# product_accumulator

Fig. 1: product_accumulator, routed clock nets over the placement
Bar = 20 um.
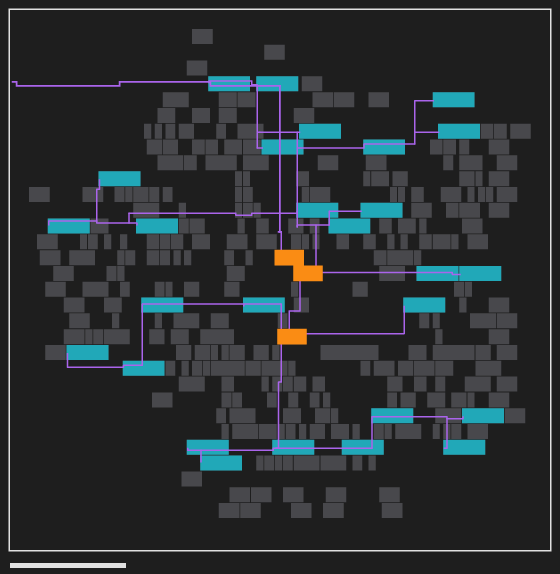

--- src/rtl/product_accumulator.sv ---
// Signed MAC accumulator: sums Term_Count 16-bit products, result valid one clock after the last strobe, held until Result_Ready.
// Backpressure: result holds in DONE until Result_Ready; ACC_SATURATE_EN selects clamping instead of wrapping on overflow.
module product_accumulator #(
  parameter int ACC_WIDTH   = 20,
  parameter int COUNT_WIDTH = 4
) (
  input  logic                   clk,
  input  logic                   rst_n,
  input  logic                   Start,
  input  logic [COUNT_WIDTH-1:0] Term_Count,
  input  logic                   Abort,
  input  logic [15:0]            Product,
  input  logic                   Product_Valid,
  input  logic                   Result_Ready,
  output logic [ACC_WIDTH-1:0]   Acc_Out,
  output logic                   Acc_Valid,
  output logic                   Busy,
  output logic                   Overflow
);

  typedef enum logic [1:0] {
    ST_IDLE  = 2'd0,
    ST_ACCUM = 2'd1,
    ST_DONE  = 2'd2
  } state_t;

  state_t                 state_q, state_d;
  logic [ACC_WIDTH-1:0]   acc_q, acc_d;
  logic                   ovf_q, ovf_d;
  logic [COUNT_WIDTH-1:0] rem_q, rem_d;

  logic [ACC_WIDTH-1:0]   prod_ext;
  logic [ACC_WIDTH-1:0]   sum;
  logic [ACC_WIDTH-1:0]   sat_val;
  logic                   add_ovf;
  logic                   take;

  assign prod_ext = {{(ACC_WIDTH-16){Product[15]}}, Product};
  assign sum      = acc_q + prod_ext;
  assign add_ovf  = (acc_q[ACC_WIDTH-1] == prod_ext[ACC_WIDTH-1]) &&
                    (sum[ACC_WIDTH-1] != acc_q[ACC_WIDTH-1]);
  // Overflow can only happen with both addends sharing a sign, so acc sign picks the rail.
  assign sat_val  = acc_q[ACC_WIDTH-1] ? {1'b1, {(ACC_WIDTH-1){1'b0}}}
                                       : {1'b0, {(ACC_WIDTH-1){1'b1}}};
  assign take     = (state_q == ST_ACCUM) && Product_Valid && !Abort;

  always_ff @(posedge clk) begin
    if (!rst_n) begin
      state_q <= ST_IDLE;
      acc_q   <= '0;
      ovf_q   <= 1'b0;
      rem_q   <= '0;
    end else begin
      state_q <= state_d;
      acc_q   <= acc_d;
      ovf_q   <= ovf_d;
      rem_q   <= rem_d;
    end
  end

  always_comb begin
    state_d = state_q;
    case (state_q)
      ST_IDLE: begin
        if (Start) state_d = (Term_Count == '0) ? ST_DONE : ST_ACCUM;
      end
      ST_ACCUM: begin
        if (Abort) state_d = ST_IDLE;
        else if (Product_Valid && rem_q == COUNT_WIDTH'(1)) state_d = ST_DONE;
      end
      ST_DONE: begin
        if (Result_Ready) state_d = ST_IDLE;
      end
      default: state_d = ST_IDLE;
    endcase
  end

  always_comb begin
    acc_d = acc_q;
    ovf_d = ovf_q;
    rem_d = rem_q;
    if (state_q == ST_IDLE && Start) begin
      acc_d = '0;
      ovf_d = 1'b0;
      rem_d = Term_Count;
    end else if (take) begin
      rem_d = rem_q - COUNT_WIDTH'(1);
      acc_d = sum;
      if (add_ovf) begin
        ovf_d = 1'b1;
`ifdef ACC_SATURATE_EN
        acc_d = sat_val;
`else
        acc_d = sum;
`endif
      end
    end
  end

`ifndef ACC_SATURATE_EN
  logic unused_sat;
  assign unused_sat = ^sat_val;
`endif

  always_comb begin
    Busy      = (state_q != ST_IDLE);
    Acc_Valid = (state_q == ST_DONE);
    Acc_Out   = acc_q;
    Overflow  = ovf_q;
  end

endmodule
--- config.mk ---
export PLATFORM = sky130hd
export DESIGN_NAME = product_accumulator
export DESIGN_NICKNAME = d
export VERILOG_FILES = /design/src/rtl/product_accumulator.sv
export SDC_FILE = /design/constraint.sdc
export NUM_CORES = 1
export LEC_CHECK = 0
export CORE_MARGIN = 3
export CORE_UTILIZATION = 26
export DETAILED_ROUTE_END_ITERATION = 10
export HOLD_SLACK_MARGIN = 0.1
export PLACE_DENSITY_LB_ADDON = 0.25
export SYNTH_ARGS = -nofsm -noshare
export SYNTH_HDL_FRONTEND = slang
export SYNTH_SLANG_ARGS = --single-unit
--- constraint.sdc ---
create_clock -name clk -period 4.1 [get_ports clk]
set_clock_uncertainty 0.15 [all_clocks]
set_input_delay 0.82 -clock clk [delete_from_list [all_inputs] [get_ports clk]]
set_output_delay 0.82 -clock clk [all_outputs]
set_load 0.03 [all_outputs]
# maxpool2d_stream

[config.mk]
export PLATFORM = sky130hd
export DESIGN_NAME = maxpool2d_stream
export DESIGN_NICKNAME = d
export VERILOG_FILES = /design/src/rtl/cnn_pkg.sv /design/src/rtl/maxpool2d_stream_line_buffer.sv /design/src/rtl/maxpool2d_stream.sv
export SDC_FILE = /design/constraint.sdc
export NUM_CORES = 1
export LEC_CHECK = 0
export CORE_AREA = 5 5 194 196
export DETAILED_ROUTE_END_ITERATION = 10
export DIE_AREA = 0 0 199 201
export GPL_ROUTABILITY_DRIVEN = 1
export PLACE_DENSITY = 0.95
export SYNTH_ARGS = -nofsm -noshare
export SYNTH_HDL_FRONTEND = slang
export SYNTH_SLANG_ARGS = --single-unit
[constraint.sdc]
create_clock -name clk -period 10.44 [get_ports clk]
set_input_delay 1.566 -clock clk [delete_from_list [all_inputs] [get_ports clk]]
set_output_delay 1.566 -clock clk [all_outputs]
set_load 0.005 [all_outputs]
[src/rtl/cnn_pkg.sv]
// Shared CNN pipeline definitions: default sample width, pooling window
// index and pooling FSM state encodings, and the signed compare helper used
// by the max-pool datapath.
package cnn_pkg;

  localparam int DATA_W_DEFAULT = 16;

  // Compare width for the helper. Callers sign-extend their samples to this
  // width, so a single function serves any DATA_W up to CMP_W.
  localparam int CMP_W = 64;

  typedef enum logic [1:0] {
    IDX_TL = 2'd0,
    IDX_TR = 2'd1,
    IDX_BL = 2'd2,
    IDX_BR = 2'd3
  } pool_idx_t;

  typedef enum logic [1:0] {
    ST_IDLE  = 2'd0,
    ST_RUN   = 2'd1,
    ST_DRAIN = 2'd2
  } pool_state_t;

  // Signed max select: returns 1 when b strictly exceeds a, i.e. b becomes
  // the maximum and its position becomes the argmax. Ties keep a, the
  // earlier sample in raster order.
  function automatic logic signed_max_sel(input logic signed [CMP_W-1:0] a,
                                          input logic signed [CMP_W-1:0] b);
    return (b > a);
  endfunction

endpackage

[src/rtl/maxpool2d_stream_line_buffer.sv]
// Line buffer for the max-pool stage: one entry per pooled column holding the
// top-pair maximum and the column bit of its winner. Synchronous write,
// asynchronous read. Contents are not reset; every entry is written on the
// even row before it is read on the following odd row.
module pool_line_buffer #(
  parameter int DEPTH = 31,
  parameter int WIDTH = 17,
  parameter int AW    = (DEPTH > 1) ? $clog2(DEPTH) : 1
) (
  input  logic             clk,
  input  logic             i_wr_en,
  input  logic [AW-1:0]    i_wr_addr,
  input  logic [WIDTH-1:0] i_wr_data,
  input  logic [AW-1:0]    i_rd_addr,
  output logic [WIDTH-1:0] o_rd_data
);

  logic [WIDTH-1:0] r_mem [DEPTH];

  // Store the top-pair result for this column pair.
  always_ff @(posedge clk) begin
    if (i_wr_en) begin
      r_mem[i_wr_addr] <= i_wr_data;
    end
  end

  assign o_rd_data = r_mem[i_rd_addr];

endmodule

[src/rtl/maxpool2d_stream.sv]
// Streaming 2x2 stride-2 max-pool with argmax index.
// Optional feature macro: POOL_RELU_EN (negative samples clamp to 0 before
// the compare, so outputs are never negative).
//
// state    | meaning
// ---------+-----------------------------------------------------------
// ST_IDLE  | waiting for start; in_ready low
// ST_RUN   | accepting the frame pixel by pixel in raster order
// ST_DRAIN | last pixel accepted; waiting for the final result to leave
module maxpool2d_stream
  import cnn_pkg::*;
#(
  parameter int FMAP_HEIGHT = 62,
  parameter int FMAP_WIDTH  = 62,
  parameter int DATA_W      = DATA_W_DEFAULT
) (
  input  logic              clk,
  input  logic              rst,
  input  logic              start,
  input  logic              in_valid,
  output logic              in_ready,
  input  logic [DATA_W-1:0] in_data,
  output logic              out_valid,
  input  logic              out_ready,
  output logic [DATA_W-1:0] out_data,
  output logic [1:0]        out_idx,
  output logic              busy,
  output logic              done
);

  localparam int PW = FMAP_WIDTH / 2;
  localparam int PH = FMAP_HEIGHT / 2;
  localparam int CW = $clog2(FMAP_WIDTH);
  localparam int RW = $clog2(FMAP_HEIGHT);
  localparam int AW = (PW > 1) ? $clog2(PW) : 1;

  localparam logic [CW-1:0] COL_LAST  = CW'(FMAP_WIDTH - 1);
  localparam logic [RW-1:0] ROW_LAST  = RW'(FMAP_HEIGHT - 1);
  localparam logic [CW:0]   COL_LIMIT = (CW + 1)'(2 * PW);
  localparam logic [RW:0]   ROW_LIMIT = (RW + 1)'(2 * PH);

  pool_state_t       r_state;
  logic [RW-1:0]     r_row;
  logic [CW-1:0]     r_col;
  logic [DATA_W-1:0] r_hold;
  logic              r_out_valid;
  logic [DATA_W-1:0] r_out_data;
  pool_idx_t         r_out_idx;
  logic              r_done;

  logic              w_acc;
  logic              w_keep;
  logic              w_last_pix;
  logic [DATA_W-1:0] w_samp;
  logic              w_pair_sel;
  logic [DATA_W-1:0] w_pair_max;
  logic              w_win_sel;
  logic [DATA_W-1:0] w_win_data;
  pool_idx_t         w_win_idx;
  logic              w_lb_we;
  logic [AW-1:0]     w_lb_addr;
  logic [DATA_W:0]   w_lb_wdata;
  logic [DATA_W:0]   w_lb_rdata;

  function automatic logic signed [CMP_W-1:0] sext(input logic [DATA_W-1:0] v);
    return {{(CMP_W - DATA_W){v[DATA_W-1]}}, v};
  endfunction

  assign in_ready   = (r_state == ST_RUN) && (!r_out_valid || out_ready);
  assign w_acc      = in_valid && in_ready;
  assign w_keep     = ({1'b0, r_col} < COL_LIMIT) && ({1'b0, r_row} < ROW_LIMIT);
  assign w_last_pix = (r_row == ROW_LAST) && (r_col == COL_LAST);

  // Optional rectification of the incoming sample before it is held or compared.
  always_comb begin
    w_samp = in_data;
`ifdef POOL_RELU_EN
    if (in_data[DATA_W-1]) begin
      w_samp = '0;
    end
`else
    w_samp = in_data;
`endif
  end

  // Pair max (held even-column sample vs current odd-column sample), then the
  // window max of the bottom pair against the stored top pair.
  always_comb begin
    w_pair_sel = signed_max_sel(sext(r_hold), sext(w_samp));
    w_pair_max = w_pair_sel ? w_samp : r_hold;
    w_win_sel  = signed_max_sel(sext(w_lb_rdata[DATA_W-1:0]), sext(w_pair_max));
    w_win_data = w_win_sel ? w_pair_max : w_lb_rdata[DATA_W-1:0];
    if (w_win_sel) begin
      w_win_idx = w_pair_sel ? IDX_BR : IDX_BL;
    end else begin
      w_win_idx = w_lb_rdata[DATA_W] ? IDX_TR : IDX_TL;
    end
  end

  assign w_lb_we    = w_acc && w_keep && !r_row[0] && r_col[0];
  assign w_lb_addr  = AW'(r_col >> 1);
  assign w_lb_wdata = {w_pair_sel, w_pair_max};

  pool_line_buffer #(
    .DEPTH (PW),
    .WIDTH (DATA_W + 1),
    .AW    (AW)
  ) u_line_buffer (
    .clk       (clk),
    .i_wr_en   (w_lb_we),
    .i_wr_addr (w_lb_addr),
    .i_wr_data (w_lb_wdata),
    .i_rd_addr (w_lb_addr),
    .o_rd_data (w_lb_rdata)
  );

  // Frame sequencing and the registered done pulse. A start arriving while
  // done is still high is ignored so the two never coincide.
  always_ff @(posedge clk) begin
    if (rst) begin
      r_state <= ST_IDLE;
      r_done  <= 1'b0;
    end else begin
      r_done <= 1'b0;
      case (r_state)
        ST_IDLE: begin
          if (start && !r_done) begin
            r_state <= ST_RUN;
          end
        end
        ST_RUN: begin
          if (w_acc && w_last_pix) begin
            r_state <= ST_DRAIN;
          end
        end
        ST_DRAIN: begin
          if (!r_out_valid || out_ready) begin
            r_state <= ST_IDLE;
            r_done  <= 1'b1;
          end
        end
        default: r_state <= ST_IDLE;
      endcase
    end
  end

  // Raster counters, hold register and the output register.
  always_ff @(posedge clk) begin
    if (rst) begin
      r_row       <= '0;
      r_col       <= '0;
      r_hold      <= '0;
      r_out_valid <= 1'b0;
      r_out_data  <= '0;
      r_out_idx   <= IDX_TL;
    end else begin
      if (r_out_valid && out_ready) begin
        r_out_valid <= 1'b0;
      end
      if (r_state == ST_IDLE && start && !r_done) begin
        r_row  <= '0;
        r_col  <= '0;
        r_hold <= '0;
      end else if (w_acc) begin
        if (r_col == COL_LAST) begin
          r_col <= '0;
          r_row <= (r_row == ROW_LAST) ? '0 : r_row + RW'(1);
        end else begin
          r_col <= r_col + CW'(1);
        end
        if (w_keep && !r_col[0]) begin
          r_hold <= w_samp;
        end
        if (w_keep && r_row[0] && r_col[0]) begin
          r_out_valid <= 1'b1;
          r_out_data  <= w_win_data;
          r_out_idx   <= w_win_idx;
        end
      end
    end
  end

  assign out_valid = r_out_valid;
  assign out_data  = r_out_data;
  assign out_idx   = r_out_idx;
  assign busy      = (r_state != ST_IDLE);
  assign done      = r_done;

endmodule

# riscv_dcache_wb_buffer

**src/rtl/riscv_dcache_wb_buffer.sv**
```systemverilog
// Write-back buffer between the D-cache and the line-granular DRAM port.
// Queues evicted dirty lines, drains them in FIFO order, and serves refills that hit queued lines.
module riscv_dcache_wb_buffer #(
    parameter int AWIDTH = 23,
    parameter int DWIDTH = 128,
    parameter int DEPTH  = 4
) (
    input  logic              i_riscv_wbuf_clk,
    input  logic              i_riscv_wbuf_rst,
    input  logic              i_riscv_wbuf_push,
    input  logic [AWIDTH-1:0] i_riscv_wbuf_push_addr,
    input  logic [DWIDTH-1:0] i_riscv_wbuf_push_data,
    output logic              o_riscv_wbuf_full,
    output logic              o_riscv_wbuf_empty,
    input  logic              i_riscv_wbuf_rd_req,
    input  logic [AWIDTH-1:0] i_riscv_wbuf_rd_addr,
    output logic [DWIDTH-1:0] o_riscv_wbuf_rd_data,
    output logic              o_riscv_wbuf_rd_done,
    output logic              o_riscv_wbuf_mem_wren,
    output logic              o_riscv_wbuf_mem_rden,
    output logic [AWIDTH-1:0] o_riscv_wbuf_mem_addr,
    output logic [DWIDTH-1:0] o_riscv_wbuf_mem_data,
    input  logic              i_riscv_wbuf_mem_ready,
    input  logic [DWIDTH-1:0] i_riscv_wbuf_mem_rdata
);

    localparam int PTRW = $clog2(DEPTH);
    localparam int CNTW = $clog2(DEPTH + 1);

    typedef enum logic [1:0] {IDLE, RD_MEM, WR_MEM, RD_DONE} state_t;

    state_t            r_state;
    state_t            w_next;
    logic [AWIDTH-1:0] r_addr_q [DEPTH];
    logic [DWIDTH-1:0] r_data_q [DEPTH];
    logic [PTRW-1:0]   r_head;
    logic [PTRW-1:0]   r_tail;
    logic [CNTW-1:0]   r_count;
    logic              w_push_ok;
    logic              w_pop;
    logic              w_hit;
    logic [DWIDTH-1:0] w_hit_data;

    assign o_riscv_wbuf_full  = (r_count == CNTW'(DEPTH));
    assign o_riscv_wbuf_empty = (r_count == '0);
    assign w_push_ok          = i_riscv_wbuf_push && !o_riscv_wbuf_full;
    assign w_pop              = (r_state == WR_MEM) && i_riscv_wbuf_mem_ready;

    // Walk oldest to newest so the last match (newest copy) wins; a same-cycle push is newer still.
    always_comb begin
        w_hit      = 1'b0;
        w_hit_data = '0;
        for (int i = 0; i < DEPTH; i++) begin
            if (CNTW'(i) < r_count && r_addr_q[r_head + PTRW'(i)] == i_riscv_wbuf_rd_addr) begin
                w_hit      = 1'b1;
                w_hit_data = r_data_q[r_head + PTRW'(i)];
            end
        end
        if (w_push_ok && i_riscv_wbuf_push_addr == i_riscv_wbuf_rd_addr) begin
            w_hit      = 1'b1;
            w_hit_data = i_riscv_wbuf_push_data;
        end
    end

    // NOTE: the entry array has no reset; validity is tracked solely by r_count, so stale contents are never observed.
    always_ff @(posedge i_riscv_wbuf_clk) begin
        if (w_push_ok) begin
            r_addr_q[r_tail] <= i_riscv_wbuf_push_addr;
            r_data_q[r_tail] <= i_riscv_wbuf_push_data;
        end
    end

    always_ff @(posedge i_riscv_wbuf_clk or posedge i_riscv_wbuf_rst) begin
        if (i_riscv_wbuf_rst) begin
            r_head  <= '0;
            r_tail  <= '0;
            r_count <= '0;
        end else begin
            if (w_push_ok) r_tail <= r_tail + PTRW'(1);
            if (w_pop)     r_head <= r_head + PTRW'(1);
            case ({w_push_ok, w_pop})
                2'b10:   r_count <= r_count + CNTW'(1);
                2'b01:   r_count <= r_count - CNTW'(1);
                default: r_count <= r_count;
            endcase
        end
    end

    always_ff @(posedge i_riscv_wbuf_clk or posedge i_riscv_wbuf_rst) begin
        if (i_riscv_wbuf_rst) r_state <= IDLE;
        else                  r_state <= w_next;
    end

    always_comb begin
        w_next = r_state;
        case (r_state)
            IDLE: begin
                if (i_riscv_wbuf_rd_req)      w_next = w_hit ? RD_DONE : RD_MEM;
                else if (!o_riscv_wbuf_empty) w_next = WR_MEM;
            end
            RD_MEM:  if (i_riscv_wbuf_mem_ready) w_next = RD_DONE;
            WR_MEM:  if (i_riscv_wbuf_mem_ready) w_next = IDLE;
            RD_DONE: w_next = IDLE;
            default: w_next = IDLE;
        endcase
    end

    always_comb begin
        o_riscv_wbuf_mem_wren = 1'b0;
        o_riscv_wbuf_mem_rden = 1'b0;
        o_riscv_wbuf_rd_done  = 1'b0;
        case (r_state)
            RD_MEM:  o_riscv_wbuf_mem_rden = 1'b1;
            WR_MEM:  o_riscv_wbuf_mem_wren = 1'b1;
            RD_DONE: o_riscv_wbuf_rd_done  = 1'b1;
            default: ;
        endcase
    end

    // Address/data are captured at the IDLE decision and held for the whole DRAM transaction.
    always_ff @(posedge i_riscv_wbuf_clk or posedge i_riscv_wbuf_rst) begin
        if (i_riscv_wbuf_rst) begin
            o_riscv_wbuf_rd_data  <= '0;
            o_riscv_wbuf_mem_addr <= '0;
            o_riscv_wbuf_mem_data <= '0;
        end else begin
            case (r_state)
                IDLE: begin
                    if (i_riscv_wbuf_rd_req) begin
                        if (w_hit) o_riscv_wbuf_rd_data  <= w_hit_data;
                        else       o_riscv_wbuf_mem_addr <= i_riscv_wbuf_rd_addr;
                    end else if (!o_riscv_wbuf_empty) begin
                        o_riscv_wbuf_mem_addr <= r_addr_q[r_head];
                        o_riscv_wbuf_mem_data <= r_data_q[r_head];
                    end
                end
                RD_MEM: if (i_riscv_wbuf_mem_ready) o_riscv_wbuf_rd_data <= i_riscv_wbuf_mem_rdata;
                default: ;
            endcase
        end
    end

endmodule

```
**config.mk**
```make
export PLATFORM = sky130hd
export DESIGN_NAME = riscv_dcache_wb_buffer
export DESIGN_NICKNAME = d
export VERILOG_FILES = /design/src/rtl/riscv_dcache_wb_buffer.sv
export SDC_FILE = /design/constraint.sdc
export NUM_CORES = 2
export LEC_CHECK = 0
export CELL_PAD_IN_SITES_DETAIL_PLACEMENT = 1
export CELL_PAD_IN_SITES_GLOBAL_PLACEMENT = 2
export CORE_MARGIN = 2
export CORE_UTILIZATION = 25
export CTS_BUF_LIST = sky130_fd_sc_hd__clkbuf_2 sky130_fd_sc_hd__clkbuf_4 sky130_fd_sc_hd__clkbuf_8
export DETAILED_ROUTE_END_ITERATION = 7
export PLACE_DENSITY = 0.66
export SYNTH_ARGS = -nofsm -noshare
export SYNTH_HDL_FRONTEND = slang
export SYNTH_SLANG_ARGS = --single-unit
```
**constraint.sdc**
```tcl
create_clock -name i_riscv_wbuf_clk -period 11.9 [get_ports i_riscv_wbuf_clk]
set_clock_uncertainty 0.15 [all_clocks]
set_input_delay 2.975 -clock i_riscv_wbuf_clk [delete_from_list [all_inputs] [get_ports i_riscv_wbuf_clk]]
set_output_delay 2.975 -clock i_riscv_wbuf_clk [all_outputs]
set_load 0.02 [all_outputs]
```
Fig. 2: product_accumulator, register map, names as in the netlist
Other sequential cells in the stronger gray, the rest of the logic in the fainter gray.
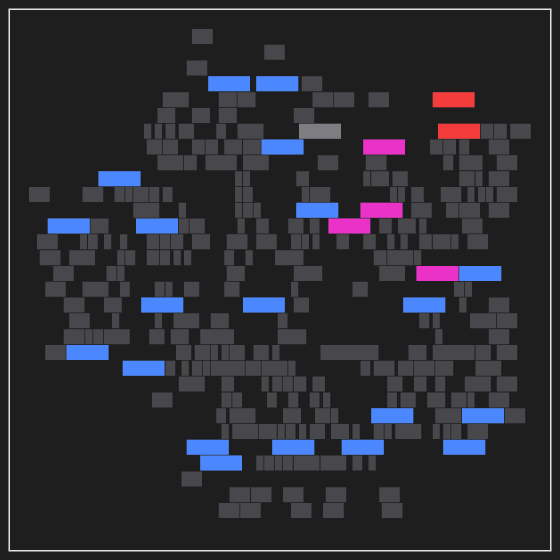
| netlist name | color | placed flops |
|---|---|---|
| Acc_Out | blue | 20 |
| state_q | red | 2 |
| rem_q | magenta | 4 |
not colored: 1

Fig. 3: product_accumulator, sizing map
Bar = 20 um.
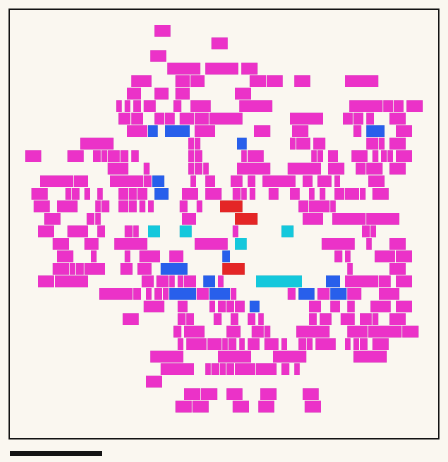
| size | color | cells | share |
|---|---|---|---|
| drive 2 | blue | 15 | 5.2% |
| drive 1 or less | magenta | 266 | 92% |
| drive 6 and up | red | 3 | 1.0% |
| drive 3 to 4 | cyan | 5 | 1.7% |
Plain + repair buffers: 52
Final Cell Area: 2620 um^2
worst setup margin: 0.487 ns

## Picture notes: Fig. 1
[clock wires] purple | length: 443 um
[cells driving clock nets] orange | count: 3
[flip-flops] cyan | count: 27
flops lie: spread over the die
routed clock nets: 4
Clock power frac: 27.5%
clk latency late pin: 0.27 ns
Clk power: 0.000157 W

==> flow_metrics.env, product_accumulator <==
# yosys + openroad results
export IMPL_status="complete, no violations"
export IMPL_mux_area_share_pct=1.08
export IMPL_grt_use_met3_pct=2.44
export IMPL_top_cell_area_share_pct=27.5
export IMPL_lay_top_cells="48 x clkdlybuf4s50_1, 39 x nand2_1, 27 x dfxtp_1, 26 x a21oi_1, 21 x ha_1"
export IMPL_power_density_nw_per_um2=218
export IMPL_grtUsageMet2_pct=18.5
export IMPL_n_tap_cell=99
export IMPL_yosys_area_um2=1970
export IMPL_final_cells=388
export IMPL_busiest_layer="met2"
export IMPL_pwr_share_comb_pct=24.0
export IMPL_cts_max_level=1
export IMPL_path_max_fanout=3
export IMPL_cts_buffers_inserted=3
export IMPL_critPathLaunch="Product[0]"
export IMPL_path_class="primary input to flop"
export IMPL_ys_async_sr_fraction_pct=0
export IMPL_reg2reg_depth=9
export IMPL_finalCritPeriodShare_pct=88.1
export IMPL_pre_cts_slack_ns=0.197
export IMPL_worstPathRequired_ns=4.16
export IMPL_p_leak_nw=1.09
export IMPL_final_clk_cell_share_pct=1.77
export IMPL_sw_frac_of_total_pct=29.1
Fig. 4: maxpool2d_stream, routed clock nets over the placement
Bar = 50 um.
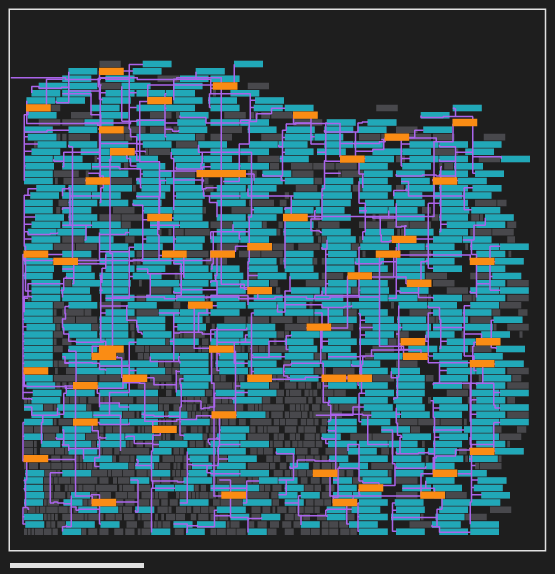
[clock wires] purple | length: 5920 um
[flip-flops] cyan | count: 582
[cells driving clock nets] orange | count: 54
routed clock nets: 55
Clock power frac: 41.2%
clk latency late pin: 0.60 ns
Clk power: 0.00192 W
post-route clock skew: 0.0256 ns

==> flow_metrics.env, maxpool2d_stream <==
# yosys + openroad results
export IMPL_status="complete, no violations"
export IMPL_diodes=0
export IMPL_clockBufferDepth=3
export IMPL_path_max_fanout=33
export IMPL_intPower_w=0.00371
export IMPL_cts_tree="done"
export IMPL_topCellsByArea="edfxtp_1 67%, mux4_2 13%, dfxtp_1 4.7%"
export IMPL_top_logic_kind="multiplexers"
export IMPL_cts_hold_repair_buffers=0
export IMPL_antenna_left=0
export IMPL_adder_share_pct=1.92
export IMPL_die_x_um=199
export IMPL_mux_area_share_pct=16.2
export IMPL_netlist_area_um2=23500
export IMPL_top_area_cell="edfxtp_1"
export IMPL_drive_above_1_share_pct=21.1
export IMPL_edf_count=527
export IMPL_yosys_area_um2=23500
export IMPL_grt_max_degree=100
export IMPL_hold_path_class="flop to flop"
export IMPL_path_class="primary input to flop"
export IMPL_logic_gates=575
Fig. 5: riscv_dcache_wb_buffer, register map, names as in the netlist
Other sequential cells in the stronger gray, the rest of the logic in the fainter gray.
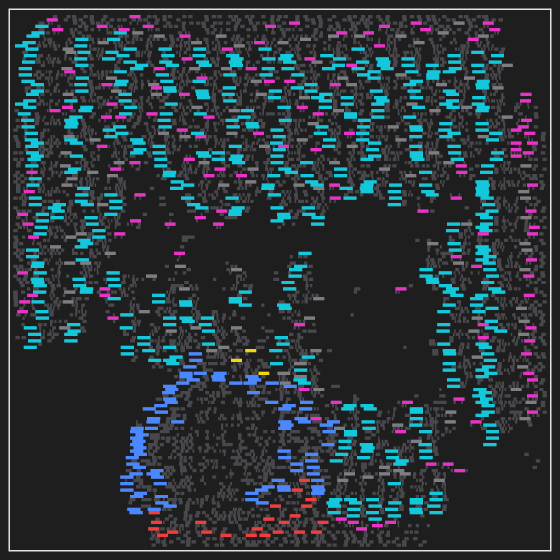
| netlist name | color | placed flops |
|---|---|---|
| o_riscv_wbuf_mem_addr | red | 23 |
| o_riscv_wbuf_mem_data | magenta | 128 |
| r_count | yellow | 3 |
| r_data_q | cyan | 512 |
| r_addr_q | blue | 92 |
Final Util: 31.2%
FF+latch area: 25400 um^2
P_seq: 0.00497 W
flop share of the area: 40.6%

==> flow_metrics.env, riscv_dcache_wb_buffer <==
# yosys + openroad results
export IMPL_ys_seq_share_pct=50.3
export IMPL_crit_arrival_ns=7.65
export IMPL_worst_path_largest_cell_delay_ns=0.88
export IMPL_status="complete, no violations"
export IMPL_antenna_found_initial=38
export IMPL_top_logic_kind="multiplexers"
export IMPL_worst_path_stages=10
export IMPL_pg_comb_w=0.00821
export IMPL_place_congestion=0.865
export IMPL_adder_share_pct=0.223
export IMPL_start_kind="primary input"
export IMPL_top_regs="r_data_q: 512 flops, o_riscv_wbuf_mem_data: 128 flops, o_riscv_wbuf_rd_data: 128 flops"
export IMPL_power_density_nw_per_um2=267
export IMPL_path_max_fanout=131
export IMPL_portBuffers=590
export IMPL_met1_usage_pct=24.5
export IMPL_min_delay_worst_endpoint="o_riscv_wbuf_mem_data[124]"
export IMPL_synth_flop_count=892
export IMPL_reg2reg_depth=12
export IMPL_buffers_excl_clock=655
export IMPL_flop_cell="edfxtp_1"
export IMPL_simple_gate_share_pct=8.76
export IMPL_dp_hpwl_um=134000
export IMPL_drv_slew=0

## Gallery

Clock wiring as the flow saved it.
(a)
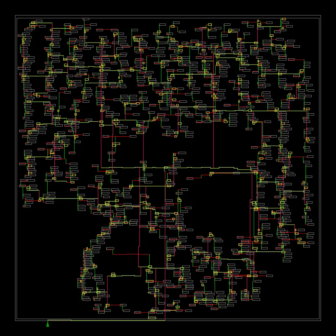
(b)
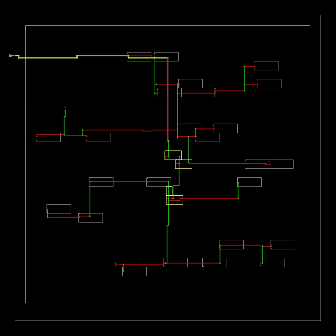
(c)
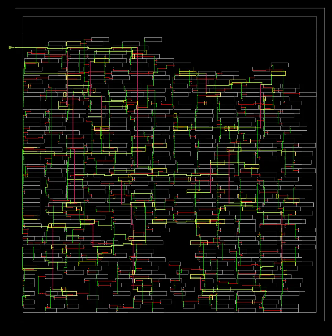
Of these, fewest sequential cells: (b)
Of these, most clock buffers: (a)
maxpool2d_stream -> (c)
riscv_dcache_wb_buffer -> (a)
product_accumulator -> (b)


# env_setpoint_ctl_flat

Fig. 6: env_setpoint_ctl_flat, register map, names as in the netlist
Other sequential cells in the stronger gray, the rest of the logic in the fainter gray.
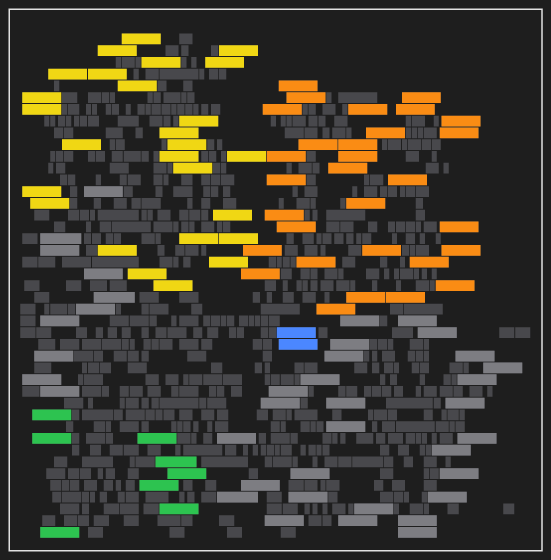

--- src/rtl/env_ctl_pkg.sv ---
// Shared types for the setpoint-tracking controller.
// ctl_state_t FSM encoding and counter width helper.
package env_ctl_pkg;

  typedef enum logic [1:0] {
    IDLE  = 2'b00,
    RAISE = 2'b01,
    LOWER = 2'b10,
    FAULT = 2'b11
  } ctl_state_t;

  // Bits needed to hold 0..n, never less than 1.
  function automatic int cnt_w(input int n);
    int w;
    w = $clog2(n + 1);
    return (w < 1) ? 1 : w;
  endfunction

endpackage

--- src/rtl/env_setpoint_ctl_if.sv ---
// Button/measurement inputs and control outputs
// master drives buttons/meas/fault_clr, slave drives results.
interface env_setpoint_ctl_if
  import env_ctl_pkg::*;
#(
  parameter int W = 8
);

  logic         inc_pb;
  logic         dec_pb;
  logic [W-1:0] meas;
  logic         meas_valid;
  logic         fault_clr;
  logic [W-1:0] setpoint;
  logic         raise_en;
  logic         lower_en;
  logic         fault;
  ctl_state_t   state;

  modport master (
    output inc_pb, dec_pb, meas,
    output meas_valid, fault_clr,
    input  setpoint, raise_en,
    input  lower_en, fault, state
  );

  modport slave (
    input  inc_pb, dec_pb, meas,
    input  meas_valid, fault_clr,
    output setpoint, raise_en,
    output lower_en, fault, state
  );

endinterface

--- src/rtl/pb_step_gen.sv ---
// Push-button step generator: edge step, then hold/auto-repeat.
// Ports: clk, rst_n, pb (level in), step (comb pulse out).
module pb_step_gen
  import env_ctl_pkg::*;
#(
  parameter int HOLD_CYCLES   = 50_000_000,
  parameter int REPEAT_CYCLES = 10_000_000
) (
  input  logic clk,
  input  logic rst_n,
  input  logic pb,
  output logic step
);

  localparam int MAXC =
    (HOLD_CYCLES > REPEAT_CYCLES) ?
    HOLD_CYCLES : REPEAT_CYCLES;
  localparam int CW = cnt_w(MAXC);

  logic          pb_q;
  logic          rep_q;
  logic [CW-1:0] cnt_q;
  logic          rise;
  logic          held;
  logic          due;

  assign rise = pb & ~pb_q;
  // cnt_q==0 while held means the press predates reset:
  // stay inert until a genuine release/press.
  assign held = pb & pb_q & (cnt_q != '0);
  assign due  = held & (rep_q ?
    (cnt_q == CW'(REPEAT_CYCLES)) :
    (cnt_q == CW'(HOLD_CYCLES)));
  assign step = rise | due;

  always_ff @(posedge clk or negedge rst_n) begin
    if (!rst_n) begin
      pb_q  <= 1'b1;
      rep_q <= 1'b0;
      cnt_q <= '0;
    end else begin
      pb_q <= pb;
      if (rise) begin
        cnt_q <= CW'(1);
        rep_q <= 1'b0;
      end else if (due) begin
        cnt_q <= CW'(1);
        rep_q <= 1'b1;
      end else if (held) begin
        cnt_q <= cnt_q + CW'(1);
      end else if (!pb) begin
        cnt_q <= '0;
        rep_q <= 1'b0;
      end
    end
  end

endmodule

--- src/rtl/env_setpoint_ctl.sv ---
// Setpoint register, hysteresis FSM and dwell-timeout fault.
// Ports: pclk, presetn, bus (env_setpoint_ctl_if.slave).
module env_setpoint_ctl
  import env_ctl_pkg::*;
#(
  parameter int W              = 8,
  parameter int SP_MIN         = 0,
  parameter int SP_MAX         = 2**W - 1,
  parameter int SP_DEFAULT     = 2**(W-1),
  parameter int HYST           = 2,
  parameter int HOLD_CYCLES    = 50_000_000,
  parameter int REPEAT_CYCLES  = 10_000_000,
  parameter int TIMEOUT_CYCLES = 600_000_000
) (
  input logic               pclk,
  input logic               presetn,
  env_setpoint_ctl_if.slave bus
);

  localparam int DW = cnt_w(TIMEOUT_CYCLES);

  logic          step_inc;
  logic          step_dec;
  logic [W-1:0]  sp_q;
  logic [W-1:0]  meas_q;
  logic [W:0]    m_ext;
  logic [W:0]    lo;
  logic [W:0]    hi;
  logic          below;
  logic          above;
  logic          tmo;
  logic [DW-1:0] dwell_q;
  ctl_state_t    st_q;
  ctl_state_t    st_d;

  pb_step_gen #(
    .HOLD_CYCLES   (HOLD_CYCLES),
    .REPEAT_CYCLES (REPEAT_CYCLES)
  ) u_inc (
    .clk   (pclk),
    .rst_n (presetn),
    .pb    (bus.inc_pb),
    .step  (step_inc)
  );

  pb_step_gen #(
    .HOLD_CYCLES   (HOLD_CYCLES),
    .REPEAT_CYCLES (REPEAT_CYCLES)
  ) u_dec (
    .clk   (pclk),
    .rst_n (presetn),
    .pb    (bus.dec_pb),
    .step  (step_dec)
  );

  always_ff @(posedge pclk or negedge presetn) begin
    if (!presetn) begin
      sp_q   <= W'(SP_DEFAULT);
      meas_q <= W'(SP_DEFAULT);
    end else begin
      if (step_inc && !step_dec &&
          sp_q < W'(SP_MAX))
        sp_q <= sp_q + W'(1);
      else if (step_dec && !step_inc &&
               sp_q > W'(SP_MIN))
        sp_q <= sp_q - W'(1);
      if (bus.meas_valid)
        meas_q <= bus.meas;
    end
  end

  // One extra bit: lo[W] set means sp<HYST, so
  // nothing can be below; hi never overflows W+1.
  assign m_ext = {1'b0, meas_q};
  assign lo    = {1'b0, sp_q} - (W+1)'(HYST);
  assign hi    = {1'b0, sp_q} + (W+1)'(HYST);
  assign below = !lo[W] && (m_ext < lo);
  assign above = m_ext > hi;
  assign tmo   = dwell_q == DW'(TIMEOUT_CYCLES - 1);

  always_comb begin
    st_d = st_q;
    case (st_q)
      IDLE: begin
        if (below)      st_d = RAISE;
        else if (above) st_d = LOWER;
      end
      RAISE: begin
        if (tmo)                 st_d = FAULT;
        else if (meas_q >= sp_q) st_d = IDLE;
      end
      LOWER: begin
        if (tmo)                 st_d = FAULT;
        else if (meas_q <= sp_q) st_d = IDLE;
      end
      FAULT: begin
        if (bus.fault_clr) st_d = IDLE;
      end
      default: st_d = IDLE;
    endcase
  end

  always_ff @(posedge pclk or negedge presetn) begin
    if (!presetn) begin
      st_q    <= IDLE;
      dwell_q <= '0;
    end else begin
      st_q <= st_d;
      if (st_d != st_q || st_q == IDLE ||
          st_q == FAULT)
        dwell_q <= '0;
      else
        dwell_q <= dwell_q + DW'(1);
    end
  end

  assign bus.setpoint = sp_q;
  assign bus.state    = st_q;
  assign bus.raise_en = st_q == RAISE;
  assign bus.lower_en = st_q == LOWER;
  assign bus.fault    = st_q == FAULT;

endmodule

--- src/flat_wrapper.sv ---
// flat-port wrapper written by rule: the top's interface ports become plain ports
module env_setpoint_ctl_flat import env_ctl_pkg::*;
#(
  parameter int W              = 8,
  parameter int SP_MIN         = 0,
  parameter int SP_MAX         = 2**W - 1,
  parameter int SP_DEFAULT     = 2**(W-1),
  parameter int HYST           = 2,
  parameter int HOLD_CYCLES    = 50_000_000,
  parameter int REPEAT_CYCLES  = 10_000_000,
  parameter int TIMEOUT_CYCLES = 600_000_000
)
  (pclk, presetn, bus_inc_pb, bus_dec_pb, bus_meas, bus_meas_valid, bus_fault_clr, bus_setpoint, bus_raise_en, bus_lower_en, bus_fault, bus_state);
  env_setpoint_ctl_if #(.W(W)) bus_i ();
  input logic pclk;
  input logic presetn;
  input wire logic [$bits(bus_i.inc_pb)-1:0] bus_inc_pb;
  input wire logic [$bits(bus_i.dec_pb)-1:0] bus_dec_pb;
  input wire logic [$bits(bus_i.meas)-1:0] bus_meas;
  input wire logic [$bits(bus_i.meas_valid)-1:0] bus_meas_valid;
  input wire logic [$bits(bus_i.fault_clr)-1:0] bus_fault_clr;
  output wire logic [$bits(bus_i.setpoint)-1:0] bus_setpoint;
  output wire logic [$bits(bus_i.raise_en)-1:0] bus_raise_en;
  output wire logic [$bits(bus_i.lower_en)-1:0] bus_lower_en;
  output wire logic [$bits(bus_i.fault)-1:0] bus_fault;
  output wire logic [$bits(bus_i.state)-1:0] bus_state;
  assign bus_i.inc_pb = bus_inc_pb;
  assign bus_i.dec_pb = bus_dec_pb;
  assign bus_i.meas = bus_meas;
  assign bus_i.meas_valid = bus_meas_valid;
  assign bus_i.fault_clr = bus_fault_clr;
  assign bus_setpoint = bus_i.setpoint;
  assign bus_raise_en = bus_i.raise_en;
  assign bus_lower_en = bus_i.lower_en;
  assign bus_fault = bus_i.fault;
  assign bus_state = bus_i.state;
  env_setpoint_ctl #(.W(W), .SP_MIN(SP_MIN), .SP_MAX(SP_MAX), .SP_DEFAULT(SP_DEFAULT), .HYST(HYST), .HOLD_CYCLES(HOLD_CYCLES), .REPEAT_CYCLES(REPEAT_CYCLES), .TIMEOUT_CYCLES(TIMEOUT_CYCLES)) u_core (.pclk(pclk), .presetn(presetn), .bus(bus_i));
endmodule
--- config.mk ---
export PLATFORM = sky130hd
export DESIGN_NAME = env_setpoint_ctl_flat
export DESIGN_NICKNAME = d
export VERILOG_FILES = /design/src/rtl/env_ctl_pkg.sv /design/src/rtl/env_setpoint_ctl_if.sv /design/src/rtl/pb_step_gen.sv /design/src/rtl/env_setpoint_ctl.sv /design/src/flat_wrapper.sv
export SDC_FILE = /design/constraint.sdc
export NUM_CORES = 1
export LEC_CHECK = 0
export CORE_AREA = 2 2 121 123
export CTS_CLUSTER_DIAMETER = 120
export DETAILED_ROUTE_END_ITERATION = 10
export DIE_AREA = 0 0 123 125
export MAX_ROUTING_LAYER = met4
export PLACE_DENSITY_LB_ADDON = 0.2
export SKIP_CTS_REPAIR_TIMING = 1
export SYNTH_ARGS = -nofsm -noshare
export SYNTH_HDL_FRONTEND = slang
export SYNTH_SLANG_ARGS = --single-unit
--- constraint.sdc ---
create_clock -name pclk -period 3.5 [get_ports pclk]
set_input_delay 1.05 -clock pclk [delete_from_list [all_inputs] [get_ports pclk]]
set_output_delay 1.05 -clock pclk [all_outputs]
set_load 0.02 [all_outputs]
# watchdog_timer_unit_flat

### config.mk
export PLATFORM = sky130hd
export DESIGN_NAME = watchdog_timer_unit_flat
export DESIGN_NICKNAME = d
export VERILOG_FILES = /design/src/rtl/watchdog_timer_unit_if.sv /design/src/rtl/watchdog_timer_unit.sv /design/src/flat_wrapper.sv
export SDC_FILE = /design/constraint.sdc
export NUM_CORES = 1
export LEC_CHECK = 0
export ABC_CLOCK_PERIOD_IN_PS = 3350
export CAP_MARGIN = 20
export CELL_PAD_IN_SITES_DETAIL_PLACEMENT = 0
export CELL_PAD_IN_SITES_GLOBAL_PLACEMENT = 1
export CORE_AREA = 3 3 96 98
export CTS_CLUSTER_SIZE = 12
export DETAILED_ROUTE_END_ITERATION = 8
export DIE_AREA = 0 0 99 101
export GPL_ROUTABILITY_DRIVEN = 0
export PLACE_DENSITY = 0.54
export SETUP_SLACK_MARGIN = 0.5
export SLEW_MARGIN = 5
export SYNTH_ARGS = -nofsm -noshare
export SYNTH_HDL_FRONTEND = slang
export SYNTH_SLANG_ARGS = --single-unit
### constraint.sdc
create_clock -name clk -period 3.35 [get_ports clk]
set_clock_uncertainty 0.05 [all_clocks]
set_input_delay 0.67 -clock clk [delete_from_list [all_inputs] [get_ports clk]]
set_output_delay 0.67 -clock clk [all_outputs]
set_load 0.01 [all_outputs]
### src/rtl/watchdog_timer_unit_if.sv
// Interface bundling the watchdog control inputs and status outputs.
// The master side (host/testbench) drives enable, heartbeat and force_reset.
// The slave side (watchdog_timer_unit) drives triggered, warning and count.
interface watchdog_timer_unit_if;
  logic        enable;
  logic        heartbeat;
  logic        force_reset;
  logic        triggered;
  logic        warning;
  logic [31:0] count;

  modport master (
    output enable,
    output heartbeat,
    output force_reset,
    input  triggered,
    input  warning,
    input  count
  );

  modport slave (
    input  enable,
    input  heartbeat,
    input  force_reset,
    output triggered,
    output warning,
    output count
  );
endinterface

### src/rtl/watchdog_timer_unit.sv
// Liveness watchdog: counts idle clocks since the last heartbeat. warning
// rises at WARN_CYCLES and the sticky triggered flag latches at
// TIMEOUT_CYCLES. Once tripped, count is frozen at TIMEOUT_CYCLES, and only
// rstn=0 or force_reset=1 clears the trip.
//
// Optional build macro: WDT_FORMAL_EN adds an f_past_valid register and
// embedded assert/cover properties. Leaving it undefined builds no formal
// logic, and the functional behaviour is the same either way.
module watchdog_timer_unit #(
  parameter logic [31:0] TIMEOUT_CYCLES = 32'd250_000_000,
  parameter logic [31:0] WARN_CYCLES    = 32'd200_000_000
) (
  input  logic                  clk,
  input  logic                  rstn,
  watchdog_timer_unit_if.slave  wdt
);

  logic [31:0] count_q, count_d;
  logic        warning_q, warning_d;
  logic        triggered_q, triggered_d;
  logic [31:0] next_count;

  // Next-state computation, following the per-edge priority order
  // (reset is handled in the flop block).
  always_comb begin
    // NOTE: every signal gets a default first, so no path can leave one
    // unassigned and infer a latch.
    next_count  = '0;
    count_d     = count_q;
    warning_d   = warning_q;
    triggered_d = triggered_q;

    if (wdt.force_reset) begin
      count_d     = '0;
      warning_d   = 1'b0;
      triggered_d = 1'b0;
    end else if (!wdt.enable) begin
      count_d   = '0;
      warning_d = 1'b0;
    end else if (triggered_q) begin
      count_d   = TIMEOUT_CYCLES;
      warning_d = 1'b1;
    end else begin
      // A heartbeat wins even on the edge that would reach the timeout.
      if (wdt.heartbeat) begin
        next_count = '0;
      end else if (count_q >= TIMEOUT_CYCLES) begin
        next_count = TIMEOUT_CYCLES;
      end else begin
        next_count = count_q + 32'd1;
      end
      count_d     = next_count;
      warning_d   = (next_count >= WARN_CYCLES);
      triggered_d = triggered_q | (next_count >= TIMEOUT_CYCLES);
    end
  end

  // State registers with synchronous active-low reset.
  always_ff @(posedge clk) begin
    // NOTE: sequential state uses non-blocking assignments, so all flops
    // update together from the pre-edge values.
    if (!rstn) begin
      count_q     <= '0;
      warning_q   <= 1'b0;
      triggered_q <= 1'b0;
    end else begin
      count_q     <= count_d;
      warning_q   <= warning_d;
      triggered_q <= triggered_d;
    end
  end

  assign wdt.count     = count_q;
  assign wdt.warning   = warning_q;
  assign wdt.triggered = triggered_q;

`ifdef WDT_FORMAL_EN
  logic f_past_valid;

  // Marks that at least one edge has passed, so $past values are meaningful.
  always_ff @(posedge clk) begin
    f_past_valid <= 1'b1;
  end

  a_count_bound : assert property (@(posedge clk)
    f_past_valid |-> (count_q <= TIMEOUT_CYCLES));

  a_trig_warn : assert property (@(posedge clk)
    (f_past_valid && $past(rstn) && $past(wdt.enable) && triggered_q)
      |-> warning_q);

  a_reset_clear : assert property (@(posedge clk)
    (f_past_valid && !$past(rstn))
      |-> (count_q == '0 && !warning_q && !triggered_q));

  a_hb_clear : assert property (@(posedge clk)
    (f_past_valid && $past(rstn) && $past(wdt.enable) && !$past(wdt.force_reset)
      && $past(wdt.heartbeat) && !$past(triggered_q))
      |-> (count_q == '0));

  c_warning   : cover property (@(posedge clk) warning_q);
  c_triggered : cover property (@(posedge clk) triggered_q);
`endif

endmodule

### src/flat_wrapper.sv
// flat-port wrapper written by rule: the top's interface ports become plain ports
module watchdog_timer_unit_flat 
#(
  parameter logic [31:0] TIMEOUT_CYCLES = 32'd250_000_000,
  parameter logic [31:0] WARN_CYCLES    = 32'd200_000_000
)
  (clk, rstn, wdt_enable, wdt_heartbeat, wdt_force_reset, wdt_triggered, wdt_warning, wdt_count);
  watchdog_timer_unit_if wdt_i ();
  input  logic clk;
  input  logic rstn;
  input wire logic [$bits(wdt_i.enable)-1:0] wdt_enable;
  input wire logic [$bits(wdt_i.heartbeat)-1:0] wdt_heartbeat;
  input wire logic [$bits(wdt_i.force_reset)-1:0] wdt_force_reset;
  output wire logic [$bits(wdt_i.triggered)-1:0] wdt_triggered;
  output wire logic [$bits(wdt_i.warning)-1:0] wdt_warning;
  output wire logic [$bits(wdt_i.count)-1:0] wdt_count;
  assign wdt_i.enable = wdt_enable;
  assign wdt_i.heartbeat = wdt_heartbeat;
  assign wdt_i.force_reset = wdt_force_reset;
  assign wdt_triggered = wdt_i.triggered;
  assign wdt_warning = wdt_i.warning;
  assign wdt_count = wdt_i.count;
  watchdog_timer_unit #(.TIMEOUT_CYCLES(TIMEOUT_CYCLES), .WARN_CYCLES(WARN_CYCLES)) u_core (.clk(clk), .rstn(rstn), .wdt(wdt_i));
endmodule
# cca_matrix_sequencer_flat

<file path="src/rtl/cca_pkg.sv">
// Shared types and constants for the chromatic-adaptation matrix sequencer.
// Matrices are nine row-major Q16.16 elements; element k lives at [32k+31:32k].
package cca_pkg;

  localparam logic [31:0] Q16_ONE  = 32'h0001_0000;
  localparam int          MATRIX_W = 288;
  localparam int          XYZ_W    = 96;

  localparam logic [MATRIX_W-1:0] IDENTITY_MATRIX =
    {Q16_ONE, 96'h0, Q16_ONE, 96'h0, Q16_ONE};

  typedef enum logic [1:0] {
    IDLE        = 2'd0,
    REQUEST     = 2'd1,
    WAIT_MATRIX = 2'd2,
    PENDING     = 2'd3
  } cca_state_e;

  // Bit offset of matrix element (row, col) inside the packed 288-bit bus.
  function automatic int unsigned elem_lsb(input int unsigned row, input int unsigned col);
    return 32 * (3 * row + col);
  endfunction

endpackage

</file>
<file path="src/rtl/cca_matrix_sequencer_if.sv">
// Bus bundle between the sequencer, the ambient sensor path, the Bradford
// block and the image processor. The sequencer uses the slave modport.
interface cca_matrix_sequencer_if;

  logic [cca_pkg::XYZ_W-1:0]    sensor_xyz;
  logic                         sensor_valid;
  logic                         sensor_ready;
  logic [15:0]                  ref_cct;

  logic [cca_pkg::XYZ_W-1:0]    brad_xyz;
  logic [15:0]                  brad_cct;
  logic                         brad_xyz_valid;
  logic [cca_pkg::MATRIX_W-1:0] brad_matrix;
  logic                         brad_matrix_valid;

  logic                         frame_sync;
  logic                         proc_busy;
  logic [cca_pkg::MATRIX_W-1:0] proc_matrix;
  logic                         proc_matrix_valid;

  logic [15:0]                  update_count;
  logic [7:0]                   superseded_count;
  logic                         timeout_err;

  modport slave (
    input  sensor_xyz, sensor_valid, ref_cct,
    input  brad_matrix, brad_matrix_valid,
    input  frame_sync, proc_busy,
    output sensor_ready,
    output brad_xyz, brad_cct, brad_xyz_valid,
    output proc_matrix, proc_matrix_valid,
    output update_count, superseded_count, timeout_err
  );

  modport master (
    output sensor_xyz, sensor_valid, ref_cct,
    output brad_matrix, brad_matrix_valid,
    output frame_sync, proc_busy,
    input  sensor_ready,
    input  brad_xyz, brad_cct, brad_xyz_valid,
    input  proc_matrix, proc_matrix_valid,
    input  update_count, superseded_count, timeout_err
  );

endinterface

</file>
<file path="src/rtl/cca_watchdog.sv">
// Calculation watchdog: 16-bit down-counter reloaded while cleared, flags
// expiry on the TIMEOUT-th enabled cycle.
module cca_watchdog #(
  parameter int unsigned TIMEOUT = 4096
) (
  input  logic clk,
  input  logic rst_n,
  input  logic clear,
  input  logic enable,
  output logic expired
);

  localparam logic [15:0] LOAD = 16'(TIMEOUT - 1);

  logic [15:0] count;

  always_ff @(posedge clk or negedge rst_n) begin
    if (!rst_n) begin
      count <= LOAD;
    end else if (clear) begin
      count <= LOAD;
    end else if (enable && (count != 16'd0)) begin
      count <= count - 16'd1;
    end
  end

  // count holds the cycles still allowed, so zero means this is the last one.
  assign expired = enable && (count == 16'd0);

endmodule

</file>
<file path="src/rtl/cca_matrix_sequencer.sv">
// Sequences Bradford matrix requests and commits results at frame boundaries.
// Optional macro CCA_RESET_IDENTITY_EN: reset loads an identity proc_matrix.
//
// state       | meaning
// ------------+---------------------------------------------------------
// IDLE        | no work outstanding, ready for an ambient sample
// REQUEST     | one-cycle brad_xyz_valid pulse to the Bradford block
// WAIT_MATRIX | waiting for brad_matrix_valid, watchdog running
// PENDING     | shadow matrix held until a frame boundary with proc idle
module cca_matrix_sequencer
  import cca_pkg::*;
#(
  parameter int unsigned MATRIX_TIMEOUT = 4096
) (
  input  logic                   clk,
  input  logic                   rst_n,
  cca_matrix_sequencer_if.slave  bus
);

`ifdef CCA_RESET_IDENTITY_EN
  localparam logic [MATRIX_W-1:0] PROC_RESET_MATRIX = IDENTITY_MATRIX;
  localparam logic                PROC_RESET_VALID  = 1'b1;
`else
  localparam logic [MATRIX_W-1:0] PROC_RESET_MATRIX = '0;
  localparam logic                PROC_RESET_VALID  = 1'b0;
`endif

  cca_state_e state;
  cca_state_e next_state;

  logic sensor_ready;
  logic accept;
  logic supersede;
  logic capture;
  logic abort;
  logic commit;
  logic wd_expired;
  logic in_wait;

  logic [XYZ_W-1:0]    brad_xyz;
  logic [15:0]         brad_cct;
  logic                brad_xyz_valid;
  logic [MATRIX_W-1:0] shadow;
  logic [MATRIX_W-1:0] proc_matrix;
  logic                proc_matrix_valid;
  logic [15:0]         update_count;
  logic [7:0]          superseded_count;
  logic                timeout_err;

  assign in_wait = (state == WAIT_MATRIX);

  cca_watchdog #(
    .TIMEOUT (MATRIX_TIMEOUT)
  ) u_watchdog (
    .clk     (clk),
    .rst_n   (rst_n),
    .clear   (!in_wait),
    .enable  (in_wait),
    .expired (wd_expired)
  );

  always_ff @(posedge clk or negedge rst_n) begin
    if (!rst_n) begin
      state <= IDLE;
    end else begin
      state <= next_state;
    end
  end

  always_comb begin
    next_state = state;
    case (state)
      IDLE: begin
        if (accept) next_state = REQUEST;
      end
      REQUEST: begin
        next_state = WAIT_MATRIX;
      end
      WAIT_MATRIX: begin
        if (capture)    next_state = PENDING;
        else if (abort) next_state = IDLE;
      end
      PENDING: begin
        if (commit)      next_state = IDLE;
        else if (accept) next_state = REQUEST;
      end
      default: next_state = IDLE;
    endcase
  end

  // Commit is decoded first so that it blocks a same-cycle sensor accept.
  always_comb begin
    sensor_ready = 1'b0;
    capture      = 1'b0;
    abort        = 1'b0;
    commit       = 1'b0;
    case (state)
      IDLE: begin
        sensor_ready = 1'b1;
      end
      WAIT_MATRIX: begin
        capture = bus.brad_matrix_valid;
        abort   = !bus.brad_matrix_valid && wd_expired;
      end
      PENDING: begin
        commit       = bus.frame_sync && !bus.proc_busy;
        sensor_ready = !commit;
      end
      default: ;
    endcase
    accept    = bus.sensor_valid && sensor_ready;
    supersede = accept && (state == PENDING);
  end

  always_ff @(posedge clk or negedge rst_n) begin
    if (!rst_n) begin
      brad_xyz          <= '0;
      brad_cct          <= '0;
      brad_xyz_valid    <= 1'b0;
      shadow            <= '0;
      proc_matrix       <= PROC_RESET_MATRIX;
      proc_matrix_valid <= PROC_RESET_VALID;
      update_count      <= '0;
      superseded_count  <= '0;
      timeout_err       <= 1'b0;
    end else begin
      brad_xyz_valid <= accept;

      if (accept) begin
        brad_xyz <= bus.sensor_xyz;
        brad_cct <= bus.ref_cct;
      end

      if (capture) begin
        shadow <= bus.brad_matrix;
      end else if (abort || supersede) begin
        shadow <= '0;
      end

      if (supersede && (superseded_count != 8'hFF)) begin
        superseded_count <= superseded_count + 8'd1;
      end

      if (commit) begin
        proc_matrix       <= shadow;
        proc_matrix_valid <= 1'b1;
        update_count      <= update_count + 16'd1;
        timeout_err       <= 1'b0;
      end else if (abort) begin
        timeout_err <= 1'b1;
      end
    end
  end

  assign bus.sensor_ready      = sensor_ready;
  assign bus.brad_xyz          = brad_xyz;
  assign bus.brad_cct          = brad_cct;
  assign bus.brad_xyz_valid    = brad_xyz_valid;
  assign bus.proc_matrix       = proc_matrix;
  assign bus.proc_matrix_valid = proc_matrix_valid;
  assign bus.update_count      = update_count;
  assign bus.superseded_count  = superseded_count;
  assign bus.timeout_err       = timeout_err;

endmodule

</file>
<file path="src/flat_wrapper.sv">
// flat-port wrapper written by rule: the top's interface ports become plain ports
module cca_matrix_sequencer_flat import cca_pkg::*;
#(
  parameter int unsigned MATRIX_TIMEOUT = 4096
)
  (clk, rst_n, bus_sensor_xyz, bus_sensor_valid, bus_ref_cct, bus_brad_matrix, bus_brad_matrix_valid, bus_frame_sync, bus_proc_busy, bus_sensor_ready, bus_brad_xyz, bus_brad_cct, bus_brad_xyz_valid, bus_proc_matrix, bus_proc_matrix_valid, bus_update_count, bus_superseded_count, bus_timeout_err);
  cca_matrix_sequencer_if bus_i ();
  input  logic clk;
  input  logic rst_n;
  input wire logic [$bits(bus_i.sensor_xyz)-1:0] bus_sensor_xyz;
  input wire logic [$bits(bus_i.sensor_valid)-1:0] bus_sensor_valid;
  input wire logic [$bits(bus_i.ref_cct)-1:0] bus_ref_cct;
  input wire logic [$bits(bus_i.brad_matrix)-1:0] bus_brad_matrix;
  input wire logic [$bits(bus_i.brad_matrix_valid)-1:0] bus_brad_matrix_valid;
  input wire logic [$bits(bus_i.frame_sync)-1:0] bus_frame_sync;
  input wire logic [$bits(bus_i.proc_busy)-1:0] bus_proc_busy;
  output wire logic [$bits(bus_i.sensor_ready)-1:0] bus_sensor_ready;
  output wire logic [$bits(bus_i.brad_xyz)-1:0] bus_brad_xyz;
  output wire logic [$bits(bus_i.brad_cct)-1:0] bus_brad_cct;
  output wire logic [$bits(bus_i.brad_xyz_valid)-1:0] bus_brad_xyz_valid;
  output wire logic [$bits(bus_i.proc_matrix)-1:0] bus_proc_matrix;
  output wire logic [$bits(bus_i.proc_matrix_valid)-1:0] bus_proc_matrix_valid;
  output wire logic [$bits(bus_i.update_count)-1:0] bus_update_count;
  output wire logic [$bits(bus_i.superseded_count)-1:0] bus_superseded_count;
  output wire logic [$bits(bus_i.timeout_err)-1:0] bus_timeout_err;
  assign bus_i.sensor_xyz = bus_sensor_xyz;
  assign bus_i.sensor_valid = bus_sensor_valid;
  assign bus_i.ref_cct = bus_ref_cct;
  assign bus_i.brad_matrix = bus_brad_matrix;
  assign bus_i.brad_matrix_valid = bus_brad_matrix_valid;
  assign bus_i.frame_sync = bus_frame_sync;
  assign bus_i.proc_busy = bus_proc_busy;
  assign bus_sensor_ready = bus_i.sensor_ready;
  assign bus_brad_xyz = bus_i.brad_xyz;
  assign bus_brad_cct = bus_i.brad_cct;
  assign bus_brad_xyz_valid = bus_i.brad_xyz_valid;
  assign bus_proc_matrix = bus_i.proc_matrix;
  assign bus_proc_matrix_valid = bus_i.proc_matrix_valid;
  assign bus_update_count = bus_i.update_count;
  assign bus_superseded_count = bus_i.superseded_count;
  assign bus_timeout_err = bus_i.timeout_err;
  cca_matrix_sequencer #(.MATRIX_TIMEOUT(MATRIX_TIMEOUT)) u_core (.clk(clk), .rst_n(rst_n), .bus(bus_i));
endmodule
</file>
<file path="config.mk">
export PLATFORM = sky130hd
export DESIGN_NAME = cca_matrix_sequencer_flat
export DESIGN_NICKNAME = d
export VERILOG_FILES = /design/src/rtl/cca_pkg.sv /design/src/rtl/cca_matrix_sequencer_if.sv /design/src/rtl/cca_watchdog.sv /design/src/rtl/cca_matrix_sequencer.sv /design/src/flat_wrapper.sv
export SDC_FILE = /design/constraint.sdc
export NUM_CORES = 1
export LEC_CHECK = 0
export ABC_AREA = 1
export CAP_MARGIN = 20
export CORE_AREA = 2 2 323 325
export DETAILED_ROUTE_END_ITERATION = 10
export DIE_AREA = 0 0 325 327
export RECOVER_POWER = 100
export SYNTH_ARGS = -nofsm -noshare
export SYNTH_HDL_FRONTEND = slang
export SYNTH_SLANG_ARGS = --single-unit
</file>
<file path="constraint.sdc">
create_clock -name clk -period 3 [get_ports clk]
set_input_delay 0.6 -clock clk [delete_from_list [all_inputs] [get_ports clk]]
set_output_delay 0.6 -clock clk [all_outputs]
set_load 0.05 [all_outputs]
</file>
# serial_to_parallel

[src/rtl/serial_to_parallel_pkg.sv]
// Constants shared by the serializer and deserializer: the COM symbol,
// the default lock depth and the alignment FSM encoding.
package serial_to_parallel_pkg;

  localparam logic [7:0] IDLE_SYM     = 8'hBC;
  localparam int unsigned COM_LOCK_DEF = 4;

  typedef enum logic [1:0] {
    SEARCH = 2'd0,
    ALIGN  = 2'd1,
    ACTIVE = 2'd2
  } s2p_state_t;

endpackage

[src/rtl/serial_to_parallel.sv]
// 1:8 deserializer: hunts for COM alignment, locks after COM_LOCK aligned COMs,
// then emits one registered byte per 8 bit clocks, one edge after the byte's LSB.
module serial_to_parallel #(
  parameter int unsigned COM_LOCK = serial_to_parallel_pkg::COM_LOCK_DEF,
  parameter logic [7:0]  IDLE_SYM = serial_to_parallel_pkg::IDLE_SYM
) (
  input  logic       clk_8f,
  input  logic       reset_L,
  input  logic       data_in,
  output logic [7:0] data_out_S2P,
  output logic       valid_out,
  output logic       active
);

  import serial_to_parallel_pkg::*;

  localparam logic [2:0] LOCK_N = 3'(COM_LOCK);

  s2p_state_t state, state_nxt;
  logic [7:0] sr;
  logic [2:0] bit_cnt, bit_cnt_nxt;
  logic [2:0] com_cnt, com_cnt_nxt;
  logic [7:0] data_nxt;
  logic       valid_nxt;
  logic       active_nxt;
  logic       is_com;
  logic       boundary;

  assign is_com   = (sr == IDLE_SYM);
  assign boundary = (bit_cnt == 3'd0);

  always_ff @(posedge clk_8f) begin
    if (!reset_L) begin
      state        <= SEARCH;
      sr           <= 8'h00;
      bit_cnt      <= 3'd0;
      com_cnt      <= 3'd0;
      data_out_S2P <= 8'h00;
      valid_out    <= 1'b0;
      active       <= 1'b0;
    end else begin
      state        <= state_nxt;
      sr           <= {sr[6:0], data_in};
      bit_cnt      <= bit_cnt_nxt;
      com_cnt      <= com_cnt_nxt;
      data_out_S2P <= data_nxt;
      valid_out    <= valid_nxt;
      active       <= active_nxt;
    end
  end

  always_comb begin
    state_nxt   = state;
    bit_cnt_nxt = bit_cnt + 3'd1;
    com_cnt_nxt = com_cnt;
    data_nxt    = data_out_S2P;
    valid_nxt   = valid_out;
    active_nxt  = active;

    case (state)
      SEARCH: begin
        // sr now holds a full COM, so the next bit starts a byte: phase 1.
        bit_cnt_nxt = 3'd0;
        if (is_com) begin
          bit_cnt_nxt = 3'd1;
          com_cnt_nxt = 3'd1;
          if (LOCK_N == 3'd1) begin
            state_nxt  = ACTIVE;
            active_nxt = 1'b1;
          end else begin
            state_nxt = ALIGN;
          end
        end
      end

      ALIGN: begin
        if (boundary) begin
          if (is_com) begin
            if (com_cnt != 3'd7) com_cnt_nxt = com_cnt + 3'd1;
            if (com_cnt + 3'd1 == LOCK_N) begin
              state_nxt  = ACTIVE;
              active_nxt = 1'b1;
            end
          end else begin
            com_cnt_nxt = 3'd0;
            bit_cnt_nxt = 3'd0;
            state_nxt   = SEARCH;
          end
        end
      end

      ACTIVE: begin
        if (boundary) begin
          if (is_com) begin
            valid_nxt = 1'b0;
          end else begin
            data_nxt  = sr;
            valid_nxt = 1'b1;
          end
        end
      end

      default: begin
        state_nxt   = SEARCH;
        bit_cnt_nxt = 3'd0;
        com_cnt_nxt = 3'd0;
      end
    endcase
  end

endmodule

[config.mk]
export PLATFORM = sky130hd
export DESIGN_NAME = serial_to_parallel
export DESIGN_NICKNAME = d
export VERILOG_FILES = /design/src/rtl/serial_to_parallel_pkg.sv /design/src/rtl/serial_to_parallel.sv
export SDC_FILE = /design/constraint.sdc
export NUM_CORES = 1
export LEC_CHECK = 0
export CAP_MARGIN = 20
export CORE_MARGIN = 4
export CORE_UTILIZATION = 30
export CTS_CLUSTER_DIAMETER = 40
export DETAILED_ROUTE_END_ITERATION = 10
export PLACE_DENSITY = 0.57
export REMOVE_ABC_BUFFERS = 1
export SYNTH_ARGS = -nofsm -noshare
export SYNTH_HDL_FRONTEND = slang
export SYNTH_SLANG_ARGS = --single-unit
[constraint.sdc]
create_clock -name clk_8f -period 1.3 [get_ports clk_8f]
set_input_delay 0.13 -clock clk_8f [delete_from_list [all_inputs] [get_ports clk_8f]]
set_output_delay 0.13 -clock clk_8f [all_outputs]
set_load 0.01 [all_outputs]
Fig. 7: env_setpoint_ctl_flat, the metal 4 layer
Supply wires on this layer in gray.
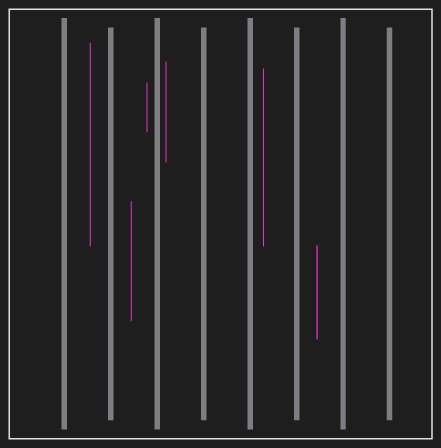
nets with wire on the layer: 4
main direction: vertical
via count: 4910
Routed WL: 13400 um

Notes on Fig. 6 above:
| netlist name | color | placed flops |
|---|---|---|
| u_core.bus.setpoint | green | 8 |
| u_core.bus.state | blue | 2 |
| u_core.dwell_q | orange | 30 |
| u_core.u_inc.cnt_q | yellow | 26 |
not colored: 38
flop share of the area: 36.8%
Final Util: 49.9%
FF+latch area: 2610 um^2
P_seq: 0.00142 W

==> flow_metrics.env, env_setpoint_ctl_flat <==
# yosys + openroad results
export IMPL_cts_tree="done"
export IMPL_grt_max_degree=65
export IMPL_ys_async_sr_fraction_pct=100
export IMPL_initCoreUtil_pct=43.5
export IMPL_status="complete, no violations"
export IMPL_ys_types=58
export IMPL_place_congestion=0.873
export IMPL_fin_setup_tns_ns=0
export IMPL_hold_ws_ns=0.530
export IMPL_ys_seq_share_pct=42.2
export IMPL_core_area_um2=14200
export IMPL_fp_dieH_um=125
export IMPL_cts_max_level=3
export IMPL_relSlewSlack_pct=46.7
export IMPL_dpl_instance_area_um2=6720
export IMPL_cp_num_buf_inv=0
export IMPL_r2r_start="u_core.u_inc.cnt_q[14]"
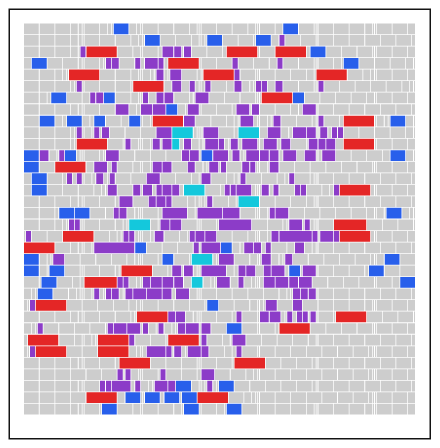
Fig. 8. Cell classes on the final placement (watchdog_timer_unit_flat).
Fill, decap, tap and diode cells in gray.
| class | color | cells |
|---|---|---|
| clock drivers and dummy loads | cyan | 8 |
| flip-flops | red | 34 |
| other buffers and delay cells | blue | 50 |
| all other logic | purple | 225 |
area of the core: 8550 um^2
Final Util: 32.4%
Final Cell Area: 2770 um^2
flop share of the area: 24.7%
row count: 34

Fig. 9: watchdog_timer_unit_flat, clock wiring as the flow saved it
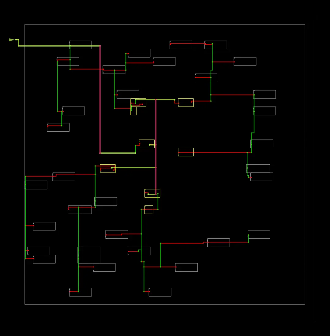
Seq cells: 34
cts bufs inserted: 5
# clock sinks: 34
clk latency late pin: 0.29 ns
Clk power: 0.000334 W

==> flow_metrics.env, watchdog_timer_unit_flat <==
# yosys + openroad results
export IMPL_rsz0062_at_grt="false"
export IMPL_ctsResizeCount=0
export IMPL_pre_cts_slack_ns=0.555
export IMPL_drv_slew=0
export IMPL_p_seq_w=0.000423
export IMPL_fmax_mhz=368
export IMPL_grt_pass1_wl_um=11000
export IMPL_r2r_setup_slack_ns=0.63
export IMPL_cts_tree="done"
export IMPL_seq_power_share_pct=51.6
export IMPL_cap_violations=0
export IMPL_hold_path_class="flop to flop"
export IMPL_top_cell_area_share_pct=32.3
export IMPL_dpl_instance_area_um2=2640
export IMPL_finalPower_w=0.000820
export IMPL_start_kind="flop"
export IMPL_ys_async_sr_fraction_pct=0
export IMPL_setup_slack_ns=0.631
export IMPL_cp_slowest_cell="or4_4"
export IMPL_critPathLaunch="u_core.wdt.count[11]"
export IMPL_clkbuf_count=6
export IMPL_yosysWarningCount=0
export IMPL_area_growth_pct=31.5
export IMPL_logic_gates=218
export IMPL_final_fill_count=917
export IMPL_ys_types=55
export IMPL_status="complete, no violations"
export IMPL_cts_hold_repair_buffers=0
export IMPL_min_path_cells=1
export IMPL_min_delay_worst_endpoint="u_core.wdt.count[0]"
Fig. 10: serial_to_parallel, register map, names as in the netlist
Other sequential cells in the stronger gray, the rest of the logic in the fainter gray.
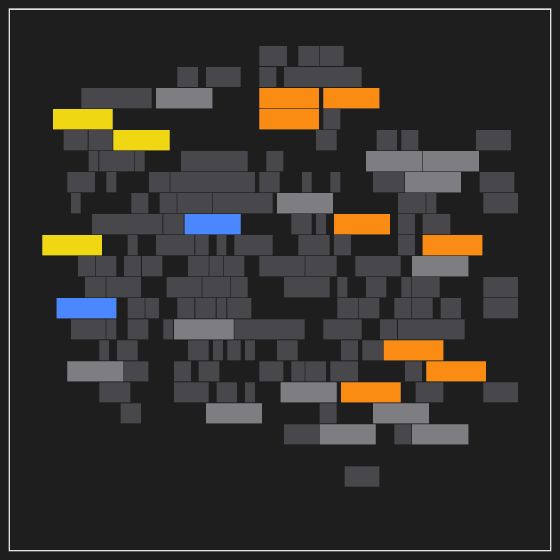
| netlist name | color | placed flops |
|---|---|---|
| sr | orange | 8 |
| state | blue | 2 |
| com_cnt | yellow | 3 |

Fig. 11: serial_to_parallel, routed clock nets over the placement
Bar = 20 um.
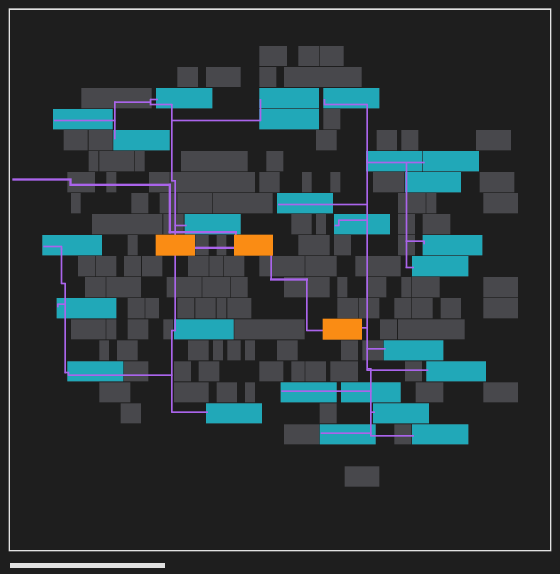
[clock wires] purple | length: 315 um
[flip-flops] cyan | count: 26
[cells driving clock nets] orange | count: 3
routed clock nets: 4
post-route clock skew: 0.00264 ns
Clk power: 0.000665 W
clk latency late pin: 0.27 ns
Clock power frac: 44.1%

==> flow_metrics.env, serial_to_parallel <==
# yosys + openroad results
export IMPL_violations="negative setup slack"
export IMPL_n_tap_cell=48
export IMPL_hold_violations=0
export IMPL_ys_sh_aoi_pct=13.8
export IMPL_setup_slack_ns=-0.0281
export IMPL_wl_per_cell_um=12.5
export IMPL_fin_area_um2=1690
export IMPL_area_growth_pct=46.9
export IMPL_register_area_um2=533
export IMPL_grt_overflow_total=0
export IMPL_drcViolationCount=0
export IMPL_crit_arrival_ns=1.53
export IMPL_clockRootBuffer="clkbuf_8"
export IMPL_top_logic_kind="simple AND/OR/NAND/NOR gates"
export IMPL_finalSetupViolations=6
export IMPL_final_fill_count=369
export IMPL_path_class="flop to flop"
export IMPL_status="finished, violations left"
export IMPL_dpl_instance_area_um2=1430
export IMPL_cp_num_buf_inv=0
Fig. 12: cca_matrix_sequencer_flat, the metal 4 layer
Supply wires on this layer in gray.
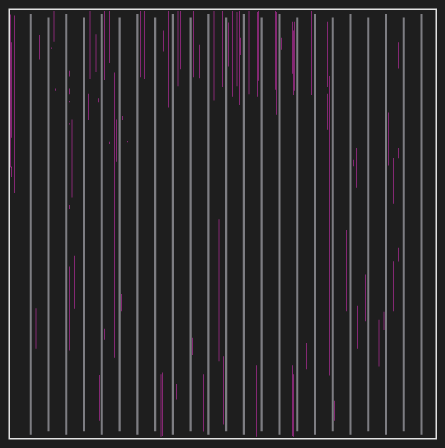
wire length on this layer: 3540 um
longest straight run: 229 um
share of all routed wire: 3.4%
Routed WL: 103000 um
via count: 25600

Fig. 13: cca_matrix_sequencer_flat, register map, names as in the netlist
Other sequential cells in the stronger gray, the rest of the logic in the fainter gray.
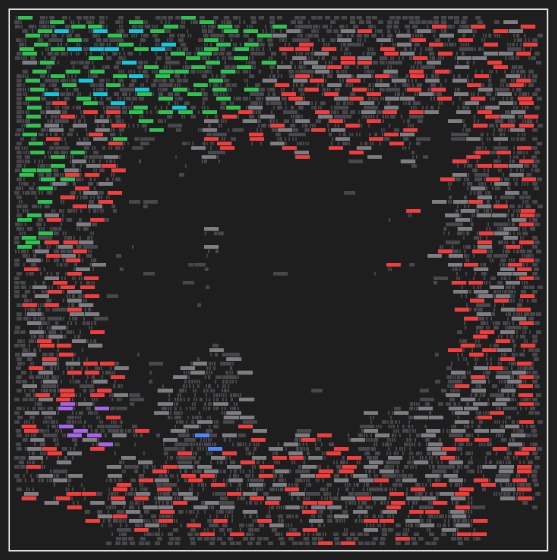
| netlist name | color | placed flops |
|---|---|---|
| u_core.bus.brad_xyz | green | 96 |
| u_core.state | blue | 2 |
| u_core.bus.brad_cct | cyan | 16 |
| u_core.bus.proc_matrix | red | 288 |
| u_core.bus.superseded_count | purple | 8 |
flop share of the area: 43.7%
FF+latch area: 18400 um^2
P_seq: 0.0161 W

==> flow_metrics.env, cca_matrix_sequencer_flat <==
# yosys + openroad results
export IMPL_status="finished, violations left"
export IMPL_violations="max-capacitance violations, max-slew violations"
export IMPL_drive_above_1_share_pct=5.20
export IMPL_ys_sh_aoi_pct=0.319
export IMPL_worst_path_stages=6
export IMPL_buffers_excl_clock=924
export IMPL_dp_hpwl_um=70400
export IMPL_simple_gate_share_pct=32.2
export IMPL_ctsResizeCount=0
export IMPL_dp_cells=5423
export IMPL_antenna_left=0
export IMPL_top_logic_kind="simple AND/OR/NAND/NOR gates"
export IMPL_drv_slew=154
export IMPL_power_leader="combinational logic"
export IMPL_syn_nets=3751
export IMPL_largestClassByArea="registers"
export IMPL_topCellsByArea="dfrtp_1 61%, nand2_1 24%, nand4_1 6.2%"
export IMPL_num_nets_final=4541
export IMPL_clock_power_share_pct=22.9
export IMPL_avgSynthCellArea_um2=8.82
export IMPL_drcViolationCount=0
export IMPL_met1_usage_pct=24.1
export IMPL_cap_violations=3
export IMPL_final_cells=5578
export IMPL_comb_share_pct=23.3

# fetch_stage

Fig. 14: fetch_stage, clock wiring as the flow saved it
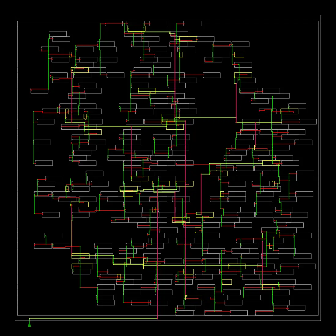

## config.mk

```make
export PLATFORM = sky130hd
export DESIGN_NAME = fetch_stage
export DESIGN_NICKNAME = d
export VERILOG_FILES = /design/src/rtl/fetch_stage.sv
export SDC_FILE = /design/constraint.sdc
export NUM_CORES = 1
export LEC_CHECK = 0
export CAP_MARGIN = 40
export CORE_UTILIZATION = 50
export DETAILED_ROUTE_END_ITERATION = 8
export PLACE_DENSITY = 0.74
export SETUP_SLACK_MARGIN = 0.5
export SLEW_MARGIN = 20
export SYNTH_ARGS = -nofsm -noshare
export SYNTH_HDL_FRONTEND = slang
export SYNTH_SLANG_ARGS = --single-unit
```

## constraint.sdc

```tcl
create_clock -name clk -period 3.9 [get_ports clk]
set_input_delay 0.39 -clock clk [delete_from_list [all_inputs] [get_ports clk]]
set_output_delay 0.39 -clock clk [all_outputs]
set_load 0.01 [all_outputs]
```

## src/rtl/fetch_stage.sv

```systemverilog
// Instruction-fetch stage: PC, in-order fetch queue with drop tracking, and the F/D register.
// Define FETCH_BYPASS_EN to let a response land in F/D on its arrival edge when nothing is queued.
module fetch_stage #(
  parameter logic [31:0] RESET_PC = 32'h0000_0000,
  parameter int          QDEPTH   = 2,
  parameter logic [31:0] NOP      = 32'h0000_0013
) (
  input  logic        clk,
  input  logic        rst_n,
  input  logic        StallF,
  input  logic        PCSrcD,
  input  logic [31:0] PCBranchD,
  output logic        imem_req,
  output logic [31:0] imem_addr,
  input  logic        imem_ready,
  input  logic        imem_rvalid,
  input  logic [31:0] imem_rdata,
  output logic [31:0] InstrD,
  output logic [31:0] PCPlus4D,
  output logic        ValidD
);

  localparam int AW = (QDEPTH > 1) ? $clog2(QDEPTH) : 1;
  localparam int CW = AW + 1;
  localparam logic [CW:0]   LIM_C  = (CW + 1)'(QDEPTH);
  localparam logic [CW-1:0] ONE_C  = CW'(1'b1);
  localparam logic [CW-1:0] ZERO_C = CW'(1'b0);
  localparam logic [AW-1:0] PONE_C = AW'(1'b1);
  localparam logic [AW-1:0] PZER_C = AW'(1'b0);

  logic [31:0]   r_pc;
  logic [31:0]   r_rsp_pc;
  logic [CW-1:0] r_outst;
  logic [CW-1:0] r_drop;
  logic [CW-1:0] r_count;
  logic [AW-1:0] r_head;
  logic [AW-1:0] r_tail;
  logic [31:0]   r_q_instr [QDEPTH];
  logic [31:0]   r_q_pc    [QDEPTH];
  logic          r_run;
  logic [31:0]   r_instr_d;
  logic [31:0]   r_pc4_d;
  logic          r_valid_d;

  logic          w_redirect;
  logic [CW:0]   w_occ;
  logic          w_req;
  logic          w_accept;
  logic          w_resp;
  logic          w_discard;
  logic          w_keep;
  logic          w_bypass;
  logic          w_push;
  logic          w_pop;
  logic [CW-1:0] w_outst_nxt;
  logic [CW-1:0] w_count_nxt;

  // Handshake decode; w_resp ignores stray responses when nothing is outstanding.
  always_comb begin
    w_redirect = PCSrcD && !StallF;
    w_occ      = {1'b0, r_outst} + {1'b0, r_count};
    w_req      = r_run && !w_redirect && (w_occ < LIM_C);
    w_accept   = w_req && imem_ready;
    w_resp     = imem_rvalid && (r_outst != ZERO_C);
    w_discard  = w_resp && (r_drop != ZERO_C);
    w_keep     = w_resp && (r_drop == ZERO_C) && !w_redirect;
`ifdef FETCH_BYPASS_EN
    w_bypass   = w_keep && (r_count == ZERO_C) && !StallF;
`else
    w_bypass   = 1'b0;
`endif
    w_push     = w_keep && !w_bypass;
    w_pop      = !StallF && !w_redirect && (r_count != ZERO_C);
  end

  // Next-value arithmetic for the outstanding and queue-occupancy counters.
  always_comb begin
    w_outst_nxt = r_outst;
    w_count_nxt = r_count;
    if (w_accept && !w_resp) begin
      w_outst_nxt = r_outst + ONE_C;
    end else if (!w_accept && w_resp) begin
      w_outst_nxt = r_outst - ONE_C;
    end else begin
      w_outst_nxt = r_outst;
    end
    if (w_push && !w_pop) begin
      w_count_nxt = r_count + ONE_C;
    end else if (!w_push && w_pop) begin
      w_count_nxt = r_count - ONE_C;
    end else begin
      w_count_nxt = r_count;
    end
  end

  // PC, response-PC tracker, outstanding/drop counters and queue pointers.
  always_ff @(posedge clk or negedge rst_n) begin
    if (!rst_n) begin
      r_run    <= 1'b0;
      r_pc     <= RESET_PC;
      r_rsp_pc <= RESET_PC;
      r_outst  <= ZERO_C;
      r_drop   <= ZERO_C;
      r_count  <= ZERO_C;
      r_head   <= PZER_C;
      r_tail   <= PZER_C;
    end else begin
      r_run   <= 1'b1;
      r_outst <= w_outst_nxt;
      if (w_redirect) begin
        // Everything still in flight is stale; a response landing now is already consumed.
        r_pc     <= PCBranchD;
        r_rsp_pc <= PCBranchD;
        r_drop   <= r_outst - (w_resp ? ONE_C : ZERO_C);
        r_count  <= ZERO_C;
        r_head   <= PZER_C;
        r_tail   <= PZER_C;
      end else begin
        if (w_accept) r_pc <= r_pc + 32'd4;
        if (w_keep) r_rsp_pc <= r_rsp_pc + 32'd4;
        if (w_discard) r_drop <= r_drop - ONE_C;
        if (w_push) r_tail <= r_tail + PONE_C;
        if (w_pop) r_head <= r_head + PONE_C;
        r_count <= w_count_nxt;
      end
    end
  end

  // Queue storage: each entry carries the PC it was fetched from.
  always_ff @(posedge clk or negedge rst_n) begin
    if (!rst_n) begin
      for (int i = 0; i < QDEPTH; i++) begin
        r_q_instr[i] <= 32'h0000_0000;
        r_q_pc[i]    <= 32'h0000_0000;
      end
    end else if (w_push) begin
      r_q_instr[r_tail] <= imem_rdata;
      r_q_pc[r_tail]    <= r_rsp_pc;
    end
  end

  // F/D pipeline register.
  always_ff @(posedge clk or negedge rst_n) begin
    if (!rst_n) begin
      r_instr_d <= NOP;
      r_pc4_d   <= 32'h0000_0000;
      r_valid_d <= 1'b0;
    end else if (w_redirect) begin
      r_instr_d <= NOP;
      r_valid_d <= 1'b0;
    end else if (StallF) begin
      r_instr_d <= r_instr_d;
      r_pc4_d   <= r_pc4_d;
      r_valid_d <= r_valid_d;
    end else if (r_count != ZERO_C) begin
      r_instr_d <= r_q_instr[r_head];
      r_pc4_d   <= r_q_pc[r_head] + 32'd4;
      r_valid_d <= 1'b1;
    end else if (w_bypass) begin
      r_instr_d <= imem_rdata;
      r_pc4_d   <= r_rsp_pc + 32'd4;
      r_valid_d <= 1'b1;
    end else begin
      r_instr_d <= NOP;
      r_valid_d <= 1'b0;
    end
  end

  assign imem_req  = w_req;
  assign imem_addr = r_pc;
  assign InstrD    = r_instr_d;
  assign PCPlus4D  = r_pc4_d;
  assign ValidD    = r_valid_d;

endmodule
```

# invsqrt_pwl_eval

--- src/rtl/invsqrt_pwl_eval.sv ---
// Pipelined 1/sqrt(x) for unsigned fixed point: normalize x to m in [1,2), evaluate an
// 8-segment piecewise-linear fit of 1/sqrt(m), then fold the halved exponent back in.

module invsqrt_lin_lut #(
  parameter int WIDTH     = 48,
  parameter int FRAC_BITS = 16
) (
  input  logic [2:0]       idx,
  output logic [WIDTH-1:0] a0,
  output logic [WIDTH-1:0] a1
);
  localparam int UP = (FRAC_BITS >= 16) ? FRAC_BITS - 16 : 0;
  localparam int DN = (FRAC_BITS < 16) ? 16 - FRAC_BITS : 0;

  logic signed [WIDTH-1:0] a0_q16;
  logic signed [WIDTH-1:0] a1_q16;

  // Chords of 1/sqrt(1+f) through the ends of each eighth of f, held in Q.16
  always_comb begin
    a0_q16 = WIDTH'(32'sd65536);
    a1_q16 = WIDTH'(-32'sd29985);
    case (idx)
      3'd0: begin a0_q16 = WIDTH'(32'sd65536); a1_q16 = WIDTH'(-32'sd29985); end
      3'd1: begin a0_q16 = WIDTH'(32'sd64959); a1_q16 = WIDTH'(-32'sd25366); end
      3'd2: begin a0_q16 = WIDTH'(32'sd64073); a1_q16 = WIDTH'(-32'sd21823); end
      3'd3: begin a0_q16 = WIDTH'(32'sd63027); a1_q16 = WIDTH'(-32'sd19035); end
      3'd4: begin a0_q16 = WIDTH'(32'sd61907); a1_q16 = WIDTH'(-32'sd16794); end
      3'd5: begin a0_q16 = WIDTH'(32'sd60761); a1_q16 = WIDTH'(-32'sd14961); end
      3'd6: begin a0_q16 = WIDTH'(32'sd59620); a1_q16 = WIDTH'(-32'sd13439); end
      3'd7: begin a0_q16 = WIDTH'(32'sd58499); a1_q16 = WIDTH'(-32'sd12158); end
    endcase
  end

  assign a0 = (a0_q16 <<< UP) >>> DN;
  assign a1 = (a1_q16 <<< UP) >>> DN;
endmodule

module invsqrt_pwl_eval #(
  parameter int WIDTH     = 48,
  parameter int FRAC_BITS = 16
) (
  input  logic             clk,
  input  logic             rst_n,
  input  logic             in_valid,
  output logic             in_ready,
  input  logic [WIDTH-1:0] in_data,
  output logic             out_valid,
  input  logic             out_ready,
  output logic [WIDTH-1:0] out_data,
  output logic             out_zero
);
  localparam int PW    = $clog2(WIDTH);
  localparam int EW    = PW + 2;
  localparam int PRODW = WIDTH + FRAC_BITS + 1;
  localparam int BIGW  = WIDTH + FRAC_BITS + 1;
  localparam logic [16:0] RSQRT2 = 17'h0B505;

  logic en;
  assign en       = !out_valid || out_ready;
  assign in_ready = en;

  logic                   s0_valid;
  logic [WIDTH-1:0]       s0_x;
  logic                   s1_valid;
  logic [FRAC_BITS-1:0]   s1_f;
  logic signed [EW-1:0]   s1_e;
  logic                   s1_zero;
  logic                   s2_valid;
  logic [WIDTH-1:0]       s2_a0;
  logic signed [WIDTH:0]  s2_prod;
  logic signed [EW-1:0]   s2_e;
  logic                   s2_zero;
  logic                   s3_valid;
  logic [WIDTH:0]         s3_y;
  logic signed [EW-1:0]   s3_k;
  logic                   s3_zero;

  always_ff @(posedge clk or negedge rst_n) begin
    if (!rst_n) begin
      s0_valid <= 1'b0;
      s0_x     <= '0;
    end else if (en) begin
      s0_valid <= in_valid;
      s0_x     <= in_data;
    end
  end

  // Leading-one search; f is x shifted so that leading one sits just above the fraction
  logic [PW-1:0]          lead;
  logic [FRAC_BITS-1:0]   f_c;
  logic signed [EW-1:0]   e_c;

  always_comb begin
    lead = '0;
    for (int i = 0; i < WIDTH; i++)
      if (s0_x[i]) lead = PW'(i);
    if (int'(lead) >= FRAC_BITS)
      f_c = FRAC_BITS'(s0_x >> (int'(lead) - FRAC_BITS));
    else
      f_c = FRAC_BITS'(s0_x << (FRAC_BITS - int'(lead)));
    e_c = EW'(int'(lead) - FRAC_BITS);
  end

  always_ff @(posedge clk or negedge rst_n) begin
    if (!rst_n) begin
      s1_valid <= 1'b0;
      s1_f     <= '0;
      s1_e     <= '0;
      s1_zero  <= 1'b0;
    end else if (en) begin
      s1_valid <= s0_valid;
      s1_f     <= f_c;
      s1_e     <= e_c;
      s1_zero  <= (s0_x == '0);
    end
  end

  logic [WIDTH-1:0]        lut_a0;
  logic [WIDTH-1:0]        lut_a1;
  logic signed [PRODW-1:0] prod_full;
  logic signed [WIDTH:0]   prod_c;

  invsqrt_lin_lut #(
    .WIDTH     (WIDTH),
    .FRAC_BITS (FRAC_BITS)
  ) u_lut (
    .idx (s1_f[FRAC_BITS-1 -: 3]),
    .a0  (lut_a0),
    .a1  (lut_a1)
  );

  always_comb begin
    prod_full = PRODW'($signed(lut_a1)) * PRODW'($signed({1'b0, s1_f}));
    prod_c    = (WIDTH+1)'(prod_full >>> FRAC_BITS);
  end

  always_ff @(posedge clk or negedge rst_n) begin
    if (!rst_n) begin
      s2_valid <= 1'b0;
      s2_a0    <= '0;
      s2_prod  <= '0;
      s2_e     <= '0;
      s2_zero  <= 1'b0;
    end else if (en) begin
      s2_valid <= s1_valid;
      s2_a0    <= lut_a0;
      s2_prod  <= prod_c;
      s2_e     <= s1_e;
      s2_zero  <= s1_zero;
    end
  end

  // An odd exponent leaves one factor of sqrt(2) that the integer shift cannot absorb
  logic signed [WIDTH+1:0] y_sum;
  logic [WIDTH:0]          y_pos;
  logic [WIDTH+16:0]       y_scaled;
  logic [WIDTH:0]          y_c;

  always_comb begin
    y_sum    = $signed({2'b00, s2_a0}) + (WIDTH+2)'(s2_prod);
    y_pos    = y_sum[WIDTH+1] ? '0 : y_sum[WIDTH:0];
    y_scaled = (WIDTH+17)'(y_pos) * (WIDTH+17)'(RSQRT2);
    y_c      = s2_e[0] ? (WIDTH+1)'(y_scaled >> 16) : y_pos;
  end

  always_ff @(posedge clk or negedge rst_n) begin
    if (!rst_n) begin
      s3_valid <= 1'b0;
      s3_y     <= '0;
      s3_k     <= '0;
      s3_zero  <= 1'b0;
    end else if (en) begin
      s3_valid <= s2_valid;
      s3_y     <= y_c;
      s3_k     <= s2_e >>> 1;
      s3_zero  <= s2_zero;
    end
  end

  // Left shifts run in a widened word so any bit pushed past WIDTH-1 is seen and saturates
  logic [BIGW-1:0]  big;
  logic [EW-1:0]    shl;
  logic [WIDTH:0]   rsh;
  logic [WIDTH-1:0] res_c;
  logic             sat;

  always_comb begin
    big   = '0;
    shl   = '0;
    rsh   = '0;
    res_c = '0;
    sat   = 1'b0;
    if (s3_k < 0) begin
      shl   = EW'(-s3_k);
      big   = BIGW'(s3_y) << shl;
      sat   = |big[BIGW-1:WIDTH];
      res_c = big[WIDTH-1:0];
    end else begin
      rsh   = s3_y >> s3_k;
      sat   = rsh[WIDTH];
      res_c = rsh[WIDTH-1:0];
    end
    if (sat) res_c = '1;
  end

  always_ff @(posedge clk or negedge rst_n) begin
    if (!rst_n) begin
      out_valid <= 1'b0;
      out_data  <= '0;
      out_zero  <= 1'b0;
    end else if (en) begin
      out_valid <= s3_valid;
      out_data  <= s3_zero ? '1 : res_c;
      out_zero  <= s3_zero;
    end
  end
endmodule

--- config.mk ---
export PLATFORM = sky130hd
export DESIGN_NAME = invsqrt_pwl_eval
export DESIGN_NICKNAME = d
export VERILOG_FILES = /design/src/rtl/invsqrt_pwl_eval.sv
export SDC_FILE = /design/constraint.sdc
export NUM_CORES = 2
export LEC_CHECK = 0
export CAP_MARGIN = 20
export CORE_MARGIN = 3
export CORE_UTILIZATION = 40
export DETAILED_ROUTE_END_ITERATION = 7
export PLACE_DENSITY = 0.62
export SETUP_SLACK_MARGIN = 0.5
export SLEW_MARGIN = 20
export SYNTH_ARGS = -nofsm -noshare
export SYNTH_HDL_FRONTEND = slang
export SYNTH_HIERARCHICAL = 1
export SYNTH_SLANG_ARGS = --single-unit
export TNS_END_PERCENT = 50
--- constraint.sdc ---
create_clock -name clk -period 10.44 [get_ports clk]
set_input_delay 2.61 -clock clk [delete_from_list [all_inputs] [get_ports clk]]
set_output_delay 2.61 -clock clk [all_outputs]
set_load 0.01 [all_outputs]
# uart_rx_line_buffer

File: src/rtl/uart_rx_line_buffer.sv
// Line buffer behind uart_rx: collects bytes up to a terminator, then streams the line out.
// Optional LINE_EDIT_EN: BS (08h) / DEL (7Fh) erase the last stored byte while filling.
module uart_rx_line_buffer #(
  parameter int          DEPTH       = 64,
  parameter logic [7:0]  TERM_CHAR   = 8'h0A,
  parameter logic [7:0]  IGNORE_CHAR = 8'h0D,
  parameter int          LW          = $clog2(DEPTH + 1)
) (
  input  logic          clk,
  input  logic          rst_n,
  input  logic [7:0]    rx_data,
  input  logic          rx_ready,
  output logic [7:0]    out_data,
  output logic          out_valid,
  output logic          out_last,
  input  logic          out_ready,
  output logic [LW-1:0] line_len,
  output logic          line_trunc,
  output logic [7:0]    drop_count,
  output logic          busy
);

  localparam int            AW      = $clog2(DEPTH);
  localparam logic [LW-1:0] ONE     = LW'(1);
  localparam logic [LW-1:0] DEPTH_L = LW'(DEPTH);

  typedef enum logic {FILL, DRAIN} state_t;

  state_t        state_q, state_d;
  logic          rx_ready_q;
  logic [LW-1:0] len_q, len_d;
  logic [LW-1:0] rd_ptr_q, rd_ptr_d;
  logic          trunc_q, trunc_d;
  logic [7:0]    drop_q, drop_d;
  logic [7:0]    mem_q [DEPTH];
  logic          mem_we;
  logic          rx_event;
  logic          is_edit;

  assign rx_event = rx_ready & ~rx_ready_q;

`ifdef LINE_EDIT_EN
  assign is_edit = (rx_data == 8'h08) || (rx_data == 8'h7F);
`else
  assign is_edit = 1'b0;
`endif

  assign out_valid  = (state_q == DRAIN);
  assign busy       = out_valid;
  assign out_data   = out_valid ? mem_q[rd_ptr_q[AW-1:0]] : 8'h00;
  assign out_last   = out_valid && (rd_ptr_q == (len_q - ONE));
  assign line_len   = len_q;
  assign line_trunc = trunc_q;
  assign drop_count = drop_q;

  always_comb begin
    state_d  = state_q;
    len_d    = len_q;
    rd_ptr_d = rd_ptr_q;
    trunc_d  = trunc_q;
    drop_d   = drop_q;
    mem_we   = 1'b0;
    case (state_q)
      FILL: begin
        if (rx_event) begin
          if (rx_data == TERM_CHAR) begin
            // An empty line produces no stream at all.
            if (len_q != '0) begin
              state_d  = DRAIN;
              rd_ptr_d = '0;
            end
          end else if (rx_data == IGNORE_CHAR) begin
            state_d = FILL;
          end else if (is_edit) begin
            if (len_q != '0) len_d = len_q - ONE;
          end else if (len_q < DEPTH_L) begin
            mem_we = 1'b1;
            len_d  = len_q + ONE;
          end else begin
            trunc_d = 1'b1;
          end
        end
      end
      DRAIN: begin
        if (out_ready) begin
          if (out_last) begin
            state_d  = FILL;
            len_d    = '0;
            rd_ptr_d = '0;
            trunc_d  = 1'b0;
          end else begin
            rd_ptr_d = rd_ptr_q + ONE;
          end
        end
        // Bytes arriving mid-drain are lost; only their count survives.
        if (rx_event && (drop_q != 8'hFF)) drop_d = drop_q + 8'd1;
      end
      default: state_d = FILL;
    endcase
  end

  always_ff @(posedge clk or negedge rst_n) begin
    if (!rst_n) begin
      state_q    <= FILL;
      rx_ready_q <= 1'b1;
      len_q      <= '0;
      rd_ptr_q   <= '0;
      trunc_q    <= 1'b0;
      drop_q     <= 8'h00;
    end else begin
      state_q    <= state_d;
      rx_ready_q <= rx_ready;
      len_q      <= len_d;
      rd_ptr_q   <= rd_ptr_d;
      trunc_q    <= trunc_d;
      drop_q     <= drop_d;
    end
  end

  always_ff @(posedge clk) begin
    if (mem_we) mem_q[len_q[AW-1:0]] <= rx_data;
  end

endmodule

File: config.mk
export PLATFORM = sky130hd
export DESIGN_NAME = uart_rx_line_buffer
export DESIGN_NICKNAME = d
export VERILOG_FILES = /design/src/rtl/uart_rx_line_buffer.sv
export SDC_FILE = /design/constraint.sdc
export NUM_CORES = 1
export LEC_CHECK = 0
export CORE_MARGIN = 2
export CORE_UTILIZATION = 39
export CTS_BUF_LIST = sky130_fd_sc_hd__clkbuf_8
export DETAILED_ROUTE_END_ITERATION = 6
export SYNTH_ARGS = -nofsm -noshare
export SYNTH_HDL_FRONTEND = slang
export SYNTH_SLANG_ARGS = --single-unit
File: constraint.sdc
create_clock -name clk -period 5.5 [get_ports clk]
set_input_delay 0.55 -clock clk [delete_from_list [all_inputs] [get_ports clk]]
set_output_delay 0.55 -clock clk [all_outputs]
set_load 0.005 [all_outputs]
# fir_out_conditioner

## config.mk

```make
export PLATFORM = sky130hd
export DESIGN_NAME = fir_out_conditioner
export DESIGN_NICKNAME = d
export VERILOG_FILES = /design/src/rtl/fir_out_conditioner.sv
export SDC_FILE = /design/constraint.sdc
export NUM_CORES = 1
export LEC_CHECK = 0
export CORE_MARGIN = 4
export CORE_UTILIZATION = 54
export CTS_CLUSTER_SIZE = 14
export DETAILED_ROUTE_END_ITERATION = 10
export PLACE_DENSITY = 0.76
export SLEW_MARGIN = 15
export SYNTH_ARGS = -nofsm -noshare
export SYNTH_HDL_FRONTEND = slang
export SYNTH_SLANG_ARGS = --single-unit
```

## constraint.sdc

```tcl
create_clock -name i_clk -period 2.6 [get_ports i_clk]
set_input_delay 0.52 -clock i_clk [delete_from_list [all_inputs] [get_ports i_clk]]
set_output_delay 0.52 -clock i_clk [all_outputs]
set_load 0.01 [all_outputs]
```

## src/rtl/fir_out_conditioner.sv

```systemverilog
// Output conditioner for the FIR filter: warm-up discard, round/saturate to the output width,
// decimate, and buffer in a first-word-fall-through FIFO with a valid/ready output.
module fir_out_conditioner #(
  parameter int unsigned DATA_IN_WIDTH   = 32,
  parameter int unsigned DATA_OUT_WIDTH  = 16,
  parameter int unsigned SHIFT           = 12,
  parameter int unsigned DECIM           = 4,
  parameter int unsigned WARMUP          = 53,
  parameter int unsigned FIFO_DEPTH      = 16,
  parameter int unsigned FIFO_ADDR_WIDTH = 4
) (
  input  logic                             i_clk,
  input  logic                             i_rst,
  input  logic                             i_fir_en,
  input  logic signed [DATA_IN_WIDTH-1:0]  i_fir_data,
  input  logic                             i_ready,
  output logic signed [DATA_OUT_WIDTH-1:0] o_data,
  output logic                             o_valid,
  output logic [FIFO_ADDR_WIDTH:0]         o_fifo_count,
  output logic                             o_overflow,
  output logic                             o_sat
);

  localparam int unsigned ExtW   = DATA_IN_WIDTH + 1;
  localparam int unsigned WarmW  = $clog2(WARMUP + 1);
  localparam int unsigned PhaseW = (DECIM > 1) ? $clog2(DECIM) : 1;

  localparam logic signed [ExtW-1:0] RoundBias = ExtW'(64'd1 << (SHIFT - 1));
  localparam logic signed [ExtW-1:0] SatMax    = ExtW'((64'd1 << (DATA_OUT_WIDTH - 1)) - 64'd1);
  localparam logic signed [ExtW-1:0] SatMin    = ~SatMax;

  typedef enum logic {StWarmup, StRun} state_e;

  state_e                             state_q, state_d;
  logic [WarmW-1:0]                   warm_cnt_q, warm_cnt_d;
  logic                               s1_valid_q, s1_valid_d;
  logic signed [DATA_OUT_WIDTH-1:0]   s1_data_q, s1_data_d;
  logic [PhaseW-1:0]                  phase_q, phase_d;
  logic [FIFO_ADDR_WIDTH-1:0]         wr_ptr_q, wr_ptr_d, rd_ptr_q, rd_ptr_d;
  logic [FIFO_ADDR_WIDTH:0]           count_q, count_d;
  logic                               sat_q, sat_d, ovf_q, ovf_d;
  logic signed [DATA_OUT_WIDTH-1:0]   mem_q [FIFO_DEPTH];

  logic signed [ExtW-1:0]             x_ext, sum, shifted;
  logic signed [DATA_OUT_WIDTH-1:0]   sat_val;
  logic                               clip_hi, clip_lo, run_accept, keep, push, pop, full;

  // Round half toward +inf, then clamp to the signed output range.
  always_comb begin
    x_ext   = {i_fir_data[DATA_IN_WIDTH-1], i_fir_data};
    sum     = x_ext + RoundBias;
    shifted = sum >>> SHIFT;
    clip_hi = shifted > SatMax;
    clip_lo = shifted < SatMin;
    if (clip_hi) begin
      sat_val = SatMax[DATA_OUT_WIDTH-1:0];
    end else if (clip_lo) begin
      sat_val = SatMin[DATA_OUT_WIDTH-1:0];
    end else begin
      sat_val = shifted[DATA_OUT_WIDTH-1:0];
    end
  end

  always_comb begin
    state_d    = state_q;
    warm_cnt_d = warm_cnt_q;
    if (state_q == StWarmup && i_fir_en) begin
      if (warm_cnt_q == WarmW'(WARMUP - 1)) begin
        state_d = StRun;
      end else begin
        warm_cnt_d = warm_cnt_q + 1'b1;
      end
    end
  end

  always_comb begin
    run_accept = (state_q == StRun) && i_fir_en;
    s1_valid_d = run_accept;
    s1_data_d  = run_accept ? sat_val : s1_data_q;
    sat_d      = sat_q | (run_accept & (clip_hi | clip_lo));

    phase_d = phase_q;
    if (s1_valid_q) begin
      phase_d = (phase_q == PhaseW'(DECIM - 1)) ? '0 : phase_q + 1'b1;
    end
    keep = s1_valid_q && (phase_q == '0);

    pop   = o_valid && i_ready;
    full  = count_q == (FIFO_ADDR_WIDTH + 1)'(FIFO_DEPTH);
    push  = keep && (!full || pop);
    ovf_d = ovf_q | (keep & ~push);

    wr_ptr_d = push ? wr_ptr_q + 1'b1 : wr_ptr_q;
    rd_ptr_d = pop ? rd_ptr_q + 1'b1 : rd_ptr_q;
    count_d  = count_q;
    if (push && !pop) begin
      count_d = count_q + 1'b1;
    end else if (pop && !push) begin
      count_d = count_q - 1'b1;
    end
  end

  always_ff @(posedge i_clk) begin
    if (i_rst) begin
      state_q    <= StWarmup;
      warm_cnt_q <= '0;
      s1_valid_q <= 1'b0;
      s1_data_q  <= '0;
      phase_q    <= '0;
      wr_ptr_q   <= '0;
      rd_ptr_q   <= '0;
      count_q    <= '0;
      sat_q      <= 1'b0;
      ovf_q      <= 1'b0;
    end else begin
      state_q    <= state_d;
      warm_cnt_q <= warm_cnt_d;
      s1_valid_q <= s1_valid_d;
      s1_data_q  <= s1_data_d;
      phase_q    <= phase_d;
      wr_ptr_q   <= wr_ptr_d;
      rd_ptr_q   <= rd_ptr_d;
      count_q    <= count_d;
      sat_q      <= sat_d;
      ovf_q      <= ovf_d;
    end
  end

  // Storage needs no reset: entries are only observable between push and pop.
  always_ff @(posedge i_clk) begin
    if (!i_rst && push) begin
      mem_q[wr_ptr_q] <= s1_data_q;
    end
  end

  always_comb begin
    o_valid      = count_q != '0;
    o_data       = o_valid ? mem_q[rd_ptr_q] : '0;
    o_fifo_count = count_q;
    o_overflow   = ovf_q;
    o_sat        = sat_q;
  end

endmodule

```

Fig. 15: invsqrt_pwl_eval, the metal 4 layer
Supply wires on this layer in gray.
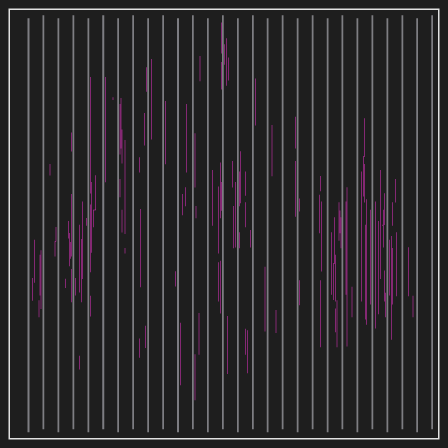
longest straight run: 144 um
wire length on this layer: 4970 um
share of all routed wire: 3.0%
nets with wire on the layer: 93

Fig. 16: invsqrt_pwl_eval, clock wiring as the flow saved it
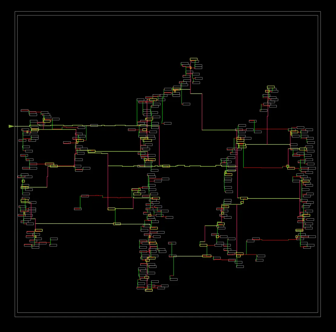
cts bufs inserted: 37
CLK BUF: 54
post-route clock skew: 0.0362 ns
# clock sinks: 287

==> flow_metrics.env, invsqrt_pwl_eval <==
# yosys + openroad results
export IMPL_top_regs="s2_prod: 49 flops, s3_y: 49 flops"
export IMPL_status="complete, no violations"
export IMPL_dp_hpwl_um=132000
export IMPL_n_tap_cell=1903
export IMPL_met1_usage_pct=29.9
export IMPL_hold_ws_ns=0.470
export IMPL_drive_above_1_share_pct=4.81
export IMPL_cts_hold_repair_buffers=0
export IMPL_num_nets_final=8178
export IMPL_dpl_instance_area_um2=61200
export IMPL_yosysCellCount=6815
export IMPL_cts_setup_buffers=3
export IMPL_routed_wl_um=165000
export IMPL_finalSetupViolations=0
export IMPL_layout_cells_most_common="nand2_1"
export IMPL_ys_seq_share_pct=12.3
export IMPL_netlist_area_um2=58500
export IMPL_fin_util_pct=43.3
export IMPL_ys_types=92
export IMPL_worst_pin_slew_ns=1.12
export IMPL_adder_share_pct=42.1
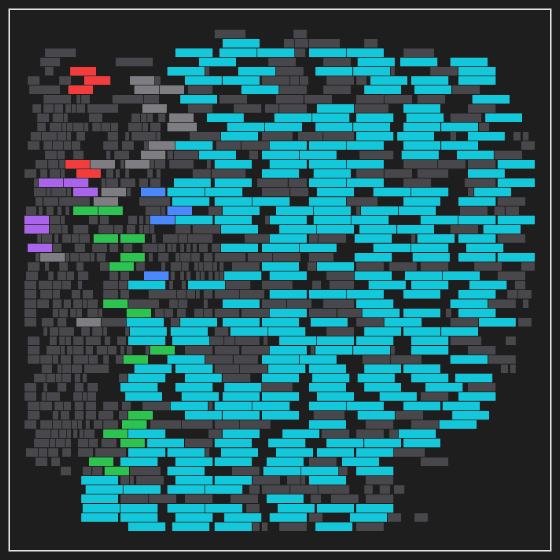
Fig. 17. Register map, names as in the netlist (fir_out_conditioner).
Other sequential cells in the stronger gray, the rest of the logic in the fainter gray.
| netlist name | color | placed flops |
|---|---|---|
| s1_data_q | green | 16 |
| mem_q | cyan | 256 |
| wr_ptr_q | blue | 4 |
| o_fifo_count | red | 5 |
| warm_cnt_q | purple | 6 |
flop share of the area: 57.0%
Final Util: 68.7%
FF+latch area: 8600 um^2

==> flow_metrics.env, fir_out_conditioner <==
# yosys + openroad results
export IMPL_status="finished, violations left"
export IMPL_violations="negative setup slack"
export IMPL_syn_inst=655
export IMPL_setup_slack_ns=-0.523
export IMPL_grt_use_met3_pct=4.18
export IMPL_top_logic_kind="multiplexers"
export IMPL_ys_types=45
export IMPL_yosysWarningCount=0
export IMPL_final_clk_cell_share_pct=5.72
export IMPL_min_delay_start="warm_cnt_q[5]"
export IMPL_rsz0062_at_grt="true"
export IMPL_logic_gates=315
export IMPL_drive_above_1_share_pct=35.1
export IMPL_wl_per_cell_um=24.6
export IMPL_buffers_excl_clock=155
export IMPL_dpl_instance_area_um2=13700
export IMPL_final_cells=1114
export IMPL_busiest_layer="met2"
export IMPL_n_all_inverters=10
export IMPL_topCellsByArea="edfxtp_1 63%, mux4_2 15%, dfxtp_1 7.4%"
export IMPL_simple_gate_share_pct=6.14
export IMPL_ys_async_sr_fraction_pct=0
export IMPL_finalSetupViolations=17
export IMPL_routed_wl_um=27400
export IMPL_dp_hpwl_um=15700
export IMPL_cp_slowest_cell="mux4_2"
export IMPL_grtUsageMet2_pct=40.4
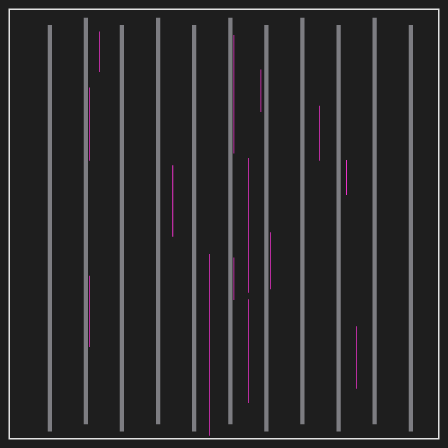
Fig. 18. The metal 4 layer (fetch_stage).
Supply wires on this layer in gray.
nets with wire on the layer: 6
longest straight run: 68.0 um
wire length on this layer: 405 um
share of all routed wire: 1.4%

Fig. 19: fetch_stage, sizing map
Bar = 50 um.
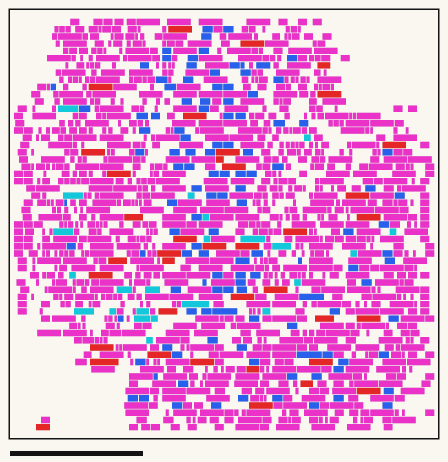
| size | color | cells | share |
|---|---|---|---|
| drive 1 or less | magenta | 1105 | 86% |
| drive 3 to 4 | cyan | 23 | 1.8% |
| drive 6 and up | red | 38 | 3.0% |
| drive 2 | blue | 121 | 9.4% |
Plain + repair buffers: 183
Final Cell Area: 15400 um^2

About Fig. 14:
Seq cells: 264
post-route clock skew: 0.0103 ns
cts bufs inserted: 27

==> flow_metrics.env, fetch_stage <==
# yosys + openroad results
export IMPL_status="complete, no violations"
export IMPL_top_cells_by_count="261 x dfrtp_1, 111 x nand2_1, 93 x mux2_2"
export IMPL_r2r_setup_slack_ns=0.90
export IMPL_cp_num_buf_inv=0
export IMPL_cts_max_level=1
export IMPL_n_tap_cell=324
export IMPL_clkTransAtPathRegs_ns=0.06
export IMPL_sh_seq_area_pct=42.9
export IMPL_dp_hpwl_um=19300
export IMPL_top_cell_area_share_pct=51.7
export IMPL_crit_arrival_ns=3.45
export IMPL_ctsResizeCount=0
export IMPL_critPathLaunch="r_count[0]"
export IMPL_area_growth_pct=22.3
export IMPL_routed_wl_um=28100
export IMPL_layout_cells_most_common="dfrtp_1"
export IMPL_min_delay_worst_endpoint="r_rsp_pc[0]"
export IMPL_final_cells=1611
export IMPL_grtUsageMet2_pct=34.2
export IMPL_drcViolationCount=0
export IMPL_netlist_area_um2=12600
Fig. 20: uart_rx_line_buffer, sizing map
Bar = 50 um.
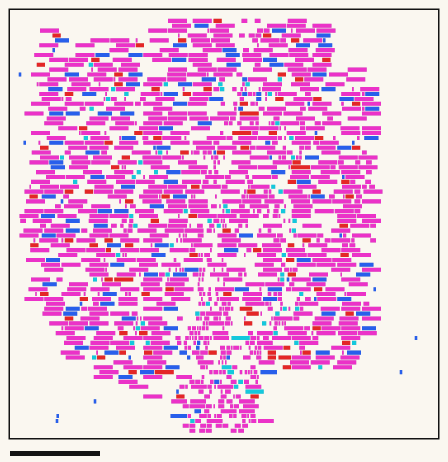
| size | color | cells | share |
|---|---|---|---|
| drive 2 | blue | 139 | 11% |
| drive 1 or less | magenta | 1019 | 77% |
| drive 6 and up | red | 97 | 7.4% |
| drive 3 to 4 | cyan | 64 | 4.9% |

==> flow_metrics.env, uart_rx_line_buffer <==
# yosys + openroad results
export IMPL_ys_async_sr_fraction_pct=4.66
export IMPL_relSlewSlack_pct=32.5
export IMPL_mux_area_share_pct=14.7
export IMPL_grtUsageMet2_pct=29.4
export IMPL_fp_dieH_um=239
export IMPL_xor_area_share_pct=0.612
export IMPL_start_kind="flop"
export IMPL_core_area_um2=54100
export IMPL_logic_area_um2=5120
export IMPL_synth_top_cell_by_count="edfxtp_1"
export IMPL_drv_slew=0
export IMPL_tool_warnings=28
export IMPL_top_area_cell="edfxtp_1"
export IMPL_n_tap_cell=696
export IMPL_hold_violations=0
export IMPL_drive_above_1_share_pct=22.7
export IMPL_top_cells_by_count="512 x edfxtp_1, 100 x mux4_2, 89 x mux2i_1"
export IMPL_portBuffers=38
export IMPL_hold_ws_ns=0.185
export IMPL_status="complete, no violations"
export IMPL_final_cells=2016
export IMPL_first_iter_violations=1102
export IMPL_setup_slack_ns=0.462
export IMPL_met1_usage_pct=26.3
export IMPL_grt_overflow_total=0
export IMPL_ys_types=58
export IMPL_critPathLaunch="rd_ptr_q[2]"
export IMPL_min_delay_worst_endpoint="mem_q[36][7]"

# spi_slave_port

Fig. 21: spi_slave_port, selected gate families
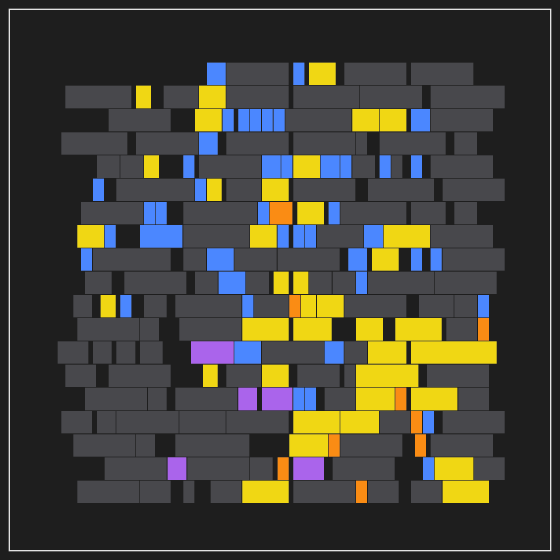
Fig. 22: spi_slave_port, clock wiring as the flow saved it
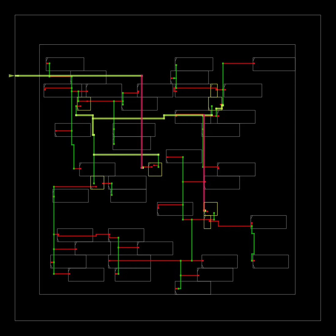
<file path="src/rtl/spi_pkg.sv">
// Shared types and constants for the SPI slave read-out port.
package spi_pkg;

  typedef enum logic {
    IDLE  = 1'b0,
    SHIFT = 1'b1
  } spi_state_t;

  localparam int SPI_BYTE_BITS       = 8;
  localparam int SPI_MIN_HALF_PERIOD = 4;

endpackage

</file>
<file path="src/rtl/spi_slave_port_sync_edge.sv">
// N-stage input synchroniser with registered one-cycle rise/fall strobes.
module sync_edge #(
  parameter int   STAGES  = 2,
  parameter logic RST_VAL = 1'b0
) (
  input  logic clk,
  input  logic rst,
  input  logic d_in,
  output logic level,
  output logic rise,
  output logic fall
);

  logic [STAGES-1:0] sync_q, sync_d;
  logic              prev_q, prev_d;
  logic              rise_q, rise_d;
  logic              fall_q, fall_d;

  always_comb begin
    sync_d = {sync_q[STAGES-2:0], d_in};
    prev_d = sync_q[STAGES-1];
    rise_d = sync_q[STAGES-1] & ~prev_q;
    fall_d = ~sync_q[STAGES-1] & prev_q;
  end

  // Reset to the line's idle level so no false edge appears after reset.
  always_ff @(posedge clk) begin
    if (rst) begin
      sync_q <= {STAGES{RST_VAL}};
      prev_q <= RST_VAL;
      rise_q <= 1'b0;
      fall_q <= 1'b0;
    end else begin
      sync_q <= sync_d;
      prev_q <= prev_d;
      rise_q <= rise_d;
      fall_q <= fall_d;
    end
  end

  assign level = sync_q[STAGES-1];
  assign rise  = rise_q;
  assign fall  = fall_q;

endmodule

</file>
<file path="src/rtl/spi_slave_port.sv">
// SPI mode-0 slave: streams memory bytes onto MISO, deserialises MOSI.
module spi_slave_port
  import spi_pkg::*;
#(
  parameter int SYNC_STAGES = 2
) (
  input  logic       clk,
  input  logic       rst,
  input  logic       sck,
  input  logic       ss_n,
  input  logic       mosi,
  output logic       miso,
  input  logic [7:0] byte_in,
  output logic       reset_addr,
  output logic       incr,
  output logic [7:0] rx_data,
  output logic       rx_valid,
  output logic       active
);

  localparam int CNT_W = $clog2(SPI_BYTE_BITS);
  localparam logic [CNT_W-1:0] BIT_CNT_LAST = CNT_W'(SPI_BYTE_BITS - 1);

  logic sck_rise, sck_fall, sck_level;
  logic ss_sync, ss_rise, ss_fall;
  logic sync_unused;

  sync_edge #(.STAGES(SYNC_STAGES), .RST_VAL(1'b0)) u_sck_sync (
    .clk(clk), .rst(rst), .d_in(sck),
    .level(sck_level), .rise(sck_rise), .fall(sck_fall)
  );

  sync_edge #(.STAGES(SYNC_STAGES), .RST_VAL(1'b1)) u_ss_sync (
    .clk(clk), .rst(rst), .d_in(ss_n),
    .level(ss_sync), .rise(ss_rise), .fall(ss_fall)
  );

  assign sync_unused = sck_level ^ ss_rise ^ ss_fall;

  logic [SYNC_STAGES-1:0] mosi_sync_q, mosi_sync_d;
  logic                   mosi_sync;

  spi_state_t         state_q, state_d;
  logic [7:0]         tx_shift_q, tx_shift_d;
  logic [7:0]         rx_shift_q, rx_shift_d;
  logic [CNT_W-1:0]   bit_cnt_q, bit_cnt_d;
  logic               reload_q, reload_d;
  logic               incr_q, incr_d;
  logic               rx_valid_q, rx_valid_d;
  logic [7:0]         rx_data_q, rx_data_d;

  assign mosi_sync = mosi_sync_q[SYNC_STAGES-1];

  always_comb begin
    mosi_sync_d = {mosi_sync_q[SYNC_STAGES-2:0], mosi};
    state_d     = state_q;
    tx_shift_d  = tx_shift_q;
    rx_shift_d  = rx_shift_q;
    bit_cnt_d   = bit_cnt_q;
    reload_d    = reload_q;
    incr_d      = 1'b0;
    rx_valid_d  = 1'b0;
    rx_data_d   = rx_data_q;
    miso        = 1'b0;
    reset_addr  = 1'b1;
    active      = 1'b0;

    case (state_q)
      IDLE: begin
        bit_cnt_d  = '0;
        reload_d   = 1'b0;
        rx_shift_d = '0;
        if (!ss_sync) begin
          tx_shift_d = byte_in;
          state_d    = SHIFT;
        end
      end

      SHIFT: begin
        miso       = tx_shift_q[7];
        reset_addr = 1'b0;
        active     = 1'b1;
        // Deselect wins over any edge in the same cycle; partial byte is dropped.
        if (ss_sync) begin
          state_d = IDLE;
        end else begin
          if (sck_rise) begin
            rx_shift_d = {rx_shift_q[6:0], mosi_sync};
            bit_cnt_d  = bit_cnt_q + CNT_W'(1);
            if (bit_cnt_q == BIT_CNT_LAST) begin
              incr_d     = 1'b1;
              rx_valid_d = 1'b1;
              rx_data_d  = rx_shift_d;
              reload_d   = 1'b1;
            end
          end
          // The memory's next byte is valid well before the following fall.
          if (sck_fall) begin
            if (reload_q) begin
              tx_shift_d = byte_in;
              reload_d   = 1'b0;
            end else begin
              tx_shift_d = {tx_shift_q[6:0], 1'b0};
            end
          end
        end
      end

      default: state_d = IDLE;
    endcase
  end

  always_ff @(posedge clk) begin
    if (rst) begin
      mosi_sync_q <= '0;
      state_q     <= IDLE;
      tx_shift_q  <= '0;
      rx_shift_q  <= '0;
      bit_cnt_q   <= '0;
      reload_q    <= 1'b0;
      incr_q      <= 1'b0;
      rx_valid_q  <= 1'b0;
      rx_data_q   <= '0;
    end else begin
      mosi_sync_q <= mosi_sync_d;
      state_q     <= state_d;
      tx_shift_q  <= tx_shift_d;
      rx_shift_q  <= rx_shift_d;
      bit_cnt_q   <= bit_cnt_d;
      reload_q    <= reload_d;
      incr_q      <= incr_d;
      rx_valid_q  <= rx_valid_d;
      rx_data_q   <= rx_data_d;
    end
  end

  assign incr     = incr_q;
  assign rx_valid = rx_valid_q;
  assign rx_data  = rx_data_q;

endmodule
</file>
<file path="config.mk">
export PLATFORM = sky130hd
export DESIGN_NAME = spi_slave_port
export DESIGN_NICKNAME = d
export VERILOG_FILES = /design/src/rtl/spi_pkg.sv /design/src/rtl/spi_slave_port_sync_edge.sv /design/src/rtl/spi_slave_port.sv
export SDC_FILE = /design/constraint.sdc
export NUM_CORES = 1
export LEC_CHECK = 0
export ABC_CLOCK_PERIOD_IN_PS = 1500
export CORE_MARGIN = 5
export CORE_UTILIZATION = 50
export DETAILED_ROUTE_END_ITERATION = 8
export MAX_ROUTING_LAYER = met4
export PLACE_DENSITY = 0.77
export SETUP_SLACK_MARGIN = 0.3
export SYNTH_ARGS = -nofsm -noshare
export SYNTH_HDL_FRONTEND = slang
export SYNTH_SLANG_ARGS = --single-unit
</file>
<file path="constraint.sdc">
create_clock -name clk -period 1.5 [get_ports clk]
set_input_delay 0.3 -clock clk [delete_from_list [all_inputs] [get_ports clk]]
set_output_delay 0.3 -clock clk [all_outputs]
set_load 0.1 [all_outputs]
</file>
==> flow_metrics.env <==
# yosys + openroad results
export IMPL_cp_num_buf_inv=2
export IMPL_power_density_nw_per_um2=747
export IMPL_yosys_area_um2=1420
export IMPL_worst_path_stages=3
export IMPL_antenna_found_initial=0
export IMPL_cts_hold_repair_buffers=0
export IMPL_simple_gate_share_pct=20.4
export IMPL_layout_cells_most_common="nand2_1"
export IMPL_met2WireLength_um=2120
export IMPL_fp_dieH_um=63.2
export IMPL_status="complete, no violations"
export IMPL_first_iter_violations=45
export IMPL_min_delay_worst_endpoint="u_sck_sync.rise"
export IMPL_register_area_um2=785
export IMPL_ys_sh_aoi_pct=17.1
## Picture notes: Fig. 21
| family | color | cells |
|---|---|---|
| inverting AOI/OAI gates | yellow | 37 |
| inverters | orange | 9 |
| AND and OR gates | purple | 5 |
| NAND gates | blue | 44 |

## Picture notes: Fig. 22
CLK BUF: 7
# clock sinks: 38
Clk power: 0.000484 W



==> gallery <==
Clock wiring as the flow saved it.
shot_01.png
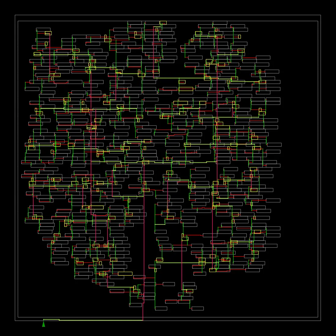
shot_02.png
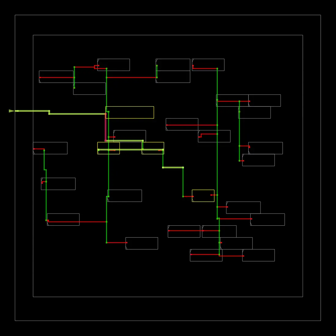
shot_03.png
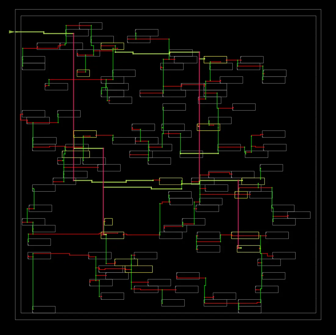
shot_04.png
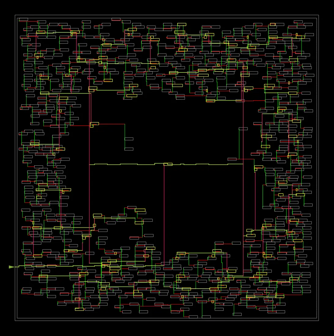
shot_05.png
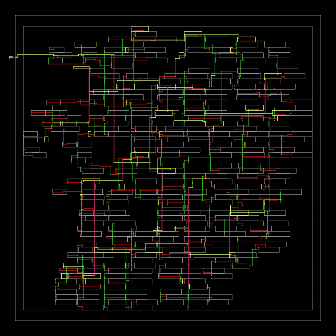
| picture | from |
|---|---|
| shot_02.png | serial_to_parallel |
| shot_05.png | fir_out_conditioner |
| shot_01.png | uart_rx_line_buffer |
| shot_04.png | cca_matrix_sequencer_flat |
| shot_03.png | env_setpoint_ctl_flat |


## Gallery

The metal 4 layer.
Supply wires on this layer in gray.
picture 1
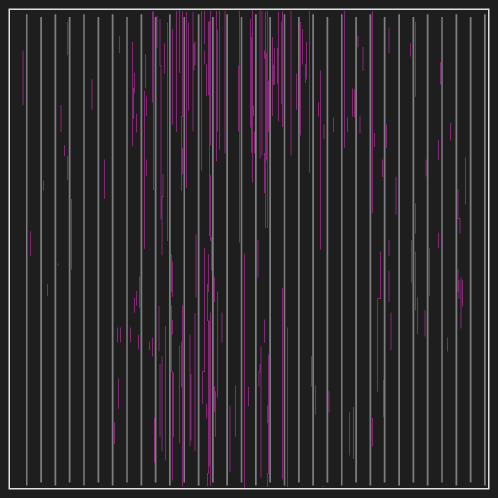
picture 2
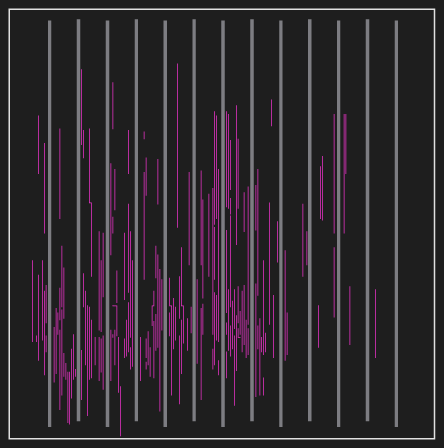
picture 3
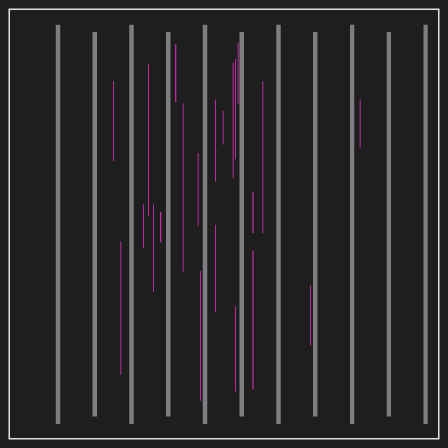
picture 4
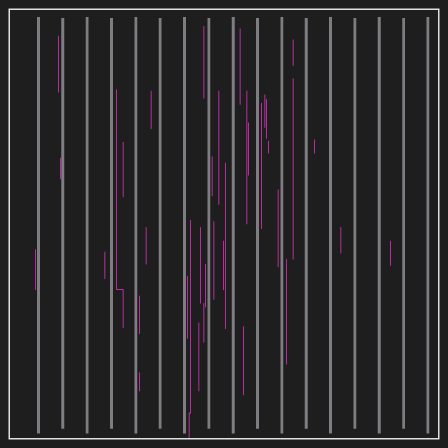
fir_out_conditioner -> picture 3
riscv_dcache_wb_buffer -> picture 1
uart_rx_line_buffer -> picture 4
maxpool2d_stream -> picture 2

Power figures rest on the tool's default switching activity, not on a simulated workload.
